=== design 1 ===
Design 1, signal wires on met2:
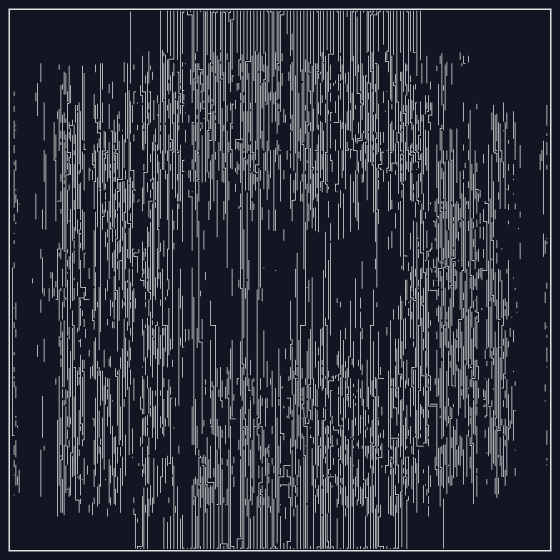

<file path="config.mk">
export PLATFORM = sky130hd
export DESIGN_NAME = ex_operand_stage
export DESIGN_NICKNAME = d
export VERILOG_FILES = /design/src/rtl/ex_operand_stage.sv
export SDC_FILE = /design/constraint.sdc
export NUM_CORES = 1
export LEC_CHECK = 0
export CAP_MARGIN = 20
export CORE_MARGIN = 8
export CORE_UTILIZATION = 40
export CTS_BUF_LIST = sky130_fd_sc_hd__clkbuf_4 sky130_fd_sc_hd__clkbuf_8
export DETAILED_ROUTE_END_ITERATION = 16
export GPL_TIMING_DRIVEN = 1
export PLACE_DENSITY = 0.81
export SLEW_MARGIN = 40
export SYNTH_ARGS = -nofsm -noshare
export SYNTH_HDL_FRONTEND = slang
export SYNTH_SLANG_ARGS = --single-unit
</file>
<file path="constraint.sdc">
create_clock -name i_clk -period 3.32 [get_ports i_clk]
set_input_delay 0.664 -clock i_clk [delete_from_list [all_inputs] [get_ports i_clk]]
set_output_delay 0.664 -clock i_clk [all_outputs]
set_load 0.005 [all_outputs]
</file>
<file path="src/rtl/ex_operand_stage.sv">
// ID/EX pipeline register with MEM/WB operand forwarding feeding the execute-stage ALU.
// Supports hazard-unit stall (hold with operand re-capture) and flush (bubble).
module ex_operand_stage #(
  parameter int DW = 32,
  parameter int AW = 5
) (
  input  logic          i_clk,
  input  logic          i_rst,
  input  logic          i_stall,
  input  logic          i_flush,
  input  logic          i_id_valid,
  input  logic [DW-1:0] i_id_rd1,
  input  logic [DW-1:0] i_id_rd2,
  input  logic [AW-1:0] i_id_rs,
  input  logic [AW-1:0] i_id_rt,
  input  logic [AW-1:0] i_id_rd,
  input  logic [DW-1:0] i_id_imm,
  input  logic          i_id_alusrc,
  input  logic          i_id_regdst,
  input  logic          i_id_regwrite,
  input  logic [2:0]    i_id_alucontrol,
  input  logic          i_mem_regwrite,
  input  logic [AW-1:0] i_mem_dst,
  input  logic [DW-1:0] i_mem_result,
  input  logic          i_wb_regwrite,
  input  logic [AW-1:0] i_wb_dst,
  input  logic [DW-1:0] i_wb_result,
  output logic [DW-1:0] o_SrcA,
  output logic [DW-1:0] o_SrcB,
  output logic [2:0]    o_ALUControl,
  output logic          o_ex_valid,
  output logic          o_ex_regwrite,
  output logic [AW-1:0] o_ex_dst,
  output logic [DW-1:0] o_ex_wdata,
  output logic [1:0]    o_fwd_a,
  output logic [1:0]    o_fwd_b
);

  typedef struct packed {
    logic          valid;
    logic [DW-1:0] opa;
    logic [DW-1:0] opb;
    logic [AW-1:0] rs;
    logic [AW-1:0] rt;
    logic [AW-1:0] rd;
    logic [DW-1:0] imm;
    logic          alusrc;
    logic          regdst;
    logic          regwrite;
    logic [2:0]    alucontrol;
  } stage_t;

  stage_t        stage_q, stage_d;
  logic [DW-1:0] fwd_a_val, fwd_b_val;
  logic [1:0]    fwd_a_sel, fwd_b_sel;

  // MEM is checked last so it overrides WB when both match (newer value).
  always_comb begin
    fwd_a_sel = 2'd0;
    fwd_a_val = stage_q.opa;
    if (i_wb_regwrite && (i_wb_dst != '0) && (i_wb_dst == stage_q.rs)) begin
      fwd_a_sel = 2'd1;
      fwd_a_val = i_wb_result;
    end
    if (i_mem_regwrite && (i_mem_dst != '0) && (i_mem_dst == stage_q.rs)) begin
      fwd_a_sel = 2'd2;
      fwd_a_val = i_mem_result;
    end

    fwd_b_sel = 2'd0;
    fwd_b_val = stage_q.opb;
    if (i_wb_regwrite && (i_wb_dst != '0) && (i_wb_dst == stage_q.rt)) begin
      fwd_b_sel = 2'd1;
      fwd_b_val = i_wb_result;
    end
    if (i_mem_regwrite && (i_mem_dst != '0) && (i_mem_dst == stage_q.rt)) begin
      fwd_b_sel = 2'd2;
      fwd_b_val = i_mem_result;
    end
  end

  // A stall re-captures the forwarded operands so a WB value survives retirement.
  always_comb begin
    stage_d = stage_q;
    if (i_flush) begin
      stage_d = '0;
    end else if (i_stall) begin
      stage_d.opa = fwd_a_val;
      stage_d.opb = fwd_b_val;
    end else begin
      stage_d.valid      = i_id_valid;
      stage_d.opa        = i_id_rd1;
      stage_d.opb        = i_id_rd2;
      stage_d.rs         = i_id_rs;
      stage_d.rt         = i_id_rt;
      stage_d.rd         = i_id_rd;
      stage_d.imm        = i_id_imm;
      stage_d.alusrc     = i_id_alusrc;
      stage_d.regdst     = i_id_regdst;
      stage_d.regwrite   = i_id_regwrite & i_id_valid;
      stage_d.alucontrol = i_id_alucontrol;
    end
  end

  always_ff @(posedge i_clk) begin
    if (i_rst) stage_q <= '0;
    else       stage_q <= stage_d;
  end

  always_comb begin
    o_SrcA        = fwd_a_val;
    o_SrcB        = stage_q.alusrc ? stage_q.imm : fwd_b_val;
    o_ex_wdata    = fwd_b_val;
    o_ex_dst      = stage_q.regdst ? stage_q.rd : stage_q.rt;
    o_ex_regwrite = stage_q.regwrite & stage_q.valid;
    o_ex_valid    = stage_q.valid;
    o_ALUControl  = stage_q.alucontrol;
    o_fwd_a       = fwd_a_sel;
    o_fwd_b       = fwd_b_sel;
  end

endmodule

</file>
=== design 2 ===
### config.mk
export PLATFORM = sky130hd
export DESIGN_NAME = fetch_stage_flat
export DESIGN_NICKNAME = d
export VERILOG_FILES = /design/src/rtl/fetch_stage_pkg.sv /design/src/rtl/fetch_stage_if.sv /design/src/rtl/fetch_stage_if_id_reg.sv /design/src/rtl/fetch_stage.sv /design/src/flat_wrapper.sv
export SDC_FILE = /design/constraint.sdc
export NUM_CORES = 1
export LEC_CHECK = 0
export CELL_PAD_IN_SITES_DETAIL_PLACEMENT = 1
export CELL_PAD_IN_SITES_GLOBAL_PLACEMENT = 2
export CORE_ASPECT_RATIO = 1.4
export CORE_MARGIN = 2
export CORE_UTILIZATION = 27
export CTS_BUF_LIST = sky130_fd_sc_hd__clkbuf_8
export CTS_CLUSTER_SIZE = 10
export DETAILED_ROUTE_END_ITERATION = 8
export PLACE_DENSITY = 0.75
export SKIP_LAST_GASP = 1
export SLEW_MARGIN = 20
export SYNTH_ARGS = -nofsm -noshare
export SYNTH_HDL_FRONTEND = slang
export SYNTH_SLANG_ARGS = --single-unit
### constraint.sdc
create_clock -name Clk -period 1.77 [get_ports Clk]
set_input_delay 0.354 -clock Clk [delete_from_list [all_inputs] [get_ports Clk]]
set_output_delay 0.354 -clock Clk [all_outputs]
set_load 0.02 [all_outputs]
### src/rtl/fetch_stage_pkg.sv
// Shared pipeline definitions for the fetch stage and the pipeline registers
// that follow it.
package fetch_stage_pkg;

  localparam int XLEN = 32;

  localparam logic [XLEN-1:0] RESET_PC_DEFAULT = 32'h0000_0000;
  // sll $0,$0,0 -- the architectural NOP loaded into a bubbled IF/ID slot
  localparam logic [XLEN-1:0] NOP_INSTR        = 32'h0000_0000;
  localparam logic [XLEN-1:0] WORD_MASK        = 32'h0000_0003;
  localparam logic [XLEN-1:0] PC_STEP          = 32'h0000_0004;

  typedef enum logic [1:0] {
    ST_IDLE    = 2'd0,
    ST_FETCH   = 2'd1,
    ST_DISCARD = 2'd2
  } fetch_state_e;

  function automatic logic [XLEN-1:0] word_align(input logic [XLEN-1:0] addr);
    return addr & ~WORD_MASK;
  endfunction

  function automatic logic [XLEN-1:0] pc_plus4(input logic [XLEN-1:0] pc);
    return pc + PC_STEP;
  endfunction

endpackage

### src/rtl/fetch_stage_if.sv
// Instruction-memory read port: the fetch stage is master, the memory is slave.
interface fetch_stage_if;
  import fetch_stage_pkg::*;

  logic            imem_req;
  logic [XLEN-1:0] imem_addr;
  logic            imem_ready;
  logic [XLEN-1:0] imem_rdata;

  modport master (output imem_req, output imem_addr, input imem_ready, input imem_rdata);
  modport slave  (input imem_req, input imem_addr, output imem_ready, output imem_rdata);

endinterface

### src/rtl/fetch_stage_if_id_reg.sv
// IF/ID pipeline register: flush beats hold, hold beats load, and an idle
// cycle with nothing to load inserts a bubble.
module if_id_reg
  import fetch_stage_pkg::*;
(
  input  logic            clk,
  input  logic            rst_n,
  input  logic            flush,
  input  logic            write_en,
  input  logic            load,
  input  logic [XLEN-1:0] instr,
  input  logic [XLEN-1:0] pc_plus4,
  output logic [XLEN-1:0] instr_r,
  output logic [XLEN-1:0] pc_plus4_r,
  output logic            valid_r
);

  // Pipeline register update with flush/hold/load/bubble priority
  always_ff @(posedge clk or negedge rst_n) begin
    if (!rst_n) begin
      instr_r    <= NOP_INSTR;
      pc_plus4_r <= 32'h0000_0000;
      valid_r    <= 1'b0;
    end else if (flush) begin
      instr_r    <= NOP_INSTR;
      pc_plus4_r <= 32'h0000_0000;
      valid_r    <= 1'b0;
    end else if (!write_en) begin
      instr_r    <= instr_r;
      pc_plus4_r <= pc_plus4_r;
      valid_r    <= valid_r;
    end else if (load) begin
      instr_r    <= instr;
      pc_plus4_r <= pc_plus4;
      valid_r    <= 1'b1;
    end else begin
      instr_r    <= NOP_INSTR;
      pc_plus4_r <= 32'h0000_0000;
      valid_r    <= 1'b0;
    end
  end

endmodule

### src/rtl/fetch_stage.sv
// MIPS instruction-fetch stage: owns the PC, reads instruction memory over a
// req/ready handshake and feeds the IF/ID register, parking late redirects.
module fetch_stage
  import fetch_stage_pkg::*;
#(
  parameter logic [XLEN-1:0] RESET_PC = RESET_PC_DEFAULT
)
(
  input  logic             Clk,
  input  logic             Rst_n,
  input  logic             PCWrite,
  input  logic             IF_ID_Write,
  input  logic             IF_ID_flush,
  input  logic             redirect_valid,
  input  logic [XLEN-1:0]  redirect_target,
  fetch_stage_if.master    imem,
  output logic [XLEN-1:0]  PC,
  output logic [XLEN-1:0]  IF_ID_Instruction,
  output logic [XLEN-1:0]  IF_ID_PCPlus4,
  output logic             IF_ID_Valid
);

  fetch_state_e    state_r;
  logic [XLEN-1:0] pc_r;
  logic [XLEN-1:0] pend_target_r;

  logic            req_s;
  logic            transfer_s;
  logic            redirect_s;
  logic            accept_s;
  logic [XLEN-1:0] target_s;
  logic [XLEN-1:0] pc_plus4_s;

  // Handshake decode; a redirect only counts when the PC is allowed to move
  always_comb begin
    req_s      = (state_r != ST_IDLE);
    transfer_s = req_s & imem.imem_ready;
    redirect_s = redirect_valid & PCWrite;
    target_s   = word_align(redirect_target);
    pc_plus4_s = pc_plus4(pc_r);
    accept_s   = (state_r == ST_FETCH) & transfer_s & PCWrite & ~redirect_valid;
  end

  assign imem.imem_req  = req_s;
  assign imem.imem_addr = pc_r;
  assign PC             = pc_r;

  // Fetch FSM: PC only moves on a completed transfer, so the request address
  // stays stable while the memory is busy
  always_ff @(posedge Clk or negedge Rst_n) begin
    if (!Rst_n) begin
      state_r       <= ST_IDLE;
      pc_r          <= RESET_PC;
      pend_target_r <= 32'h0000_0000;
    end else begin
      case (state_r)
        ST_IDLE: begin
          state_r <= ST_FETCH;
        end
        ST_FETCH: begin
          if (redirect_s) begin
            if (transfer_s) begin
              pc_r <= target_s;
            end else begin
              pend_target_r <= target_s;
              state_r       <= ST_DISCARD;
            end
          end else if (accept_s) begin
            pc_r <= pc_plus4_s;
          end else begin
            pc_r <= pc_r;
          end
        end
        ST_DISCARD: begin
          // The stale word is dropped; the newest redirect target wins
          if (transfer_s) begin
            pc_r    <= redirect_s ? target_s : pend_target_r;
            state_r <= ST_FETCH;
          end else if (redirect_s) begin
            pend_target_r <= target_s;
          end else begin
            pend_target_r <= pend_target_r;
          end
        end
        default: begin
          state_r <= ST_IDLE;
        end
      endcase
    end
  end

  if_id_reg u_if_id_reg (
    .clk        (Clk),
    .rst_n      (Rst_n),
    .flush      (IF_ID_flush),
    .write_en   (IF_ID_Write),
    .load       (accept_s),
    .instr      (imem.imem_rdata),
    .pc_plus4   (pc_plus4_s),
    .instr_r    (IF_ID_Instruction),
    .pc_plus4_r (IF_ID_PCPlus4),
    .valid_r    (IF_ID_Valid)
  );

endmodule
### src/flat_wrapper.sv
// flat-port wrapper written by rule: the top's interface ports become plain ports
module fetch_stage_flat import fetch_stage_pkg::*;
#(
  parameter logic [XLEN-1:0] RESET_PC = RESET_PC_DEFAULT
)
  (Clk, Rst_n, PCWrite, IF_ID_Write, IF_ID_flush, redirect_valid, redirect_target, PC, IF_ID_Instruction, IF_ID_PCPlus4, IF_ID_Valid, imem_imem_req, imem_imem_addr, imem_imem_ready, imem_imem_rdata);
  fetch_stage_if imem_i ();
  input  logic Clk;
  input  logic Rst_n;
  input  logic PCWrite;
  input  logic IF_ID_Write;
  input  logic IF_ID_flush;
  input  logic redirect_valid;
  input  logic [XLEN-1:0] redirect_target;
  output logic [XLEN-1:0] PC;
  output logic [XLEN-1:0] IF_ID_Instruction;
  output logic [XLEN-1:0] IF_ID_PCPlus4;
  output logic IF_ID_Valid;
  output wire logic [$bits(imem_i.imem_req)-1:0] imem_imem_req;
  output wire logic [$bits(imem_i.imem_addr)-1:0] imem_imem_addr;
  input wire logic [$bits(imem_i.imem_ready)-1:0] imem_imem_ready;
  input wire logic [$bits(imem_i.imem_rdata)-1:0] imem_imem_rdata;
  assign imem_imem_req = imem_i.imem_req;
  assign imem_imem_addr = imem_i.imem_addr;
  assign imem_i.imem_ready = imem_imem_ready;
  assign imem_i.imem_rdata = imem_imem_rdata;
  fetch_stage #(.RESET_PC(RESET_PC)) u_core (.Clk(Clk), .Rst_n(Rst_n), .PCWrite(PCWrite), .IF_ID_Write(IF_ID_Write), .IF_ID_flush(IF_ID_flush), .redirect_valid(redirect_valid), .redirect_target(redirect_target), .imem(imem_i), .PC(PC), .IF_ID_Instruction(IF_ID_Instruction), .IF_ID_PCPlus4(IF_ID_PCPlus4), .IF_ID_Valid(IF_ID_Valid));
endmodule
=== design 3 ===
### src/rtl/branch_resolve_ctrl.sv
// Branch resolution controller: evaluates a branch condition against the {N,Z,V,C} flags,
// stalling decode while a flag write is in flight. Macro BR_ANNUL_EN enables delay-slot annulment.
module branch_resolve_ctrl (
  input  logic        clk,
  input  logic        reset,
  input  logic        br_valid,
  input  logic [3:0]  br_cond,
  input  logic        br_annul,
  input  logic [31:0] br_target,
  output logic        br_ack,
  input  logic        cc_we,
  input  logic [3:0]  cc_in,
  input  logic        cc_pending,
  output logic        stall,
  output logic        br_resolved,
  output logic        br_taken,
  output logic        pc_sel,
  output logic [31:0] pc_target,
  output logic        flush_ds,
  output logic [15:0] taken_cnt,
  input  logic        cnt_clr
);
  localparam int unsigned AW = 32;
  localparam int unsigned FW = 4;
  localparam int unsigned NW = 16;
  localparam logic [NW-1:0] CNT_MAX = '1;

  typedef enum logic [1:0] {IDLE, WAIT_CC, RESOLVE} state_e;

  state_e        state_q, state_d;
  logic [FW-1:0] flags_q, flags_d;
  logic [FW-1:0] cond_q, cond_d;
  logic          annul_q, annul_d;
  logic [AW-1:0] tgt_q, tgt_d;
  logic [AW-1:0] pc_target_q, pc_target_d;
  logic [NW-1:0] taken_cnt_q, taken_cnt_d;

  logic cc_busy;
  logic eval;
  logic flush_c;

  assign cc_busy   = cc_pending | cc_we;
  assign taken_cnt = taken_cnt_q;

  // Condition evaluation on the flag value held at the start of the cycle
  always_comb begin
    logic n, z, v, c, l;
    n = flags_q[3];
    z = flags_q[2];
    v = flags_q[1];
    c = flags_q[0];
    l = n ^ v;
    eval = 1'b0;
    case (cond_q)
      4'h0: eval = 1'b0;
      4'h1: eval = 1'b1;
      4'h2: eval = z;
      4'h3: eval = ~z;
      4'h4: eval = l;
      4'h5: eval = ~l;
      4'h6: eval = l | z;
      4'h7: eval = ~l & ~z;
      4'h8: eval = n;
      4'h9: eval = ~n;
      4'hA: eval = v;
      4'hB: eval = ~v;
      4'hC: eval = c;
      4'hD: eval = ~c;
      4'hE: eval = c | z;
      4'hF: eval = ~(c | z);
      default: eval = 1'b0;
    endcase
  end

`ifdef BR_ANNUL_EN
  assign flush_c = annul_q & (~eval | (cond_q == 4'b0001));
`else
  logic unused_annul;
  assign unused_annul = annul_q;
  assign flush_c      = 1'b0;
`endif

  // Next-state and output decode
  always_comb begin
    state_d     = state_q;
    flags_d     = cc_we ? cc_in : flags_q;
    cond_d      = cond_q;
    annul_d     = annul_q;
    tgt_d       = tgt_q;
    pc_target_d = pc_target_q;
    taken_cnt_d = taken_cnt_q;
    br_ack      = 1'b0;
    stall       = 1'b0;
    br_resolved = 1'b0;
    br_taken    = 1'b0;
    pc_sel      = 1'b0;
    flush_ds    = 1'b0;
    pc_target   = pc_target_q;

    case (state_q)
      IDLE: begin
        stall = br_valid & cc_busy;
        if (br_valid && !reset) begin
          br_ack  = 1'b1;
          cond_d  = br_cond;
          annul_d = br_annul;
          tgt_d   = br_target;
          state_d = cc_busy ? WAIT_CC : RESOLVE;
        end
      end
      WAIT_CC: begin
        stall = 1'b1;
        if (!cc_busy) state_d = RESOLVE;
      end
      RESOLVE: begin
        br_resolved = 1'b1;
        br_taken    = eval;
        pc_sel      = eval;
        flush_ds    = flush_c;
        pc_target   = tgt_q;
        pc_target_d = tgt_q;
        if (eval && (taken_cnt_q != CNT_MAX)) taken_cnt_d = taken_cnt_q + NW'(1);
        state_d = IDLE;
      end
      default: state_d = IDLE;
    endcase

    if (cnt_clr) taken_cnt_d = '0;
  end

  always_ff @(posedge clk) begin
    if (reset) begin
      state_q     <= IDLE;
      flags_q     <= '0;
      cond_q      <= '0;
      annul_q     <= 1'b0;
      tgt_q       <= '0;
      pc_target_q <= '0;
      taken_cnt_q <= '0;
    end else begin
      state_q     <= state_d;
      flags_q     <= flags_d;
      cond_q      <= cond_d;
      annul_q     <= annul_d;
      tgt_q       <= tgt_d;
      pc_target_q <= pc_target_d;
      taken_cnt_q <= taken_cnt_d;
    end
  end

endmodule

### config.mk
export PLATFORM = sky130hd
export DESIGN_NAME = branch_resolve_ctrl
export DESIGN_NICKNAME = d
export VERILOG_FILES = /design/src/rtl/branch_resolve_ctrl.sv
export SDC_FILE = /design/constraint.sdc
export NUM_CORES = 1
export LEC_CHECK = 0
export CORE_MARGIN = 2
export CORE_UTILIZATION = 48
export CTS_CLUSTER_SIZE = 16
export DETAILED_ROUTE_END_ITERATION = 7
export PLACE_DENSITY = 0.8
export RECOVER_POWER = 50
export SETUP_SLACK_MARGIN = 0.4
export SLEW_MARGIN = 20
export SYNTH_ARGS = -nofsm -noshare
export SYNTH_HDL_FRONTEND = slang
export SYNTH_SLANG_ARGS = --single-unit
### constraint.sdc
create_clock -name clk -period 2.6 [get_ports clk]
set_clock_uncertainty 0.1 [all_clocks]
set_input_delay 0.78 -clock clk [delete_from_list [all_inputs] [get_ports clk]]
set_output_delay 0.78 -clock clk [all_outputs]
set_load 0.05 [all_outputs]
=== design 4 ===
<file path="src/rtl/lift_pkg.sv">
// lift_pkg: definitions shared by the pending-call register and the lift
// controller.
//   floor_t       - floor encoding (GROUND/FIRST/SECOND, 3 is illegal)
//   door_state_t  - door sequencing states (IDLE/OPEN/CLOSE)
//   DWELL_DEFAULT - default door-open dwell in clk cycles
//   CALL_*        - bit positions of the four pending-call latches
//   floor_mask()  - selects the latches that belong to a given floor
package lift_pkg;

    typedef enum logic [1:0] {
        GROUND = 2'd0,
        FIRST  = 2'd1,
        SECOND = 2'd2
    } floor_t;

    typedef enum logic [1:0] {
        IDLE  = 2'd0,
        OPEN  = 2'd1,
        CLOSE = 2'd2
    } door_state_t;

    localparam int DWELL_DEFAULT = 8;

    // Latch vector layout, matches the pend output {S, F[1], F[0], G}
    localparam int CALL_G  = 0;
    localparam int CALL_FD = 1;
    localparam int CALL_FU = 2;
    localparam int CALL_S  = 3;

    // Latches served by a stop at 'floor'. Floor 3 is not a stop, so it
    // selects nothing and nothing gets cleared there.
    function automatic logic [3:0] floor_mask(input logic [1:0] floor);
        case (floor)
            GROUND:  return 4'b0001;
            FIRST:   return 4'b0110;
            SECOND:  return 4'b1000;
            default: return 4'b0000;
        endcase
    endfunction

endpackage

</file>
<file path="src/rtl/lift_call_register_if.sv">
// lift_call_register_if: button/floor inputs and request outputs between the
// call register and its surroundings.
//   slave  - the call register: takes buttons and cur_floor, drives requests
//   master - the environment: drives buttons and cur_floor, reads requests
// Signals: btn_g, btn_f_dn, btn_f_up, btn_s, car_btn[2:0], cur_floor[1:0],
//          G, F[1:0], S, door_open, pend[3:0]
interface lift_call_register_if;
    logic       btn_g;
    logic       btn_f_dn;
    logic       btn_f_up;
    logic       btn_s;
    logic [2:0] car_btn;
    logic [1:0] cur_floor;
    logic       G;
    logic [1:0] F;
    logic       S;
    logic       door_open;
    logic [3:0] pend;

    modport slave (
        input  btn_g, btn_f_dn, btn_f_up, btn_s, car_btn, cur_floor,
        output G, F, S, door_open, pend
    );

    modport master (
        output btn_g, btn_f_dn, btn_f_up, btn_s, car_btn, cur_floor,
        input  G, F, S, door_open, pend
    );
endinterface

</file>
<file path="src/rtl/lift_btn_sync.sv">
// lift_btn_sync: WIDTH-bit two-flop synchroniser for asynchronous button
// levels.
//   clk   - destination clock
//   reset - asynchronous, active-high; both stages clear to 0
//   d     - raw button levels
//   q     - synchronised levels, two clk cycles behind d
module lift_btn_sync #(
    parameter int WIDTH = 7
) (
    input  logic             clk,
    input  logic             reset,
    input  logic [WIDTH-1:0] d,
    output logic [WIDTH-1:0] q
);
    logic [WIDTH-1:0] meta_reg;
    logic [WIDTH-1:0] sync_reg;

    always_ff @(posedge clk or posedge reset) begin
        if (reset) begin
            meta_reg <= '0;
            sync_reg <= '0;
        end else begin
            meta_reg <= d;
            sync_reg <= meta_reg;
        end
    end

    assign q = sync_reg;
endmodule

</file>
<file path="src/rtl/lift_call_register.sv">
// lift_call_register: latches hall/car calls into the lift controller's
// request inputs, runs a door dwell on arrival and clears served calls.
//   clk, reset - clock (rising edge) and asynchronous active-high reset
//   bus        - lift_call_register_if.slave: buttons and cur_floor in;
//                G, F, S, door_open and raw pend latches out
//   DWELL      - door-open time in clk cycles (>= 2)
// Optional build macro LIFT_CALL_SYNC_EN: buttons pass through a 2-flop
// synchroniser before the latch logic (two extra cycles of press latency).
module lift_call_register
    import lift_pkg::*;
#(
    parameter int DWELL = DWELL_DEFAULT
) (
    input  logic                 clk,
    input  logic                 reset,
    lift_call_register_if.slave  bus
);
    localparam int              CNT_W    = $clog2(DWELL);
    localparam logic [CNT_W-1:0] CNT_LOAD = CNT_W'(DWELL - 1);
    localparam logic [CNT_W-1:0] CNT_ONE  = CNT_W'(1);

    localparam logic [1:0] ST_IDLE  = IDLE;
    localparam logic [1:0] ST_OPEN  = OPEN;
    localparam logic [1:0] ST_CLOSE = CLOSE;

    // {car_btn[2:0], btn_s, btn_f_up, btn_f_dn, btn_g}
    logic [6:0] btn_raw;
    logic [6:0] btn_vec;

    assign btn_raw = {bus.car_btn, bus.btn_s, bus.btn_f_up, bus.btn_f_dn, bus.btn_g};

`ifdef LIFT_CALL_SYNC_EN
    lift_btn_sync #(.WIDTH(7)) u_btn_sync (
        .clk   (clk),
        .reset (reset),
        .d     (btn_raw),
        .q     (btn_vec)
    );
`else
    assign btn_vec = btn_raw;
`endif

    logic [1:0]       state_reg, state_next;
    logic [CNT_W-1:0] cnt_reg, cnt_next;
    logic [3:0]       pend_reg, pend_next;
    logic [1:0]       prev_floor_reg;
    logic             g_reg, s_reg, door_reg;
    logic [1:0]       f_reg;

    logic [3:0] set_vec;
    logic [3:0] here_mask;
    logic       here_set;
    logic       here_hit;
    logic       arrival;
    logic       gate_next;

    always_comb begin
        set_vec          = '0;
        set_vec[CALL_G]  = btn_vec[0] | btn_vec[4];
        set_vec[CALL_S]  = btn_vec[3] | btn_vec[6];
        // A car press for First becomes an up call only from Ground
        set_vec[CALL_FD] = btn_vec[1] | (btn_vec[5] & (bus.cur_floor != 2'd0));
        set_vec[CALL_FU] = btn_vec[2] | (btn_vec[5] & (bus.cur_floor == 2'd0));
    end

    assign here_mask = floor_mask(bus.cur_floor);
    assign here_set  = |(set_vec & here_mask);
    // A stationary car reopens for a call already pending here or being
    // pressed right now; the press never shows up on the request outputs.
    assign here_hit  = |((pend_reg | set_vec) & here_mask);
    assign arrival   = (bus.cur_floor != prev_floor_reg) && (bus.cur_floor != 2'd3);

    always_comb begin
        state_next = state_reg;
        cnt_next   = cnt_reg;
        pend_next  = pend_reg | set_vec;
        case (state_reg)
            ST_IDLE: begin
                if (arrival || here_hit) begin
                    state_next = ST_OPEN;
                    cnt_next   = CNT_LOAD;
                    pend_next  = (pend_reg | set_vec) & ~here_mask;
                end
            end
            ST_OPEN: begin
                // Clearing wins over a same-cycle press for this floor,
                // which instead restarts the dwell.
                pend_next = (pend_reg | set_vec) & ~here_mask;
                if (here_set) begin
                    cnt_next = CNT_LOAD;
                end else if (cnt_reg == '0) begin
                    state_next = ST_CLOSE;
                end else begin
                    cnt_next = cnt_reg - CNT_ONE;
                end
            end
            ST_CLOSE: begin
                state_next = ST_IDLE;
            end
            default: begin
                state_next = ST_IDLE;
            end
        endcase
    end

    // Requests are only visible with the door shut and the car free to move
    assign gate_next = (state_next == ST_IDLE);

    always_ff @(posedge clk or posedge reset) begin
        if (reset) begin
            state_reg      <= ST_IDLE;
            cnt_reg        <= '0;
            pend_reg       <= '0;
            prev_floor_reg <= 2'd0;
            g_reg          <= 1'b0;
            f_reg          <= 2'b00;
            s_reg          <= 1'b0;
            door_reg       <= 1'b0;
        end else begin
            state_reg      <= state_next;
            cnt_reg        <= cnt_next;
            pend_reg       <= pend_next;
            prev_floor_reg <= bus.cur_floor;
            g_reg          <= gate_next & pend_next[CALL_G];
            f_reg          <= {2{gate_next}} & pend_next[CALL_FU:CALL_FD];
            s_reg          <= gate_next & pend_next[CALL_S];
            door_reg       <= (state_next == ST_OPEN);
        end
    end

    assign bus.G         = g_reg;
    assign bus.F         = f_reg;
    assign bus.S         = s_reg;
    assign bus.door_open = door_reg;
    assign bus.pend      = pend_reg;
endmodule

</file>
<file path="src/flat_wrapper.sv">
// flat-port wrapper written by rule: the top's interface ports become plain ports
module lift_call_register_flat import lift_pkg::*;
#(
    parameter int DWELL = DWELL_DEFAULT
)
  (clk, reset, bus_btn_g, bus_btn_f_dn, bus_btn_f_up, bus_btn_s, bus_car_btn, bus_cur_floor, bus_G, bus_F, bus_S, bus_door_open, bus_pend);
  lift_call_register_if bus_i ();
  input  logic clk;
  input  logic reset;
  input wire logic [$bits(bus_i.btn_g)-1:0] bus_btn_g;
  input wire logic [$bits(bus_i.btn_f_dn)-1:0] bus_btn_f_dn;
  input wire logic [$bits(bus_i.btn_f_up)-1:0] bus_btn_f_up;
  input wire logic [$bits(bus_i.btn_s)-1:0] bus_btn_s;
  input wire logic [$bits(bus_i.car_btn)-1:0] bus_car_btn;
  input wire logic [$bits(bus_i.cur_floor)-1:0] bus_cur_floor;
  output wire logic [$bits(bus_i.G)-1:0] bus_G;
  output wire logic [$bits(bus_i.F)-1:0] bus_F;
  output wire logic [$bits(bus_i.S)-1:0] bus_S;
  output wire logic [$bits(bus_i.door_open)-1:0] bus_door_open;
  output wire logic [$bits(bus_i.pend)-1:0] bus_pend;
  assign bus_i.btn_g = bus_btn_g;
  assign bus_i.btn_f_dn = bus_btn_f_dn;
  assign bus_i.btn_f_up = bus_btn_f_up;
  assign bus_i.btn_s = bus_btn_s;
  assign bus_i.car_btn = bus_car_btn;
  assign bus_i.cur_floor = bus_cur_floor;
  assign bus_G = bus_i.G;
  assign bus_F = bus_i.F;
  assign bus_S = bus_i.S;
  assign bus_door_open = bus_i.door_open;
  assign bus_pend = bus_i.pend;
  lift_call_register #(.DWELL(DWELL)) u_core (.clk(clk), .reset(reset), .bus(bus_i));
endmodule
</file>
<file path="config.mk">
export PLATFORM = sky130hd
export DESIGN_NAME = lift_call_register_flat
export DESIGN_NICKNAME = d
export VERILOG_FILES = /design/src/rtl/lift_pkg.sv /design/src/rtl/lift_call_register_if.sv /design/src/rtl/lift_btn_sync.sv /design/src/rtl/lift_call_register.sv /design/src/flat_wrapper.sv
export SDC_FILE = /design/constraint.sdc
export NUM_CORES = 1
export LEC_CHECK = 0
export ABC_AREA = 1
export CORE_ASPECT_RATIO = 0.9
export CORE_MARGIN = 3
export CORE_UTILIZATION = 30
export CTS_CLUSTER_DIAMETER = 150
export CTS_CLUSTER_SIZE = 30
export DETAILED_ROUTE_END_ITERATION = 8
export PLACE_DENSITY_LB_ADDON = 0.05
export REMOVE_ABC_BUFFERS = 1
export SLEW_MARGIN = 20
export SYNTH_ARGS = -nofsm -noshare
export SYNTH_HDL_FRONTEND = slang
export SYNTH_HIERARCHICAL = 1
export SYNTH_SLANG_ARGS = --single-unit
</file>
<file path="constraint.sdc">
create_clock -name clk -period 1.1 [get_ports clk]
set_input_delay 0.165 -clock clk [delete_from_list [all_inputs] [get_ports clk]]
set_output_delay 0.165 -clock clk [all_outputs]
set_load 0.1 [all_outputs]
</file>
Design 3, signal wires on met2:
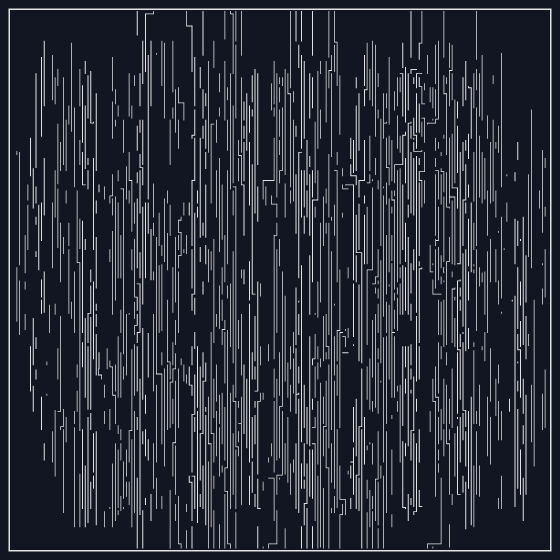
longest straight run: 35.4 um
nets with wire on the layer: 577
share of all routed wire: 53%
wire length on this layer: 6560 um
main direction: vertical

==> impl_metrics.toml, design 3 <==
# synthesis and place-and-route metrics
[finish]
clock_buffers = 10
seqCellArea_sq_mm = 0.001832
comb-cell-share = 0.3905
final_cells = 677
multi_input_comb_area_sq_mm = 0.002430
layout.filler_cells = 384
nNonClkInverters = 3
final_cell_mix = "nand2_4, nand2_1, dfxtp_1"

[die]
die_w_um = 90.75
floorplan.io_pins = 101
core_sq_mm = 0.007253

[pwr]
power_frac_seq = 0.502
worst_vdd_drop_mv = 0.3253
p_int_uw = 2150
power_density_mw_per_mm2 = 468.7

[flow_run]
maxCapViolations = 1

[setup_path]
data_arrival_time_of_the_critical_path_ns = 1.77
critPathMaxFanout = 5

[global_routing]
met1_usage = 0.3265
grt_antenna_before_repair = 0

[synth]
synthArstFlopShare = 0
synth.cells.most_frequent = "nand2_1, dfxtp_1, a21oi_1, nor2b_1, clkbuf_1"
synth.largest_area_cell = "dfxtp_1"
synth.avg_cell_area_sq_um = 7.853
yosysMostFrequentCell = "nand2_1"
ys_warnings = 0

[detailed_routing]
wl_um = 12370
vias = 3768
met3_wirelength_um = 733

[min_path]
min-delay-path-class = "flip-flop to flip-flop"

[placement]
place_hpwl_um = 5831
placed_area_sq_mm = 0.004701

[sta]
final_critical_path_setup_slack_ns = -0.04619
timing.final.setup_violations = 2
final_number_of_max_transition_violations = 38
finalHoldWorstSlack_ns = 0.3717
period_used_share = 1.018

[run_status]
outcome = "finished, violations left"
violated_checks = "capacitance limit, slew limit, setup timing"
## design 3: path summary, 6_finish.rpt
kind	start	endpoint	slack [ns]	cells after the start
worst max-delay path	cond_q[2]	pc_sel	-0.05	6
worst min-delay path	tgt_q[5]	tgt_q[5]	0.37	2
worst max register to register	cond_q[1]	taken_cnt[9]	0.38	7
worst min register to register	tgt_q[5]	tgt_q[5]	0.37	2
## design 3: power groups by stage
stage          Clock [uW]  Sequential, uW  Combinational (uW)
2_1_floorplan           0            1480                 182
3_3_place_gp            0            1480                 306
3_5_place_dp            0            1480                 311
4_1_cts              1020            1460                 397
5_1_grt              1090            1470                 445
6_report             1030            1460                 422
## design 3: worst register-to-register path, stage by stage, from the launching register on
cell,delay [ns]
dfxtp_4,0.36
buf_4,0.14
nor3_1,0.23
a31oi_1,0.11
o211ai_2,0.16
nand3_4,0.32
or4_1,0.60
a21oi_1,0.12
## design 3: state kept, by name (all words and copies together) (netlist names)
signal and cells:
taken_cnt 16, state_q 2, pc_target_q 32, tgt_q 32, flags_q 4, cond_q 4
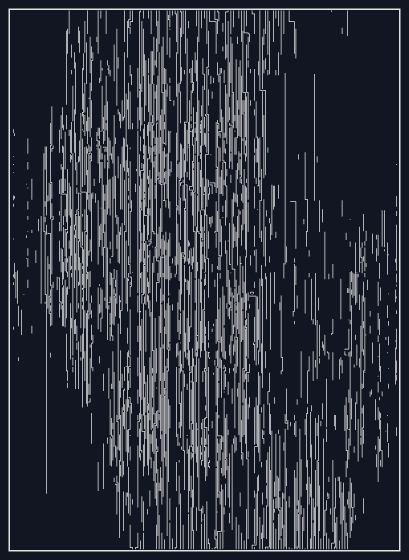
Design 2: signal wires on met2
main direction: vertical
longest straight run: 70.0 um
share of all routed wire: 54%

==> impl_metrics.toml, design 2 <==
# synthesis and place-and-route metrics
[run_status]
outcome = "finished, violations left"
violated_checks = "setup timing"

[pwr]
power_frac_seq = 0.296
power_sequential_uw = 4380
power.combinational.fraction = 0.532
p_comb_uw = 7890
power.switching_uw = 6109
pwr.group.clock_uw = 2560

[synth]
synth.avg_cell_area_sq_um = 10.43
yosys.area_share.aoi = 0.1877
yosysMostFrequentCell = "dfrtp_1"
synthArstFlopShare = 1.000
simple_gate_area_frac = 0.1243
synth.largest_area_cell = "dfrtp_1"

[global_routing]
grt_busiest_layer = "met2"
met1_usage = 0.2187
met2_usage = 0.3770

[die]
floorplan.io_pins = 201
core_util_floorplan = 0.2731
die-area_sq_mm = 0.02527

[setup_path]
critPathMaxFanout = 8
cp_top_family = "buffers and inverters"
worstSetupStartpointType = "flip-flop"

[detailed_routing]
wl_um = 26080
wl_met2_um = 14160

[sta]
timing.final.setup_violations = 42
timing.final.crit_period_ns = 1.855
final_critical_path_setup_slack_ns = -0.08526

[finish]
final-clk-cell-share = 0.03582
nNonClkInverters = 15
nonClockBufferCount = 333
multi_input_comb_area_sq_mm = 0.003238
dominant_cells = "buffers"

[clock_tree]
clk_transition_reported_paths_ns = 0.09

[flow_run]
openroad.warnings = 34
design 2: final timing paths:
kind,start,endpoint,slack (ns),cells past startpoint
hold reg to reg,u_core.u_if_id_reg.pc_plus4_r[15],u_core.u_if_id_reg.pc_plus4_r[15],0.48,2
min in group Clk,u_core.u_if_id_reg.pc_plus4_r[15],u_core.u_if_id_reg.pc_plus4_r[15],0.48,2
setup / recovery,u_core.state_r[1],u_core.pend_target_r[6],-0.09,9
setup reg to reg,u_core.state_r[1],u_core.pend_target_r[6],-0.09,9
max in group asynchronous,Rst_n,u_core.u_if_id_reg.instr_r[7],0.77,3
hold / removal,Rst_n,u_core.u_if_id_reg.pc_plus4_r[14],0.41,2
design 2: metrics by stage:
step	cells	setup TNS, ns	instance area [sq um]
6_report	1220	-2.476	10660
5_1_grt	1220	-5.980	10660
4_1_cts	1200	-3.588	10080
3_5_place_dp	1144	-27.68	9305
3_3_place_gp	1144	-21.68	9305
2_1_floorplan	621	-0.7558	6529
design 2: repair_timing:
action                                  CTS  global route
hold endpoints to repair                 41             0
gates resized                           194           131
hold buffers                              1             0
endpoints found under the setup margin  195           139
setup buffers                            17            17
cloned                                    7             3
pin swaps                                18            34
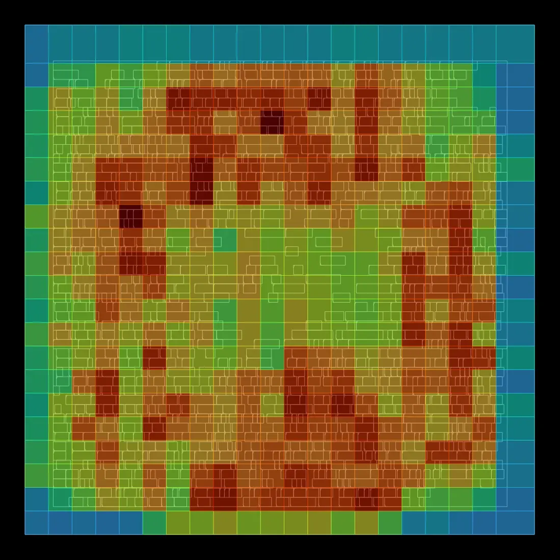
Design 1: track usage over the die
met3 global-route usage: 0.07373
met2 Track Usage GR: 0.4799

About 'signal wires on met2' of design 1:
share of all routed wire: 49%
main direction: vertical
wire length on this layer: 16200 um

==> impl_metrics.toml, design 1 <==
# synthesis and place-and-route metrics
[clock_tree]
tritoncts = "built"
clock-sinks = 118

[finish]
clock_buffers = 18
num-nets-final = 1441

[detailed_routing]
firstDrtPassIters = 6
viasPerCell = 5.781

[placement]
place_hpwl_um = 20870
pre_cts_slack_ns = -0.7657

[setup_path]
worstSetupStartpointType = "primary input"
timing.critical_path.to_type = "primary output"
critical_path.startpoint = "i_mem_regwrite"
count_of_buffer_and_inverter_cells_on_the_critical_path = 2

[global_routing]
first_global_vias = 8827
grt_remaining_overflow = 0
grt_max_degree = 88

[synth]
ys_area_sq_mm = 0.007102

[sta]
hold_viol = 0
timing.final.setup_violations = 8
final_critical_path_setup_slack_ns = -0.02176

[pwr]
worst_vdd_drop_mv = 0.2593
switching_share = 0.2940
pwr.group.clock_uw = 1430

[min_path]
min-delay-path-class = "flip-flop to flip-flop"

[run_status]
outcome = "finished, violations left"
violated_checks = "setup timing"
==> design 1: cells by family (layout without fill, tap and decap cells) <==
kind of cell	after synthesis	after routing
AND/OR/NAND/NOR	297	297
flip-flops	118	118
XOR/XNOR	20	20
buffers and inverters	125	503
multiplexers	89	89
other	0	1
AND-OR/OR-AND	229	229
==> design 1: worst paths after layout <==
check                                    to  slack [ns]  cells past startpoint
worst max-delay path             o_SrcA[30]       -0.02                      5
worst min register to register  stage_q[37]        0.50                      2
worst min-delay path            stage_q[37]        0.50                      2
worst max register to register  stage_q[57]        1.12                      9
==> design 1: flip-flops by register name, indices dropped and copies added (netlist names) <==
| signal | cells |
|---|---|
| stage_q | 114 |
| o_ALUControl | 3 |
| o_ex_valid | 1 |
==> design 1: what timing repair did <==
action / 4_1_cts / 5_1_grt
resized: 346 / 55
endpoints found under the setup margin: 100 / 90
pin swaps: 45 / 25
cloned: 13 / 1
setup buffers: 25 / 16
==> design 1: routing by layer <==
metal,GRT usage,vias up
li1,-,3921
met1,0.3331,4126
met2,0.4799,437
met3,0.07373,84
met4,0.1272,0
met5,0,-
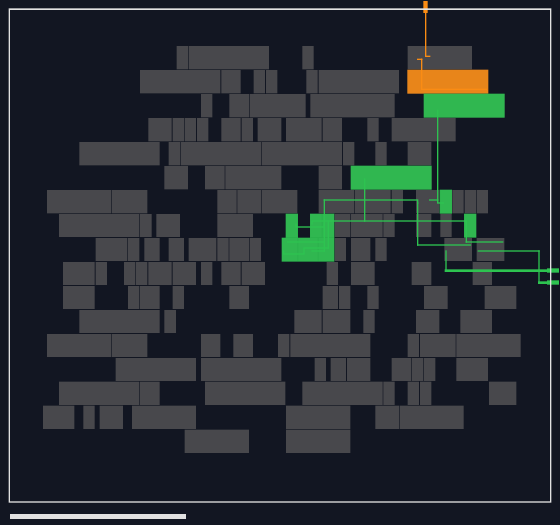
Design 4: nets reached from selected ports
Scale bar: 20 um.
| colour | port | bits | direction | end cells | buffers | wire |
|---|---|---|---|---|---|---|
| orange | bus_door_open | 1 | output | 1 | 1 | 16.6 um |
| green | bus_cur_floor | 2 | input | 10 | 3 | 112 um |
input/output buffers: 19
Top Ports: 20

==> impl_metrics.toml, design 4 <==
# synthesis and place-and-route metrics
[placement]
pre_cts_slack_ns = -0.5931
place_inst = 168

[run_status]
violated_checks = "setup timing"
outcome = "finished, violations left"

[die]
fp-row-count = 17
core_util_floorplan = 0.3258

[setup_path]
worst_path_max_delay_cell = "dfrtp_1"
cp_common_cell = "nand2_4"

[pwr]
power.combinational.fraction = 0.444
p_int_uw = 1148

[sta]
finalHoldWorstSlack_ns = 0.1713
timing.final.setup_violations = 16
hold_viol = 0
final_critical_path_setup_slack_ns = -0.1282

[synth]
ys_warnings = 6

[global_routing]
grt_max_degree = 17

[finish]
syn2layout_area_growth_pct = 71.78

[detailed_routing]
drc = 0
## design 4: metal layers
metal  vias to the layer above  global-route usage  wire (um)
li1                        405                   -          -
met5                         -                   0          0
met4                         0             0.04644         27
met2                        23              0.1979        918
met1                       351              0.1526        927
met3                         4             0.04640        125
## design 4: worst paths after layout
kind / start / end / slack, ns / cells past startpoint
worst max-delay path: u_core/state_reg[0] / u_core/bus.pend[2] / -0.13 / 7
worst max register to register: u_core/state_reg[0] / u_core/bus.pend[2] / -0.13 / 7
worst min-delay path: reset / u_core/bus.F[0] / 0.17 / 3
min in group clk: bus_cur_floor[0] / u_core/prev_floor_reg[0] / 0.26 / 1
max in group asynchronous: reset / u_core/state_reg[1] / 0.72 / 3
worst min register to register: u_core/cnt_reg[2] / u_core/cnt_reg[2] / 0.49 / 2
## design 4: timing repair
action	in CTS	in global routing
setup buffers	1	2
endpoints found under the setup margin	17	18
pin swaps	5	10
resized	21	14
## design 4: cell type report
| cell class | count | area [sq um] |
|---|---|---|
| clock buffers | 3 | 22.52 |
| fillers | 232 | 1115 |
| inverters | 28 | 107.6 |
| multi-input cells | 62 | 410.4 |
| flip-flops and latches | 16 | 401.6 |
| well taps | 28 | 35.03 |
| repair buffers | 37 | 439.2 |

==> notes/layouts.md <==
Pictures saved along the way, in no particular order.

The metal 1 layer.
panel A
Scale bar: 50 um.
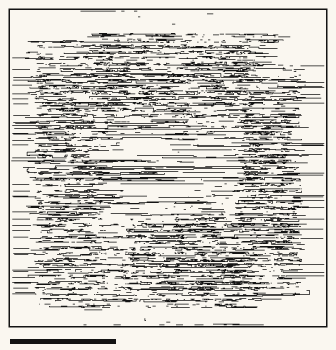
panel B
Scale bar: 20 um.
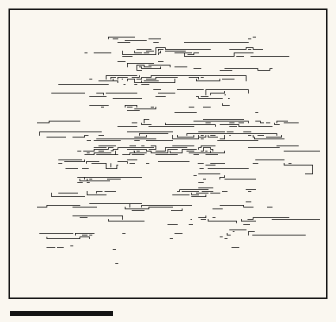
panel C
Scale bar: 20 um.
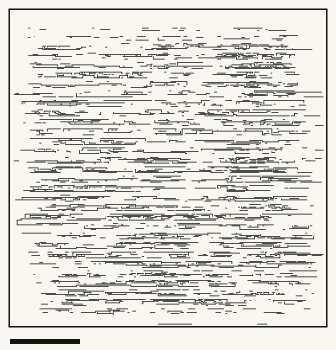
panel D
Scale bar: 50 um.
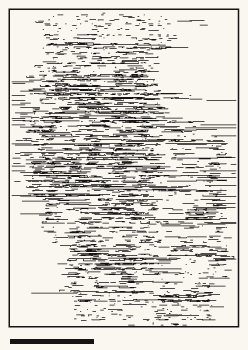
Of these, smallest die: panel B
panel A -> design 1
panel D -> design 2
panel B -> design 4
panel C -> design 3

Key to panel B:
wire length on this layer: 928 um
nets with wire on the layer: 139


=== design 5 ===
--- src/rtl/ifetch_pkg.sv ---
// Definitions shared by the fetch unit, its prefetch queue and the instruction memory.
package ifetch_pkg;

  localparam int unsigned INST_BYTES      = 4;
  localparam int unsigned WORD_ALIGN_MASK = INST_BYTES - 1;

  // Access size encoding understood by the instruction memory.
  typedef enum logic [1:0] {
    SizeByte = 2'd0,
    SizeHalf = 2'd1,
    SizeWord = 2'd2
  } size_e;

  localparam size_e SIZE_WORD = SizeWord;

  typedef struct packed {
    logic [31:0] instr;
    logic [31:0] pc;
  } fetch_entry_t;

endpackage

--- src/rtl/fetch_queue.sv ---
// Circular register FIFO of fetched entries; flush empties it in a single cycle.
module fetch_queue
  import ifetch_pkg::*;
#(
  parameter int unsigned  DEPTH   = 4,
  parameter type          entry_t = fetch_entry_t,
  localparam int unsigned PTR_W   = $clog2(DEPTH),
  localparam int unsigned CNT_W   = PTR_W + 1
) (
  input  logic             i_clk,
  input  logic             i_rst_n,
  input  logic             i_flush,
  input  logic             i_push,
  input  entry_t           i_data,
  input  logic             i_pop,
  output logic [CNT_W-1:0] o_count,
  output entry_t           o_head
);

  entry_t           r_mem [DEPTH];
  logic [PTR_W-1:0] r_wr_ptr;
  logic [PTR_W-1:0] r_rd_ptr;
  logic [CNT_W-1:0] r_count;

  always_ff @(posedge i_clk) begin
    if (!i_rst_n || i_flush) begin
      r_wr_ptr <= '0;
      r_rd_ptr <= '0;
      r_count  <= '0;
    end else begin
      if (i_push) r_wr_ptr <= r_wr_ptr + PTR_W'(1);
      if (i_pop)  r_rd_ptr <= r_rd_ptr + PTR_W'(1);
      case ({i_push, i_pop})
        2'b10:   r_count <= r_count + CNT_W'(1);
        2'b01:   r_count <= r_count - CNT_W'(1);
        default: r_count <= r_count;
      endcase
    end
  end

  // Storage carries no reset; only entries below the count are ever observed.
  always_ff @(posedge i_clk) begin
    if (i_rst_n && !i_flush && i_push) begin
      r_mem[r_wr_ptr] <= i_data;
    end
  end

  assign o_count = r_count;
  assign o_head  = r_mem[r_rd_ptr];

endmodule

--- src/rtl/ifetch_pq.sv ---
// Sequential instruction fetch with a prefetch queue, bounded outstanding requests and
// redirect handling that drops responses still in flight from the old stream.
module ifetch_pq
  import ifetch_pkg::*;
#(
  parameter int unsigned       ADDR_W   = 32,
  parameter int unsigned       INST_W   = 32,
  parameter int unsigned       DEPTH    = 4,
  parameter int unsigned       MAX_OUT  = 2,
  parameter logic [ADDR_W-1:0] RESET_PC = '0
) (
  input  logic              clk,
  input  logic              rst,
  input  logic              redirect_valid,
  input  logic [ADDR_W-1:0] redirect_pc,
  output logic              imem_req_valid,
  input  logic              imem_req_ready,
  output logic [ADDR_W-1:0] imem_req_addr,
  input  logic              imem_resp_valid,
  input  logic [INST_W-1:0] imem_resp_data,
  output logic              out_valid,
  input  logic              out_ready,
  output logic [INST_W-1:0] out_instr,
  output logic [ADDR_W-1:0] out_pc
);

  localparam int unsigned       CNT_W = $clog2(DEPTH) + 1;
  localparam int unsigned       OUT_W = $clog2(MAX_OUT) + 1;
  localparam logic [ADDR_W-1:0] STEP  = ADDR_W'(INST_BYTES);
  localparam logic [ADDR_W-1:0] ALIGN = ~ADDR_W'(WORD_ALIGN_MASK);

  typedef struct packed {
    logic [INST_W-1:0] instr;
    logic [ADDR_W-1:0] pc;
  } entry_t;

  logic [ADDR_W-1:0] r_fetch_pc;
  logic [ADDR_W-1:0] r_resp_pc;
  logic [OUT_W-1:0]  r_outstanding;
  logic [OUT_W-1:0]  r_drop_cnt;

  logic [CNT_W-1:0]  w_count;
  logic [ADDR_W-1:0] w_target;
  logic              w_credit;
  logic              w_space;
  logic              w_req_fire;
  logic              w_resp;
  logic              w_push;
  logic              w_pop;
  entry_t            w_push_data;
  entry_t            w_head;

  assign w_target = redirect_pc & ALIGN;

  // Queue slots are reserved at issue time, so a response never finds the queue full.
  assign w_credit       = 32'(r_outstanding) < MAX_OUT;
  assign w_space        = (32'(w_count) + 32'(r_outstanding)) < DEPTH;
  assign imem_req_valid = rst & ~redirect_valid & w_credit & w_space;
  assign imem_req_addr  = r_fetch_pc;
  assign w_req_fire     = imem_req_valid & imem_req_ready;

  // A response with nothing outstanding is a protocol error and is ignored.
  assign w_resp            = imem_resp_valid & (r_outstanding != '0);
  assign w_push            = w_resp & (r_drop_cnt == '0) & ~redirect_valid;
  assign w_push_data.instr = imem_resp_data;
  assign w_push_data.pc    = r_resp_pc;

  assign out_valid = rst & (w_count != '0);
  assign w_pop     = out_valid & out_ready & ~redirect_valid;
  assign out_instr = w_head.instr;
  assign out_pc    = w_head.pc;

  fetch_queue #(
    .DEPTH  (DEPTH),
    .entry_t(entry_t)
  ) u_queue (
    .i_clk  (clk),
    .i_rst_n(rst),
    .i_flush(redirect_valid),
    .i_push (w_push),
    .i_data (w_push_data),
    .i_pop  (w_pop),
    .o_count(w_count),
    .o_head (w_head)
  );

  always_ff @(posedge clk) begin
    if (!rst) begin
      r_fetch_pc    <= RESET_PC;
      r_resp_pc     <= RESET_PC;
      r_outstanding <= '0;
      r_drop_cnt    <= '0;
    end else begin
      r_outstanding <= r_outstanding + OUT_W'(w_req_fire) - OUT_W'(w_resp);
      if (redirect_valid) begin
        r_fetch_pc <= w_target;
        r_resp_pc  <= w_target;
        // Everything still in flight belongs to the old stream; this cycle's response too.
        r_drop_cnt <= r_outstanding - OUT_W'(w_resp);
      end else begin
        if (w_req_fire) r_fetch_pc <= r_fetch_pc + STEP;
        if (w_push)     r_resp_pc  <= r_resp_pc + STEP;
        if (w_resp && (r_drop_cnt != '0)) r_drop_cnt <= r_drop_cnt - OUT_W'(1);
      end
    end
  end

  a_resp_has_request: assert property (@(posedge clk) disable iff (!rst)
    imem_resp_valid |-> (r_outstanding != '0))
    else $error("ifetch_pq: response with no outstanding request");

endmodule

--- config.mk ---
export PLATFORM = sky130hd
export DESIGN_NAME = ifetch_pq
export DESIGN_NICKNAME = d
export VERILOG_FILES = /design/src/rtl/ifetch_pkg.sv /design/src/rtl/fetch_queue.sv /design/src/rtl/ifetch_pq.sv
export SDC_FILE = /design/constraint.sdc
export NUM_CORES = 1
export LEC_CHECK = 0
export CAP_MARGIN = 15
export CORE_ASPECT_RATIO = 0.75
export CORE_MARGIN = 2
export CORE_UTILIZATION = 50
export DETAILED_ROUTE_END_ITERATION = 8
export PLACE_DENSITY_LB_ADDON = 0.12
export SLEW_MARGIN = 30
export SYNTH_ARGS = -nofsm -noshare
export SYNTH_HDL_FRONTEND = slang
export SYNTH_HIERARCHICAL = 1
export SYNTH_SLANG_ARGS = --single-unit
--- constraint.sdc ---
create_clock -name clk -period 4 [get_ports clk]
set_input_delay 0.4 -clock clk [delete_from_list [all_inputs] [get_ports clk]]
set_output_delay 0.4 -clock clk [all_outputs]
set_load 0.02 [all_outputs]
=== design 6 ===
### config.mk
export PLATFORM = sky130hd
export DESIGN_NAME = monitor_semafor_flat
export DESIGN_NICKNAME = d
export VERILOG_FILES = /design/src/rtl/monitor_semafor_if.sv /design/src/rtl/monitor_semafor.sv /design/src/flat_wrapper.sv
export SDC_FILE = /design/constraint.sdc
export NUM_CORES = 1
export LEC_CHECK = 0
export ABC_CLOCK_PERIOD_IN_PS = 4400
export CAP_MARGIN = 20
export CORE_ASPECT_RATIO = 2
export CORE_MARGIN = 10
export CORE_UTILIZATION = 65
export CTS_BUF_LIST = sky130_fd_sc_hd__clkbuf_4 sky130_fd_sc_hd__clkbuf_8
export DETAILED_ROUTE_END_ITERATION = 8
export PLACE_DENSITY_LB_ADDON = 0.15
export REMOVE_ABC_BUFFERS = 1
export SYNTH_ARGS = -nofsm -noshare
export SYNTH_HDL_FRONTEND = slang
export SYNTH_SLANG_ARGS = --single-unit
### constraint.sdc
create_clock -name clk -period 4.4 [get_ports clk]
set_input_delay 0.44 -clock clk [delete_from_list [all_inputs] [get_ports clk]]
set_output_delay 0.44 -clock clk [all_outputs]
set_load 0.1 [all_outputs]
### src/rtl/monitor_semafor_if.sv
// Lamp read-back and fault-report signals between the intersection and its
// conflict monitor.
interface monitor_semafor_if;
   logic [3:0] verde_i;
   logic [3:0] galben_i;
   logic [3:0] rosu_i;
   logic [3:0] verde_pietoni_i;
   logic [3:0] rosu_pietoni_i;
   logic       service_i;
   logic       fault_clr_i;
   logic       armed_o;
   logic       fault_o;
   logic [2:0] fault_cod_o;
   logic [1:0] fault_dir_o;
   logic       service_req_o;

   modport master (
      output verde_i, galben_i, rosu_i, verde_pietoni_i, rosu_pietoni_i,
      output service_i, fault_clr_i,
      input  armed_o, fault_o, fault_cod_o, fault_dir_o, service_req_o
   );

   modport slave (
      input  verde_i, galben_i, rosu_i, verde_pietoni_i, rosu_pietoni_i,
      input  service_i, fault_clr_i,
      output armed_o, fault_o, fault_cod_o, fault_dir_o, service_req_o
   );
endinterface

### src/rtl/monitor_semafor.sv
// Conflict monitor: debounces the 20 lamp read-backs and latches the first
// illegal combination, conflicting green, bad sequence or timing violation.
module monitor_semafor #(
   parameter int FACTOR_DIVIZARE = 1000,
   parameter int MIN_GALBEN_SEC  = 3,
   parameter int MAX_VERDE_SEC   = 60,
   parameter int GLITCH_CYC      = 4
) (
   input logic              clk,
   input logic              rst_n,
   monitor_semafor_if.slave bus
);
   localparam int PW = (FACTOR_DIVIZARE > 1) ? $clog2(FACTOR_DIVIZARE) : 1;
   localparam int DW = $clog2(MAX_VERDE_SEC + 2);
   localparam int GW = $clog2(GLITCH_CYC + 1);
   localparam logic [PW-1:0] PRE_LAST   = PW'(FACTOR_DIVIZARE - 1);
   localparam logic [DW-1:0] DUR_SAT    = DW'(MAX_VERDE_SEC + 1);
   localparam logic [DW-1:0] GALBEN_MIN = DW'((MIN_GALBEN_SEC > 0) ? MIN_GALBEN_SEC - 1 : 0);
   localparam logic [GW-1:0] RUN_FULL   = GW'(GLITCH_CYC);
   // Pattern bits: {verde_pietoni, rosu_pietoni, rosu, galben, verde}
   localparam logic [4:0]    RED_PAT    = 5'b01100;

   typedef enum logic [1:0] {PH_R = 2'd0, PH_G = 2'd1, PH_Y = 2'd2} faza_t;
   typedef enum logic [1:0] {
      ST_SYNC = 2'd0, ST_MONITOR = 2'd1, ST_FAULT = 2'd2, ST_SERVICE = 2'd3
   } state_t;

   function automatic logic one_hot3(input logic [2:0] v);
      return (v == 3'b001) || (v == 3'b010) || (v == 3'b100);
   endfunction

   function automatic logic legal_step(input faza_t from, input faza_t to);
      return ((from == PH_R) && (to == PH_G)) ||
             ((from == PH_G) && (to == PH_Y)) ||
             ((from == PH_Y) && (to == PH_R));
   endfunction

   function automatic logic [1:0] lowest_idx(input logic [3:0] m);
      logic [1:0] r;
      if (m[0])      r = 2'd0;
      else if (m[1]) r = 2'd1;
      else if (m[2]) r = 2'd2;
      else           r = 2'd3;
      return r;
   endfunction

   logic [4:0]    raw_s    [4];
   logic [4:0]    prev_q   [4];
   logic [4:0]    stable_q [4];
   logic [GW-1:0] run_q    [4];
   logic [GW-1:0] run_d    [4];
   logic [PW-1:0] pre_q;
   logic          tick_s;
   faza_t         ph_q     [4];
   faza_t         ph_d     [4];
   logic [DW-1:0] dur_q    [4];
   logic [DW-1:0] dur_d    [4];
   logic [3:0]    act_s, vp_s;
   logic [3:0]    m_lampa_s, m_conf_s, m_secv_s, m_scurt_s, m_lung_s;
   logic          all_red_s, multi_s, viol_s;
   logic [2:0]    cod_s;
   logic [1:0]    dir_s;
   state_t        state_q;
   logic          armed_q, fault_q, svc_req_q;
   logic [2:0]    cod_q;
   logic [1:0]    dir_q;

   // Run length of the current raw pattern per approach
   always_comb begin
      for (int i = 0; i < 4; i++) begin
         raw_s[i] = {bus.verde_pietoni_i[i], bus.rosu_pietoni_i[i], bus.rosu_i[i],
                     bus.galben_i[i], bus.verde_i[i]};
         if (raw_s[i] != prev_q[i]) begin
            run_d[i] = GW'(1'b1);
         end else if (run_q[i] != RUN_FULL) begin
            run_d[i] = run_q[i] + GW'(1'b1);
         end else begin
            run_d[i] = run_q[i];
         end
      end
   end

   // Glitch filter: adopt a pattern once it has been seen GLITCH_CYC edges in a row
   always_ff @(posedge clk or negedge rst_n) begin
      if (!rst_n) begin
         for (int i = 0; i < 4; i++) begin
            prev_q[i]   <= 5'd0;
            run_q[i]    <= {GW{1'b0}};
            stable_q[i] <= 5'd0;
         end
      end else begin
         for (int i = 0; i < 4; i++) begin
            prev_q[i] <= raw_s[i];
            run_q[i]  <= run_d[i];
            if (run_d[i] == RUN_FULL) begin
               stable_q[i] <= raw_s[i];
            end
         end
      end
   end

   assign tick_s = (pre_q == PRE_LAST);

   // Phase decode and per-phase duration; malformed patterns keep the last phase
   always_comb begin
      for (int i = 0; i < 4; i++) begin
         case (stable_q[i][2:0])
            3'b001:  ph_d[i] = PH_G;
            3'b010:  ph_d[i] = PH_Y;
            3'b100:  ph_d[i] = PH_R;
            default: ph_d[i] = ph_q[i];
         endcase
         if (ph_d[i] != ph_q[i]) begin
            dur_d[i] = {DW{1'b0}};
         end else if (tick_s && (dur_q[i] != DUR_SAT)) begin
            dur_d[i] = dur_q[i] + DW'(1'b1);
         end else begin
            dur_d[i] = dur_q[i];
         end
      end
   end

   // Prescaler, phase and duration registers
   always_ff @(posedge clk or negedge rst_n) begin
      if (!rst_n) begin
         pre_q <= {PW{1'b0}};
         for (int i = 0; i < 4; i++) begin
            ph_q[i]  <= PH_R;
            dur_q[i] <= {DW{1'b0}};
         end
      end else begin
         pre_q <= tick_s ? {PW{1'b0}} : pre_q + PW'(1'b1);
         for (int i = 0; i < 4; i++) begin
            ph_q[i]  <= ph_d[i];
            dur_q[i] <= dur_d[i];
         end
      end
   end

   // Violation masks and first-fault selection: lowest code, then lowest approach
   always_comb begin
      all_red_s = 1'b1;
      for (int i = 0; i < 4; i++) begin
         act_s[i]  = stable_q[i][0] | stable_q[i][1];
         vp_s[i]   = stable_q[i][4];
         all_red_s = all_red_s & (stable_q[i] == RED_PAT);
      end
      multi_s = ((act_s & (act_s - 4'd1)) != 4'd0);
      for (int i = 0; i < 4; i++) begin
         m_lampa_s[i] = !one_hot3(stable_q[i][2:0]) || (stable_q[i][4] == stable_q[i][3]);
         m_conf_s[i]  = (act_s[i] && (multi_s || vp_s[i] || ((vp_s & ~(4'd1 << i)) != 4'd0))) ||
                        (vp_s[i] && ((act_s & ~(4'd1 << i)) != 4'd0));
         m_secv_s[i]  = (ph_d[i] != ph_q[i]) && !legal_step(ph_q[i], ph_d[i]);
         m_scurt_s[i] = (ph_q[i] == PH_Y) && (ph_d[i] == PH_R) && (dur_q[i] < GALBEN_MIN);
         m_lung_s[i]  = (ph_q[i] == PH_G) && (dur_q[i] == DUR_SAT);
      end
      if (m_lampa_s != 4'd0) begin
         cod_s = 3'd1;
         dir_s = lowest_idx(m_lampa_s);
      end else if (m_conf_s != 4'd0) begin
         cod_s = 3'd2;
         dir_s = lowest_idx(m_conf_s);
      end else if (m_secv_s != 4'd0) begin
         cod_s = 3'd3;
         dir_s = lowest_idx(m_secv_s);
      end else if (m_scurt_s != 4'd0) begin
         cod_s = 3'd4;
         dir_s = lowest_idx(m_scurt_s);
      end else if (m_lung_s != 4'd0) begin
         cod_s = 3'd5;
         dir_s = lowest_idx(m_lung_s);
      end else begin
         cod_s = 3'd0;
         dir_s = 2'd0;
      end
      viol_s = (cod_s != 3'd0);
   end

   // Monitor FSM with registered outputs; a fault outranks entry into service
   always_ff @(posedge clk or negedge rst_n) begin
      if (!rst_n) begin
         state_q   <= ST_SYNC;
         armed_q   <= 1'b0;
         fault_q   <= 1'b0;
         svc_req_q <= 1'b0;
         cod_q     <= 3'd0;
         dir_q     <= 2'd0;
      end else begin
         case (state_q)
            ST_SYNC: begin
               if (all_red_s && !bus.service_i) begin
                  state_q <= ST_MONITOR;
                  armed_q <= 1'b1;
               end
            end
            ST_MONITOR: begin
               if (viol_s) begin
                  state_q   <= ST_FAULT;
                  armed_q   <= 1'b0;
                  fault_q   <= 1'b1;
                  svc_req_q <= 1'b1;
                  cod_q     <= cod_s;
                  dir_q     <= dir_s;
               end else if (bus.service_i) begin
                  state_q <= ST_SERVICE;
                  armed_q <= 1'b0;
               end
            end
            ST_FAULT: begin
               if (bus.fault_clr_i) begin
                  state_q   <= ST_SYNC;
                  fault_q   <= 1'b0;
                  svc_req_q <= 1'b0;
                  cod_q     <= 3'd0;
                  dir_q     <= 2'd0;
               end
            end
            ST_SERVICE: begin
               if (!bus.service_i) begin
                  state_q <= ST_SYNC;
               end
            end
            default: begin
               state_q   <= ST_SYNC;
               armed_q   <= 1'b0;
               fault_q   <= 1'b0;
               svc_req_q <= 1'b0;
               cod_q     <= 3'd0;
               dir_q     <= 2'd0;
            end
         endcase
      end
   end

   assign bus.armed_o       = armed_q;
   assign bus.fault_o       = fault_q;
   assign bus.fault_cod_o   = cod_q;
   assign bus.fault_dir_o   = dir_q;
   assign bus.service_req_o = svc_req_q;
endmodule

### src/flat_wrapper.sv
// flat-port wrapper written by rule: the top's interface ports become plain ports
module monitor_semafor_flat 
#(
   parameter int FACTOR_DIVIZARE = 1000,
   parameter int MIN_GALBEN_SEC  = 3,
   parameter int MAX_VERDE_SEC   = 60,
   parameter int GLITCH_CYC      = 4
)
  (clk, rst_n, bus_verde_i, bus_galben_i, bus_rosu_i, bus_verde_pietoni_i, bus_rosu_pietoni_i, bus_service_i, bus_fault_clr_i, bus_armed_o, bus_fault_o, bus_fault_cod_o, bus_fault_dir_o, bus_service_req_o);
  monitor_semafor_if bus_i ();
  input logic clk;
  input logic rst_n;
  input wire logic [$bits(bus_i.verde_i)-1:0] bus_verde_i;
  input wire logic [$bits(bus_i.galben_i)-1:0] bus_galben_i;
  input wire logic [$bits(bus_i.rosu_i)-1:0] bus_rosu_i;
  input wire logic [$bits(bus_i.verde_pietoni_i)-1:0] bus_verde_pietoni_i;
  input wire logic [$bits(bus_i.rosu_pietoni_i)-1:0] bus_rosu_pietoni_i;
  input wire logic [$bits(bus_i.service_i)-1:0] bus_service_i;
  input wire logic [$bits(bus_i.fault_clr_i)-1:0] bus_fault_clr_i;
  output wire logic [$bits(bus_i.armed_o)-1:0] bus_armed_o;
  output wire logic [$bits(bus_i.fault_o)-1:0] bus_fault_o;
  output wire logic [$bits(bus_i.fault_cod_o)-1:0] bus_fault_cod_o;
  output wire logic [$bits(bus_i.fault_dir_o)-1:0] bus_fault_dir_o;
  output wire logic [$bits(bus_i.service_req_o)-1:0] bus_service_req_o;
  assign bus_i.verde_i = bus_verde_i;
  assign bus_i.galben_i = bus_galben_i;
  assign bus_i.rosu_i = bus_rosu_i;
  assign bus_i.verde_pietoni_i = bus_verde_pietoni_i;
  assign bus_i.rosu_pietoni_i = bus_rosu_pietoni_i;
  assign bus_i.service_i = bus_service_i;
  assign bus_i.fault_clr_i = bus_fault_clr_i;
  assign bus_armed_o = bus_i.armed_o;
  assign bus_fault_o = bus_i.fault_o;
  assign bus_fault_cod_o = bus_i.fault_cod_o;
  assign bus_fault_dir_o = bus_i.fault_dir_o;
  assign bus_service_req_o = bus_i.service_req_o;
  monitor_semafor #(.FACTOR_DIVIZARE(FACTOR_DIVIZARE), .MIN_GALBEN_SEC(MIN_GALBEN_SEC), .MAX_VERDE_SEC(MAX_VERDE_SEC), .GLITCH_CYC(GLITCH_CYC)) u_core (.clk(clk), .rst_n(rst_n), .bus(bus_i));
endmodule
=== design 7 ===
`config.mk`:
```
export PLATFORM = sky130hd
export DESIGN_NAME = cfg_chain_loader_flat
export DESIGN_NICKNAME = d
export VERILOG_FILES = /design/src/rtl/cfg_chain_loader_if.sv /design/src/rtl/cfg_chain_loader.sv /design/src/flat_wrapper.sv
export SDC_FILE = /design/constraint.sdc
export NUM_CORES = 1
export LEC_CHECK = 0
export ABC_CLOCK_PERIOD_IN_PS = 2300
export CAP_MARGIN = 10
export CORE_MARGIN = 10
export CORE_UTILIZATION = 48
export DETAILED_ROUTE_END_ITERATION = 8
export PLACE_DENSITY = 0.7
export SLEW_MARGIN = 20
export SYNTH_ARGS = -nofsm -noshare
export SYNTH_HDL_FRONTEND = slang
export SYNTH_SLANG_ARGS = --single-unit
```
`constraint.sdc`:
```
create_clock -name clk -period 2.3 [get_ports clk]
set_clock_uncertainty 0.05 [all_clocks]
set_input_delay 0.46 -clock clk [delete_from_list [all_inputs] [get_ports clk]]
set_output_delay 0.46 -clock clk [all_outputs]
set_load 0.1 [all_outputs]
```
`src/rtl/cfg_chain_loader_if.sv`:
```
// rtl/cfg_chain_loader_if.sv - bitstream word stream and readback word strobe for the chain loader
interface cfg_chain_loader_if #(
  parameter int WORD_W = 8
);
  logic [WORD_W-1:0] s_data;
  logic              s_valid;
  logic              s_ready;
  logic [WORD_W-1:0] rb_data;
  logic              rb_valid;

  modport master (
    output s_data,
    output s_valid,
    input  s_ready,
    input  rb_data,
    input  rb_valid
  );

  modport slave (
    input  s_data,
    input  s_valid,
    output s_ready,
    output rb_data,
    output rb_valid
  );
endinterface

```
`src/rtl/cfg_chain_loader.sv`:
```
// rtl/cfg_chain_loader.sv - serialises bitstream words onto parallel config scan chains and returns old contents
module cfg_chain_loader #(
  parameter int CHAIN_LEN  = 1480,
  parameter int NUM_CHAINS = 1,
  parameter int WORD_W     = 8,
  parameter int CLK_DIV    = 2
) (
  input  logic                  clk,
  input  logic                  rst_n,
  input  logic                  start,
  cfg_chain_loader_if.slave     bus,
  output logic [NUM_CHAINS-1:0] prog_in,
  output logic                  prog_clk,
  output logic                  prog_en,
  input  logic [NUM_CHAINS-1:0] prog_out,
  output logic                  busy,
  output logic                  done
);
  localparam int SPW    = WORD_W / NUM_CHAINS;
  localparam int SUB_W  = (SPW > 1) ? $clog2(SPW) : 1;
  localparam int DIV_W  = (CLK_DIV > 1) ? $clog2(CLK_DIV) : 1;
  localparam int STEP_W = $clog2(CHAIN_LEN + 1);

  localparam logic [SUB_W-1:0]  LAST_SUB  = SUB_W'(SPW - 1);
  localparam logic [DIV_W-1:0]  LAST_DIV  = DIV_W'(CLK_DIV - 1);
  localparam logic [STEP_W-1:0] LAST_STEP = STEP_W'(CHAIN_LEN - 1);

  typedef enum logic [2:0] {IDLE, FETCH, LOW, HIGH, FINISH} state_t;

  state_t                state_q, state_d;
  logic [WORD_W-1:0]     word_q;
  logic [SUB_W-1:0]      sub_q;
  logic [DIV_W-1:0]      div_q;
  logic [STEP_W-1:0]     step_q;
  logic [NUM_CHAINS-1:0] prog_in_q;
  logic [WORD_W-1:0]     rb_acc_q;
  logic [WORD_W-1:0]     rb_data_q;
  logic                  rb_valid_q;

  logic div_end, word_end, step_last, take;

  assign div_end   = (div_q == LAST_DIV);
  assign word_end  = (sub_q == LAST_SUB);
  assign step_last = (step_q == LAST_STEP);
  assign take      = (state_q == FETCH) && bus.s_valid;

  always_ff @(posedge clk or negedge rst_n) begin
    if (!rst_n) begin
      state_q <= IDLE;
    end else begin
      state_q <= state_d;
    end
  end

  always_comb begin
    state_d = state_q;
    case (state_q)
      IDLE:    if (start) state_d = FETCH;
      FETCH:   if (bus.s_valid) state_d = LOW;
      LOW:     if (div_end) state_d = HIGH;
      HIGH: begin
        if (div_end) begin
          if (step_last)     state_d = FINISH;
          else if (word_end) state_d = FETCH;
          else               state_d = LOW;
        end
      end
      FINISH:  state_d = IDLE;
      default: state_d = IDLE;
    endcase
  end

  // word_q is a shift register: the slice for the next step always sits in its low bits
  always_ff @(posedge clk or negedge rst_n) begin
    if (!rst_n) begin
      word_q     <= '0;
      sub_q      <= '0;
      div_q      <= '0;
      step_q     <= '0;
      prog_in_q  <= '0;
      rb_acc_q   <= '0;
      rb_data_q  <= '0;
      rb_valid_q <= 1'b0;
    end else begin
      rb_valid_q <= 1'b0;
      case (state_q)
        IDLE: begin
          if (start) begin
            step_q   <= '0;
            sub_q    <= '0;
            div_q    <= '0;
            rb_acc_q <= '0;
          end
        end
        FETCH: begin
          if (take) begin
            prog_in_q <= bus.s_data[NUM_CHAINS-1:0];
            word_q    <= bus.s_data >> NUM_CHAINS;
            sub_q     <= '0;
            div_q     <= '0;
          end
        end
        LOW: begin
          if (div_end) begin
            div_q <= '0;
            // pre-shift chain outputs, sampled on the edge where prog_clk rises
            for (int s = 0; s < SPW; s++) begin
              if (sub_q == SUB_W'(s)) rb_acc_q[s*NUM_CHAINS +: NUM_CHAINS] <= prog_out;
            end
          end else begin
            div_q <= div_q + 1'b1;
          end
        end
        HIGH: begin
          if (div_end) begin
            div_q  <= '0;
            step_q <= step_q + 1'b1;
            if (step_last || word_end) begin
              rb_data_q  <= rb_acc_q;
              rb_valid_q <= 1'b1;
              rb_acc_q   <= '0;
            end else begin
              sub_q     <= sub_q + 1'b1;
              prog_in_q <= word_q[NUM_CHAINS-1:0];
              word_q    <= word_q >> NUM_CHAINS;
            end
          end else begin
            div_q <= div_q + 1'b1;
          end
        end
        default: ;
      endcase
    end
  end

  assign bus.s_ready  = (state_q == FETCH);
  assign bus.rb_data  = rb_data_q;
  assign bus.rb_valid = rb_valid_q;
  assign prog_in      = prog_in_q;
  assign prog_clk     = (state_q == HIGH);
  assign prog_en      = (state_q == FETCH) || (state_q == LOW) || (state_q == HIGH);
  assign busy         = prog_en;
  assign done         = (state_q == FINISH);
endmodule
```
`src/flat_wrapper.sv`:
```
// flat-port wrapper written by rule: the top's interface ports become plain ports
module cfg_chain_loader_flat 
#(
  parameter int CHAIN_LEN  = 1480,
  parameter int NUM_CHAINS = 1,
  parameter int WORD_W     = 8,
  parameter int CLK_DIV    = 2
)
  (clk, rst_n, start, prog_in, prog_clk, prog_en, prog_out, busy, done, bus_s_data, bus_s_valid, bus_s_ready, bus_rb_data, bus_rb_valid);
  cfg_chain_loader_if #(.WORD_W(WORD_W)) bus_i ();
  input  logic clk;
  input  logic rst_n;
  input  logic start;
  output logic [NUM_CHAINS-1:0] prog_in;
  output logic prog_clk;
  output logic prog_en;
  input  logic [NUM_CHAINS-1:0] prog_out;
  output logic busy;
  output logic done;
  input wire logic [$bits(bus_i.s_data)-1:0] bus_s_data;
  input wire logic [$bits(bus_i.s_valid)-1:0] bus_s_valid;
  output wire logic [$bits(bus_i.s_ready)-1:0] bus_s_ready;
  output wire logic [$bits(bus_i.rb_data)-1:0] bus_rb_data;
  output wire logic [$bits(bus_i.rb_valid)-1:0] bus_rb_valid;
  assign bus_i.s_data = bus_s_data;
  assign bus_i.s_valid = bus_s_valid;
  assign bus_s_ready = bus_i.s_ready;
  assign bus_rb_data = bus_i.rb_data;
  assign bus_rb_valid = bus_i.rb_valid;
  cfg_chain_loader #(.CHAIN_LEN(CHAIN_LEN), .NUM_CHAINS(NUM_CHAINS), .WORD_W(WORD_W), .CLK_DIV(CLK_DIV)) u_core (.clk(clk), .rst_n(rst_n), .start(start), .bus(bus_i), .prog_in(prog_in), .prog_clk(prog_clk), .prog_en(prog_en), .prog_out(prog_out), .busy(busy), .done(done));
endmodule
```
=== design 8 ===
--- config.mk ---
export PLATFORM = sky130hd
export DESIGN_NAME = gb_ram_arbiter
export DESIGN_NICKNAME = d
export VERILOG_FILES = /design/src/rtl/gb_ram_arbiter.sv
export SDC_FILE = /design/constraint.sdc
export NUM_CORES = 1
export LEC_CHECK = 0
export CORE_MARGIN = 2
export CORE_UTILIZATION = 40
export DETAILED_ROUTE_END_ITERATION = 8
export GPL_TIMING_DRIVEN = 0
export PLACE_DENSITY_LB_ADDON = 0.25
export SYNTH_ARGS = -nofsm -noshare
export SYNTH_HDL_FRONTEND = slang
export SYNTH_SLANG_ARGS = --single-unit
export TNS_END_PERCENT = 1
--- constraint.sdc ---
create_clock -name clock -period 2.1 [get_ports clock]
set_input_delay 0.525 -clock clock [delete_from_list [all_inputs] [get_ports clock]]
set_output_delay 0.525 -clock clock [all_outputs]
set_load 0.005 [all_outputs]
--- src/rtl/gb_ram_arbiter.sv ---
// Two-port req/ack arbiter sharing one synchronous single-port RAM.
// Accesses are serialised IDLE -> ISSUE -> RESP, so there is one access every 3 cycles.
module gb_ram_arbiter #(
  parameter int ADDR_W      = 13,
  parameter int DATA_W      = 8,
  parameter int P1_PRIORITY = 0
) (
  input  logic              clock,
  input  logic              reset_n,
  input  logic              p0_req,
  input  logic              p0_we,
  input  logic [ADDR_W-1:0] p0_addr,
  input  logic [DATA_W-1:0] p0_wdata,
  output logic [DATA_W-1:0] p0_rdata,
  output logic              p0_ack,
  input  logic              p1_req,
  input  logic              p1_we,
  input  logic [ADDR_W-1:0] p1_addr,
  input  logic [DATA_W-1:0] p1_wdata,
  output logic [DATA_W-1:0] p1_rdata,
  output logic              p1_ack,
  output logic              ram_en,
  output logic              ram_we,
  output logic [ADDR_W-1:0] ram_addr,
  output logic [DATA_W-1:0] ram_wdata,
  input  logic [DATA_W-1:0] ram_rdata,
  output logic [1:0]        grant,
  output logic              busy
);

  typedef enum logic [1:0] {IDLE, ISSUE, RESP} state_t;

  state_t              state, state_n;
  logic                last_grant, last_n;
  logic                op_we, op_we_n;
  logic                ram_en_n, ram_we_n, busy_n, p0_ack_n, p1_ack_n;
  logic [ADDR_W-1:0]   addr_n;
  logic [DATA_W-1:0]   wdata_n, p0_rdata_n, p1_rdata_n;
  logic [1:0]          grant_n;
  logic                p0_elig, p1_elig, win;

  // A port whose ack is high this cycle has not yet had a chance to drop req.
  assign p0_elig = p0_req & ~p0_ack;
  assign p1_elig = p1_req & ~p1_ack;
  assign win = (p0_elig & p1_elig) ? ((P1_PRIORITY != 0) ? 1'b1 : ~last_grant) : p1_elig;

  always_comb begin
    state_n    = state;
    last_n     = last_grant;
    op_we_n    = op_we;
    ram_en_n   = ram_en;
    ram_we_n   = ram_we;
    addr_n     = ram_addr;
    wdata_n    = ram_wdata;
    grant_n    = grant;
    busy_n     = busy;
    p0_ack_n   = 1'b0;
    p1_ack_n   = 1'b0;
    p0_rdata_n = p0_rdata;
    p1_rdata_n = p1_rdata;
    case (state)
      IDLE: begin
        if (p0_elig | p1_elig) begin
          state_n  = ISSUE;
          ram_en_n = 1'b1;
          ram_we_n = win ? p1_we : p0_we;
          op_we_n  = win ? p1_we : p0_we;
          addr_n   = win ? p1_addr : p0_addr;
          wdata_n  = win ? p1_wdata : p0_wdata;
          grant_n  = win ? 2'b10 : 2'b01;
          last_n   = win;
          busy_n   = 1'b1;
        end
      end
      ISSUE: begin
        ram_en_n = 1'b0;
        ram_we_n = 1'b0;
        state_n  = RESP;
      end
      RESP: begin
        // last_grant still names the port being served here.
        if (!op_we) begin
          if (last_grant) p1_rdata_n = ram_rdata;
          else            p0_rdata_n = ram_rdata;
        end
        p0_ack_n = ~last_grant;
        p1_ack_n = last_grant;
        grant_n  = 2'b00;
        busy_n   = 1'b0;
        state_n  = IDLE;
      end
      default: state_n = IDLE;
    endcase
  end

  always_ff @(posedge clock or negedge reset_n) begin
    if (!reset_n) begin
      state      <= IDLE;
      last_grant <= 1'b1;
      op_we      <= 1'b0;
      ram_en     <= 1'b0;
      ram_we     <= 1'b0;
      ram_addr   <= '0;
      ram_wdata  <= '0;
      grant      <= 2'b00;
      busy       <= 1'b0;
      p0_ack     <= 1'b0;
      p1_ack     <= 1'b0;
      p0_rdata   <= '0;
      p1_rdata   <= '0;
    end else begin
      state      <= state_n;
      last_grant <= last_n;
      op_we      <= op_we_n;
      ram_en     <= ram_en_n;
      ram_we     <= ram_we_n;
      ram_addr   <= addr_n;
      ram_wdata  <= wdata_n;
      grant      <= grant_n;
      busy       <= busy_n;
      p0_ack     <= p0_ack_n;
      p1_ack     <= p1_ack_n;
      p0_rdata   <= p0_rdata_n;
      p1_rdata   <= p1_rdata_n;
    end
  end

endmodule


==> layout pictures side by side <==
The metal 1 layer.
image #1
Scale bar: 50 um.
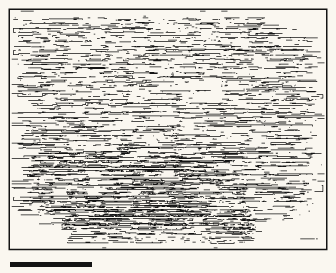
image #2
Scale bar: 20 um.
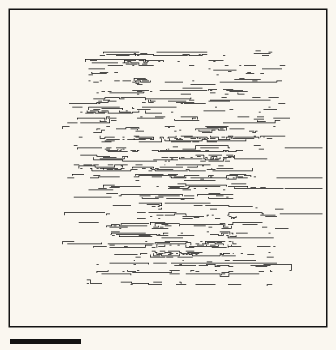
image #3
Scale bar: 20 um.
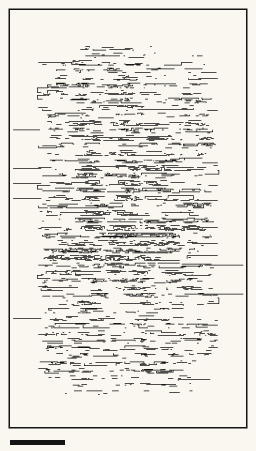
image #4
Scale bar: 20 um.
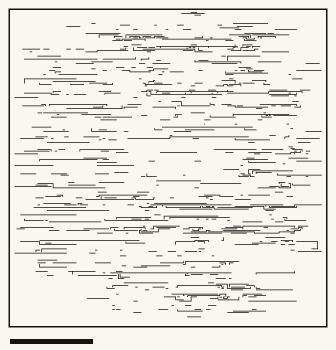
Of these, smallest die: image #4
Of these, largest die: image #1
| from | picture |
|---|---|
| design 7 | image #2 |
| design 6 | image #3 |
| design 8 | image #4 |
| design 5 | image #1 |

Design 6, signal wires on met4:
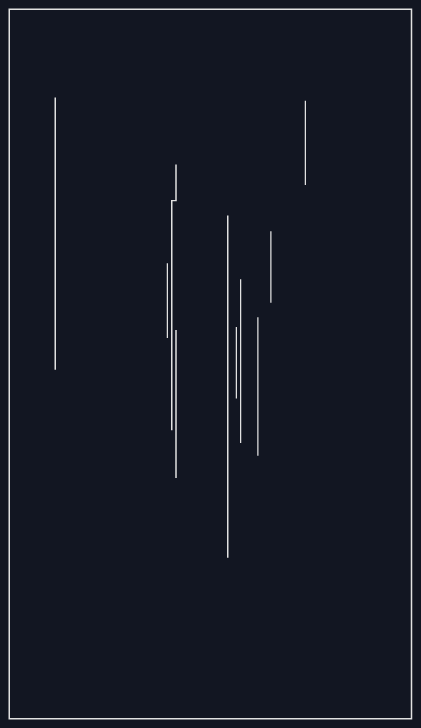
longest straight run: 72.8 um
main direction: vertical
nets with wire on the layer: 10

==> impl_metrics.toml, design 6 <==
# synthesis and place-and-route metrics
[finish]
syn2layout_area_growth_pct = 10.53
final_instance_area_sq_mm = 0.006172
fraction_of_layout_instances_using_a_drive_strength_above_1 = 0.1081
num-nets-final = 619

[die]
fp-row-count = 47
die_w_um = 85.54

[pwr]
p_int_uw = 1362
p_comb_uw = 149
power.combinational.fraction = 0.084
power.switching_uw = 420.5

[run_status]
outcome = "finished clean"

[clock_tree]
post_cts.resized_instances = 0
h_tree_levels = 3
clock.latency.late_pin_ns = 0.37
inserted_clock_buffers = 9
clockBufferDepth = 2

[synth]
synthArstFlopShare = 1.000
ys_seq_frac = 0.4616
ys_warnings = 0
synth.cells.most_frequent = "dfrtp_1, nor2_1, nand2_1, xor2_1, inv_1"
synth-seq-cells = 103
synth.cellmix.xorXnorShare = 0.08783
synth-edff-count = 0

[detailed_routing]
drt_iter0_markers = 195
wl_um = 11410
firstDrtPassIters = 4

[placement]
place_hpwl_um = 8696
gp_routability_congestion = 0.9146
place_inst = 665

[min_path]
min-delay-path-class = "primary input to asynchronous set/reset pin"

[setup_path]
data_arrival_time_of_the_critical_path_ns = 3.06
reg_to_reg_endpoint = "u_core.bus.fault_cod_o[1]"

[sta]
maxClockFrequency_mhz = 358.1
timing.final.crit_period_ns = 2.793
hold_viol = 0
slew-limit-headroom = 0.3403
total_neg_setup_slack_ns = 0
## design 6: critical path: stages, from the launching register on
cell and delay (ns):
dfrtp_1 0.53, or4_1 0.68, nor3_4 0.20, a211oi_2 0.10
nor4_4 0.48, a31oi_4 0.18, nor2_4 0.21, mux2_4 0.31
## design 6: layout make-up
type	count	share of cell area
Clock buffer	10	0.02230
Clock inverter	6	0.01358
Inverter	28	0.01703
Multi-Input combinational cell	404	0.4585
Sequential cell	103	0.4176
Tap cell	98	0.01987
Timing Repair Buffer	32	0.05108
## design 6: registers in the layout, summed over array words and instances (netlist names)
register                count
u_core.dur_q               24
u_core.prev_q              20
u_core.stable_q            20
u_core.run_q               12
u_core.pre_q               10
u_core.ph_q                 8
u_core.bus.fault_cod_o      3
u_core.bus.fault_dir_o      2
u_core.state_q              2
u_core.bus.armed_o          1
u_core.bus.fault_o          1
## design 6: routing by layer
metal | vias up | track usage | routed length [um]
li1 | 2006 | - | -
met1 | 2059 | 0.1798 | 4207
met2 | 74 | 0.3558 | 6577
met3 | 25 | 0.03497 | 280
met4 | 0 | 0.09189 | 346
met5 | - | 0 | 0
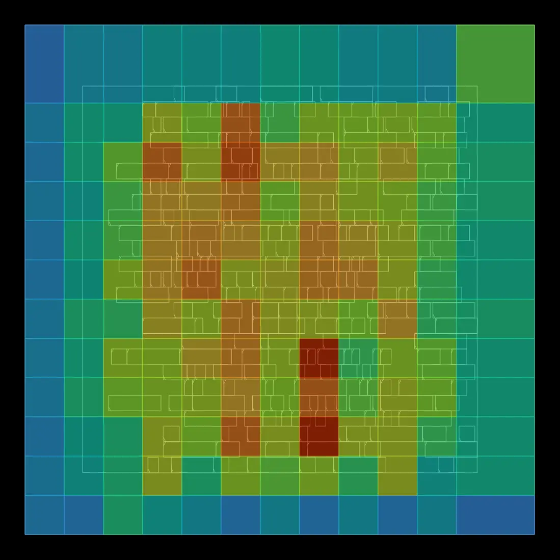
Design 7: track usage over the die
met2 Track Usage GR: 0.2051
Util after Layout: 0.6122
WL per Instance: 14.46 um
met1 usage in global routing: 0.1528
overall routing resource usage: 0.1243

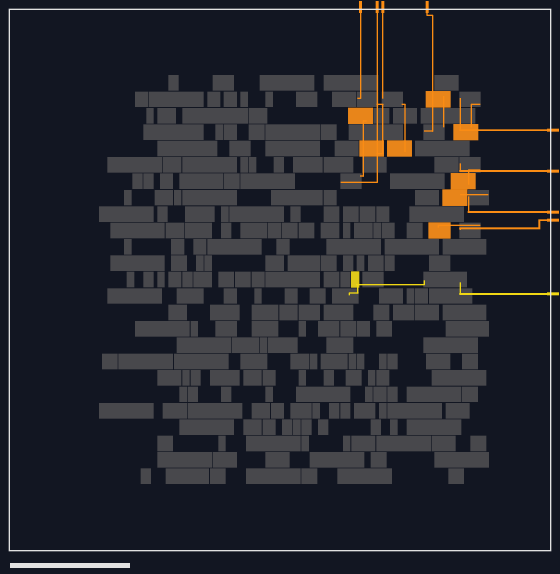
Design 7: nets reached from selected ports
Scale bar: 20 um.
| colour | port | bits | direction | end cells | buffers | wire |
|---|---|---|---|---|---|---|
| yellow | prog_clk | 1 | output | 1 | 1 | 31.4 um |
| orange | bus_s_data | 8 | input | 8 | 8 | 208 um |
input/output buffers: 27
Top Ports: 28

==> impl_metrics.toml, design 7 <==
# synthesis and place-and-route metrics
[run_status]
outcome = "finished clean"

[detailed_routing]
wl_met2_um = 2148
firstDrtPassIters = 4
vias = 1681
viasPerCell = 5.320
drt_iter0_markers = 122
routedLengthMet1_um = 2102
met3_wirelength_um = 255
wl_um = 4569

[finish]
num-nets-final = 268
fraction_of_layout_instances_using_a_drive_strength_above_1 = 0.2972
syn2layout_area_growth_pct = 24.25

[synth]
postSynth.topFlopCell = "dfrtp_1"
area_leaders = "dfrtp_1, mux2_2, ha_1"
share_of_the_synthesized_area_in_the_top_cell_type = 0.4624
topCombFamilyByArea = "AND-OR/OR-AND gates"
ys_area_sq_mm = 0.002327

[global_routing]
grt_antenna_before_repair = 0

[setup_path]
timing.critical_path.cells = "buf_4 > nand3b_1 > inv_1 > buf_12"
worstSetupStartpointType = "flip-flop"
critical_path.startpoint = "u_core.state_q[2]"
crit_end = "prog_clk"

[flow_run]
maxCapViolations = 0

[pwr]
static-leakage-power_uw = 0.001294

[placement]
gp_routability_congestion = 0.8112
place_inst = 308
placed_area_sq_mm = 0.002774

[clock_tree]
clock.latency.late_pin_ns = 0.30
clock-sinks = 43
clockBufferDepth = 2

[die]
fp.dieH_um = 89.63
die_w_um = 89.63

[sta]
setup_repair_after_global_routing_missed_its_margin = "false"
period_used_share = 0.9170
[design 7: stage by stage]
stage / setup TNS (ns) / worst slack, ns / hold WS [ns]
finish: 0 / 0.1909 / 0.06738
global route: 0 / 0.07377 / 0.09830
CTS: 0 / 0.1821 / 0.07409
detailed placement: -0.1318 / -0.04945 / 0.4021
global placement: -0.008849 / -0.008579 / 0.3942
floorplan: -0.01329 / -0.01329 / 0.1144
[design 7: area by class of cell]
class                           count  area, sq um  share of cell area
Timing Repair Buffer               41        407.9              0.1411
Sequential cell                    43         1076              0.3721
Tap cell                           67        83.83             0.02899
Clock buffer                        6        82.58             0.02856
Multi-Input combinational cell    144         1157              0.4003
Clock inverter                      2        35.03             0.01212
Inverter                           13        48.80             0.01688
[design 7: power by group through the flow]
stage	Sequential (uW)	Combinational, uW	Clock (uW)
2_1_floorplan	1690	1150	0
3_3_place_gp	1260	2090	0
3_5_place_dp	1270	2120	0
4_1_cts	1260	2130	627
5_1_grt	1300	2280	661
6_report	1260	2110	602
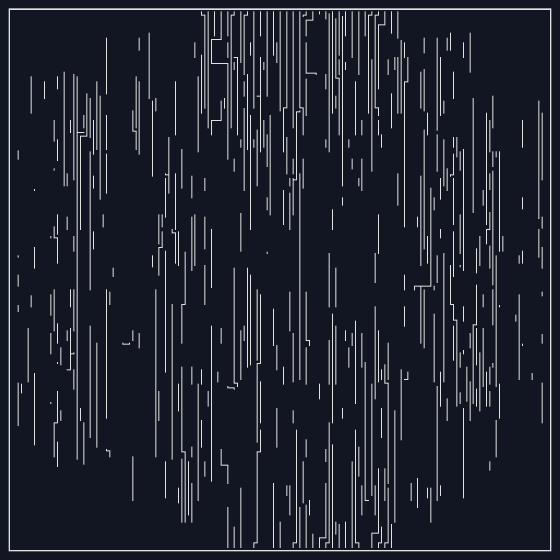
Design 8: signal wires on met2
nets with wire on the layer: 293
wire length on this layer: 2490 um
total wire length: 4977 um
count of vias placed by the detailed router: 1691

==> impl_metrics.toml, design 8 <==
# synthesis and place-and-route metrics
[finish]
clock_buffers = 5
multi_input_comb_area_sq_um = 787.0
dominant_cells = "flip-flops and latches"
nonClockBufferCount = 109
design.seq.count = 48
multiin_comb = 126

[placement]
place_inst = 355

[setup_path]
number_of_cell_instances_on_the_worst_register_to_register_path = 6
timing.critical_path.to_type = "flip-flop"
crit_type = "primary input to flip-flop"
worstSetupStartpointType = "primary input"
critPathMaxFanout = 10

[synth]
synthDistinctLibCells = 32
synthArstFlopShare = 1.000
postSynth.topFlopCell = "dfrtp_1"
synth.largest_area_cell = "dfrtp_1"

[clock_tree]
h_tree_levels = 2
clockBufferDepth = 2
inserted_clock_buffers = 5
clock-sinks = 48

[die]
fp-row-count = 26
die-area_sq_mm = 0.005756
die_w_um = 75.87
core_sq_mm = 0.005042
floorplan.io_pins = 100

[global_routing]
grt_antenna_before_repair = 0
global_route.usage.total = 0.1757

[sta]
timing.final.setup_violations = 0
total_neg_setup_slack_ns = 0
timing.final.crit_period_ns = 1.795
finalHoldWorstSlack_ns = 0.2220
worst_slew_pin_slew_ns = 0.5495
final_number_of_max_transition_violations = 0

[detailed_routing]
detail_route.wl_per_cell_um = 13.75
viasPerCell = 4.671
antenna_violating_nets_post_route = 0

[flow_run]
maxCapViolations = 0

[pwr]
power_frac_seq = 0.354
power.switching_uw = 1458

[run_status]
outcome = "finished clean"
design 8: kinds of logic after synthesis:
logic type / Yosys count / share of synthesized area
compound gates: 45 / 0.1260
buf+inv: 11 / 0.03694
flops: 48 / 0.5821
mux: 16 / 0.1018
simple gates: 65 / 0.1533
design 8: worst max-delay path, stage by stage:
cell	delay, ns
clkdlybuf4s50_1	0.42
nor2b_2	0.19
a21oi_2	0.36
buf_4	0.25
a21oi_1	0.08
a21oi_1	0.17
design 8: power groups by stage:
stage                     Sequential (uW)  Combinational [uW]  Clock (uW)
final                                1660                2280         752
after global routing                 1720                2500         813
after CTS                            1670                2320         772
after detailed placement             1670                2310           0
after global placement               1660                2270           0
after floorplan                      1690                1080           0
design 8: metrics by stage:
| stage | area, sq um | total power, uW |
|---|---|---|
| floorplan | 2066 | 2770 |
| global placement | 3144 | 3933 |
| detailed placement | 3159 | 3987 |
| CTS | 3288 | 4761 |
| global route | 3288 | 5037 |
| finish | 3288 | 4691 |
design 8: layer usage:
layer	track usage	vias up	share of wire
met5	0	-	0
met4	0.04094	0	0.0034
met3	0.03968	2	0.065
met2	0.3056	50	0.50
met1	0.2229	809	0.43
li1	-	830	-
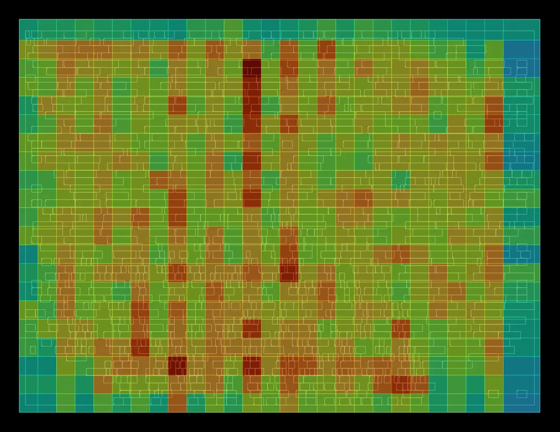
Design 5: track usage over the die
layer with the highest usage: met2
met3 global-route usage: 0.03497

==> impl_metrics.toml, design 5 <==
# synthesis and place-and-route metrics
[setup_path]
number_of_cell_instances_on_the_worst_register_to_register_path = 10
reg_to_reg_endpoint = "u_queue/o_count[2]"
cp_top_family = "buffers and inverters"
critical-path-max-stage-delay_ns = 0.70
regToRegSetupSlack_ns = 1.23

[run_status]
outcome = "finished clean"

[detailed_routing]
antenna_violating_nets_post_route = 0
detail_route.wl_per_cell_um = 20.71

[placement]
pre_cts_slack_ns = 0.8614
place_hpwl_um = 18620
gp_routability_congestion = 0.8442

[sta]
total_neg_setup_slack_ns = 0
slew-limit-headroom = 0.4882

[clock_tree]
cts-hold-fix-buffers = 0
cts-root-buf = "clkbuf_16"

[finish]
num-nets-final = 1099
## design 5: per-layer routing
layer | vias to the layer above | GRT usage
met5 | - | 0
met4 | 0 | 0.03864
met3 | 33 | 0.03497
met2 | 229 | 0.3217
met1 | 4027 | 0.3130
li1 | 3659 | -
## design 5: worst reg2reg max path: stages, from the launching register on
cell,delay [ns]
dfxtp_1,0.30
inv_1,0.08
ha_1,0.23
o211ai_1,0.24
nor2_1,0.50
inv_1,0.10
ha_1,0.26
fa_1,0.39
xnor2_1,0.14
or3_1,0.31
a21oi_1,0.14
## design 5: area by class of cell
cell class	instances	area, sq um	share of cell area
timing repair buffer	181	1812	0.1104
inverter	19	71.32	0.004346
multi-input combinational	451	3933	0.2396
clock inverter	12	83.83	0.005108
clock buffer	46	927.1	0.05650
sequential	329	9154	0.5578
tap	344	430.4	0.02623
## design 5: synth_stat cells (7+ instances only)
library cell  count
a21oi_1          35
and2_1            7
and3_1           13
buf_2             7
clkbuf_1         21
dfxtp_1          73
edfxtp_1        256
ha_1             12
inv_1            19
mux2i_1           9
mux4_2           60
nand2_1          50
nand3_1          31
nand4_1          22
nor2_1           25
nor3_1           10
o211a_1           8
o21ai_0          40
xnor2_1          18
xor2_1           19


==> gallery <==
Track usage over the die.
picture 1
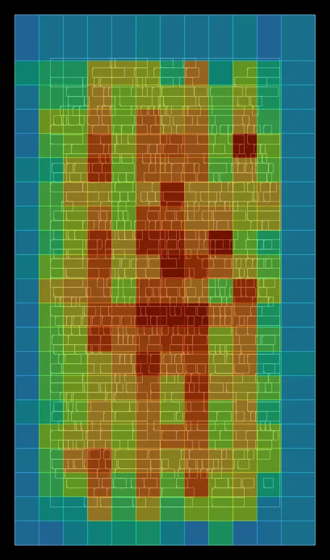
picture 2
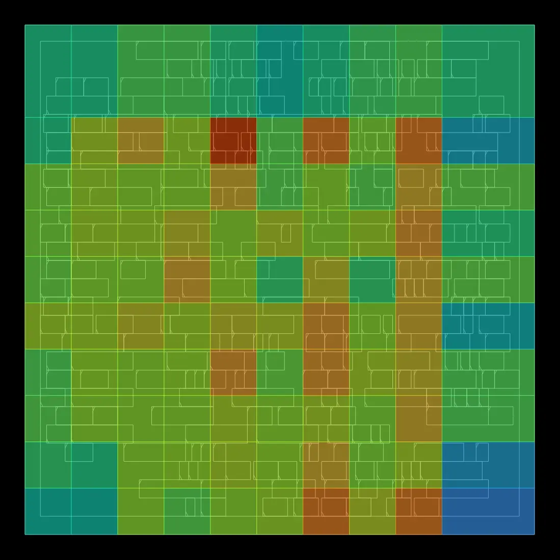
picture 3
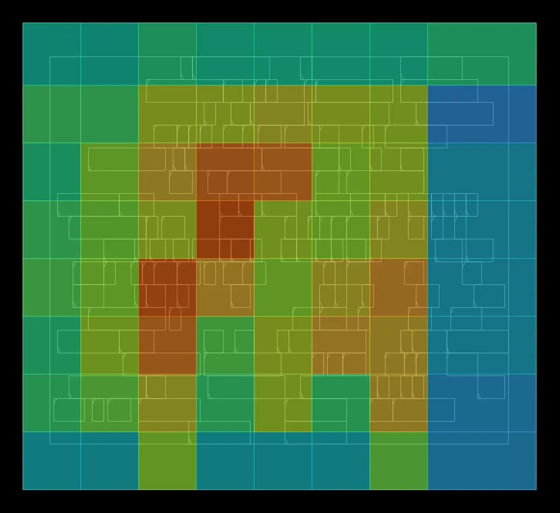
picture 4
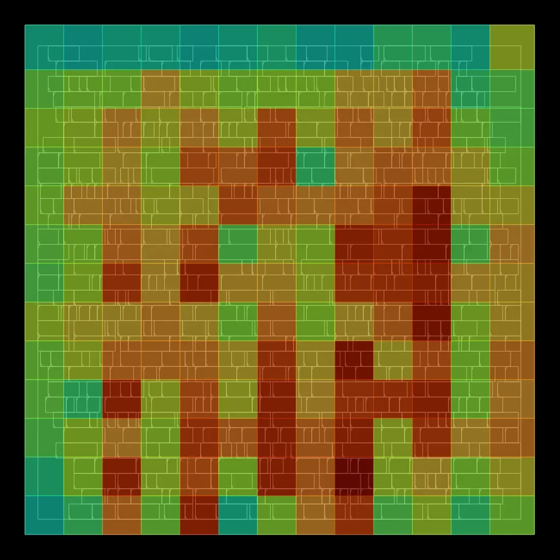
picture 5
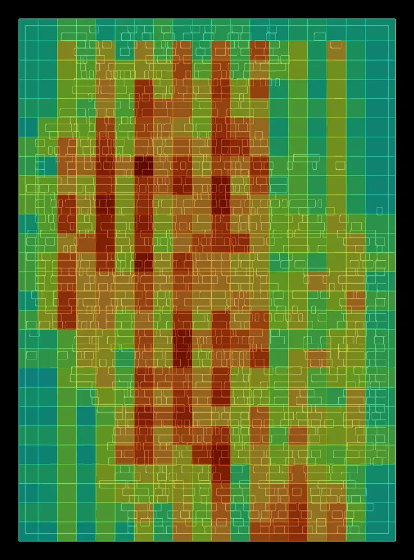
- design 3 = picture 4
- design 2 = picture 5
- design 8 = picture 2
- design 4 = picture 3
- design 6 = picture 1
The one with the highest track usage is picture 4.
The one with the least wire per cell is picture 3.


==> notes/layouts.md <==
Pictures saved along the way, in no particular order.

Metal 3.
Plate I
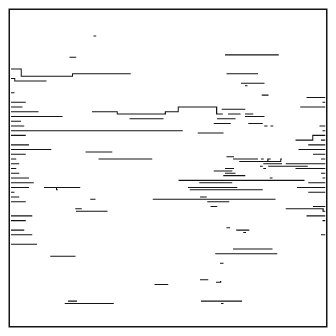
Plate II
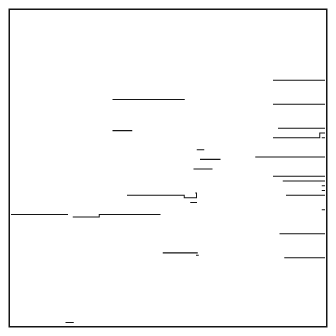
Plate III
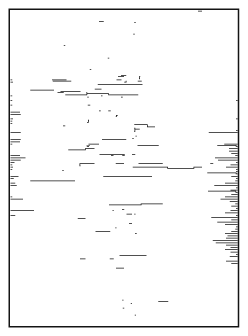
Plate IV
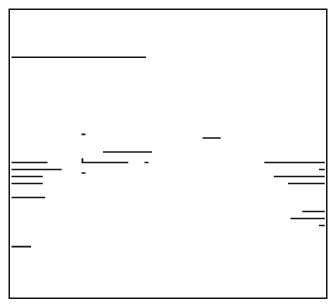
Plate V
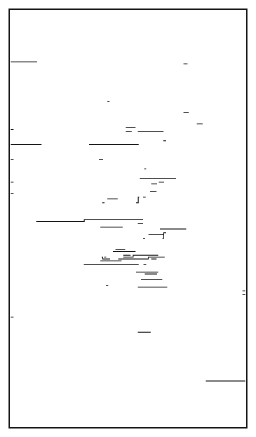
Plate VI
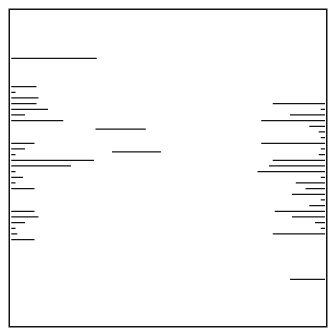
Design 6 is Plate V.
Design 8 is Plate VI.
Design 2 is Plate III.
Design 4 is Plate IV.
Design 7 is Plate II.
Design 3 is Plate I.

Power is estimated from default activity; no workload was simulated.
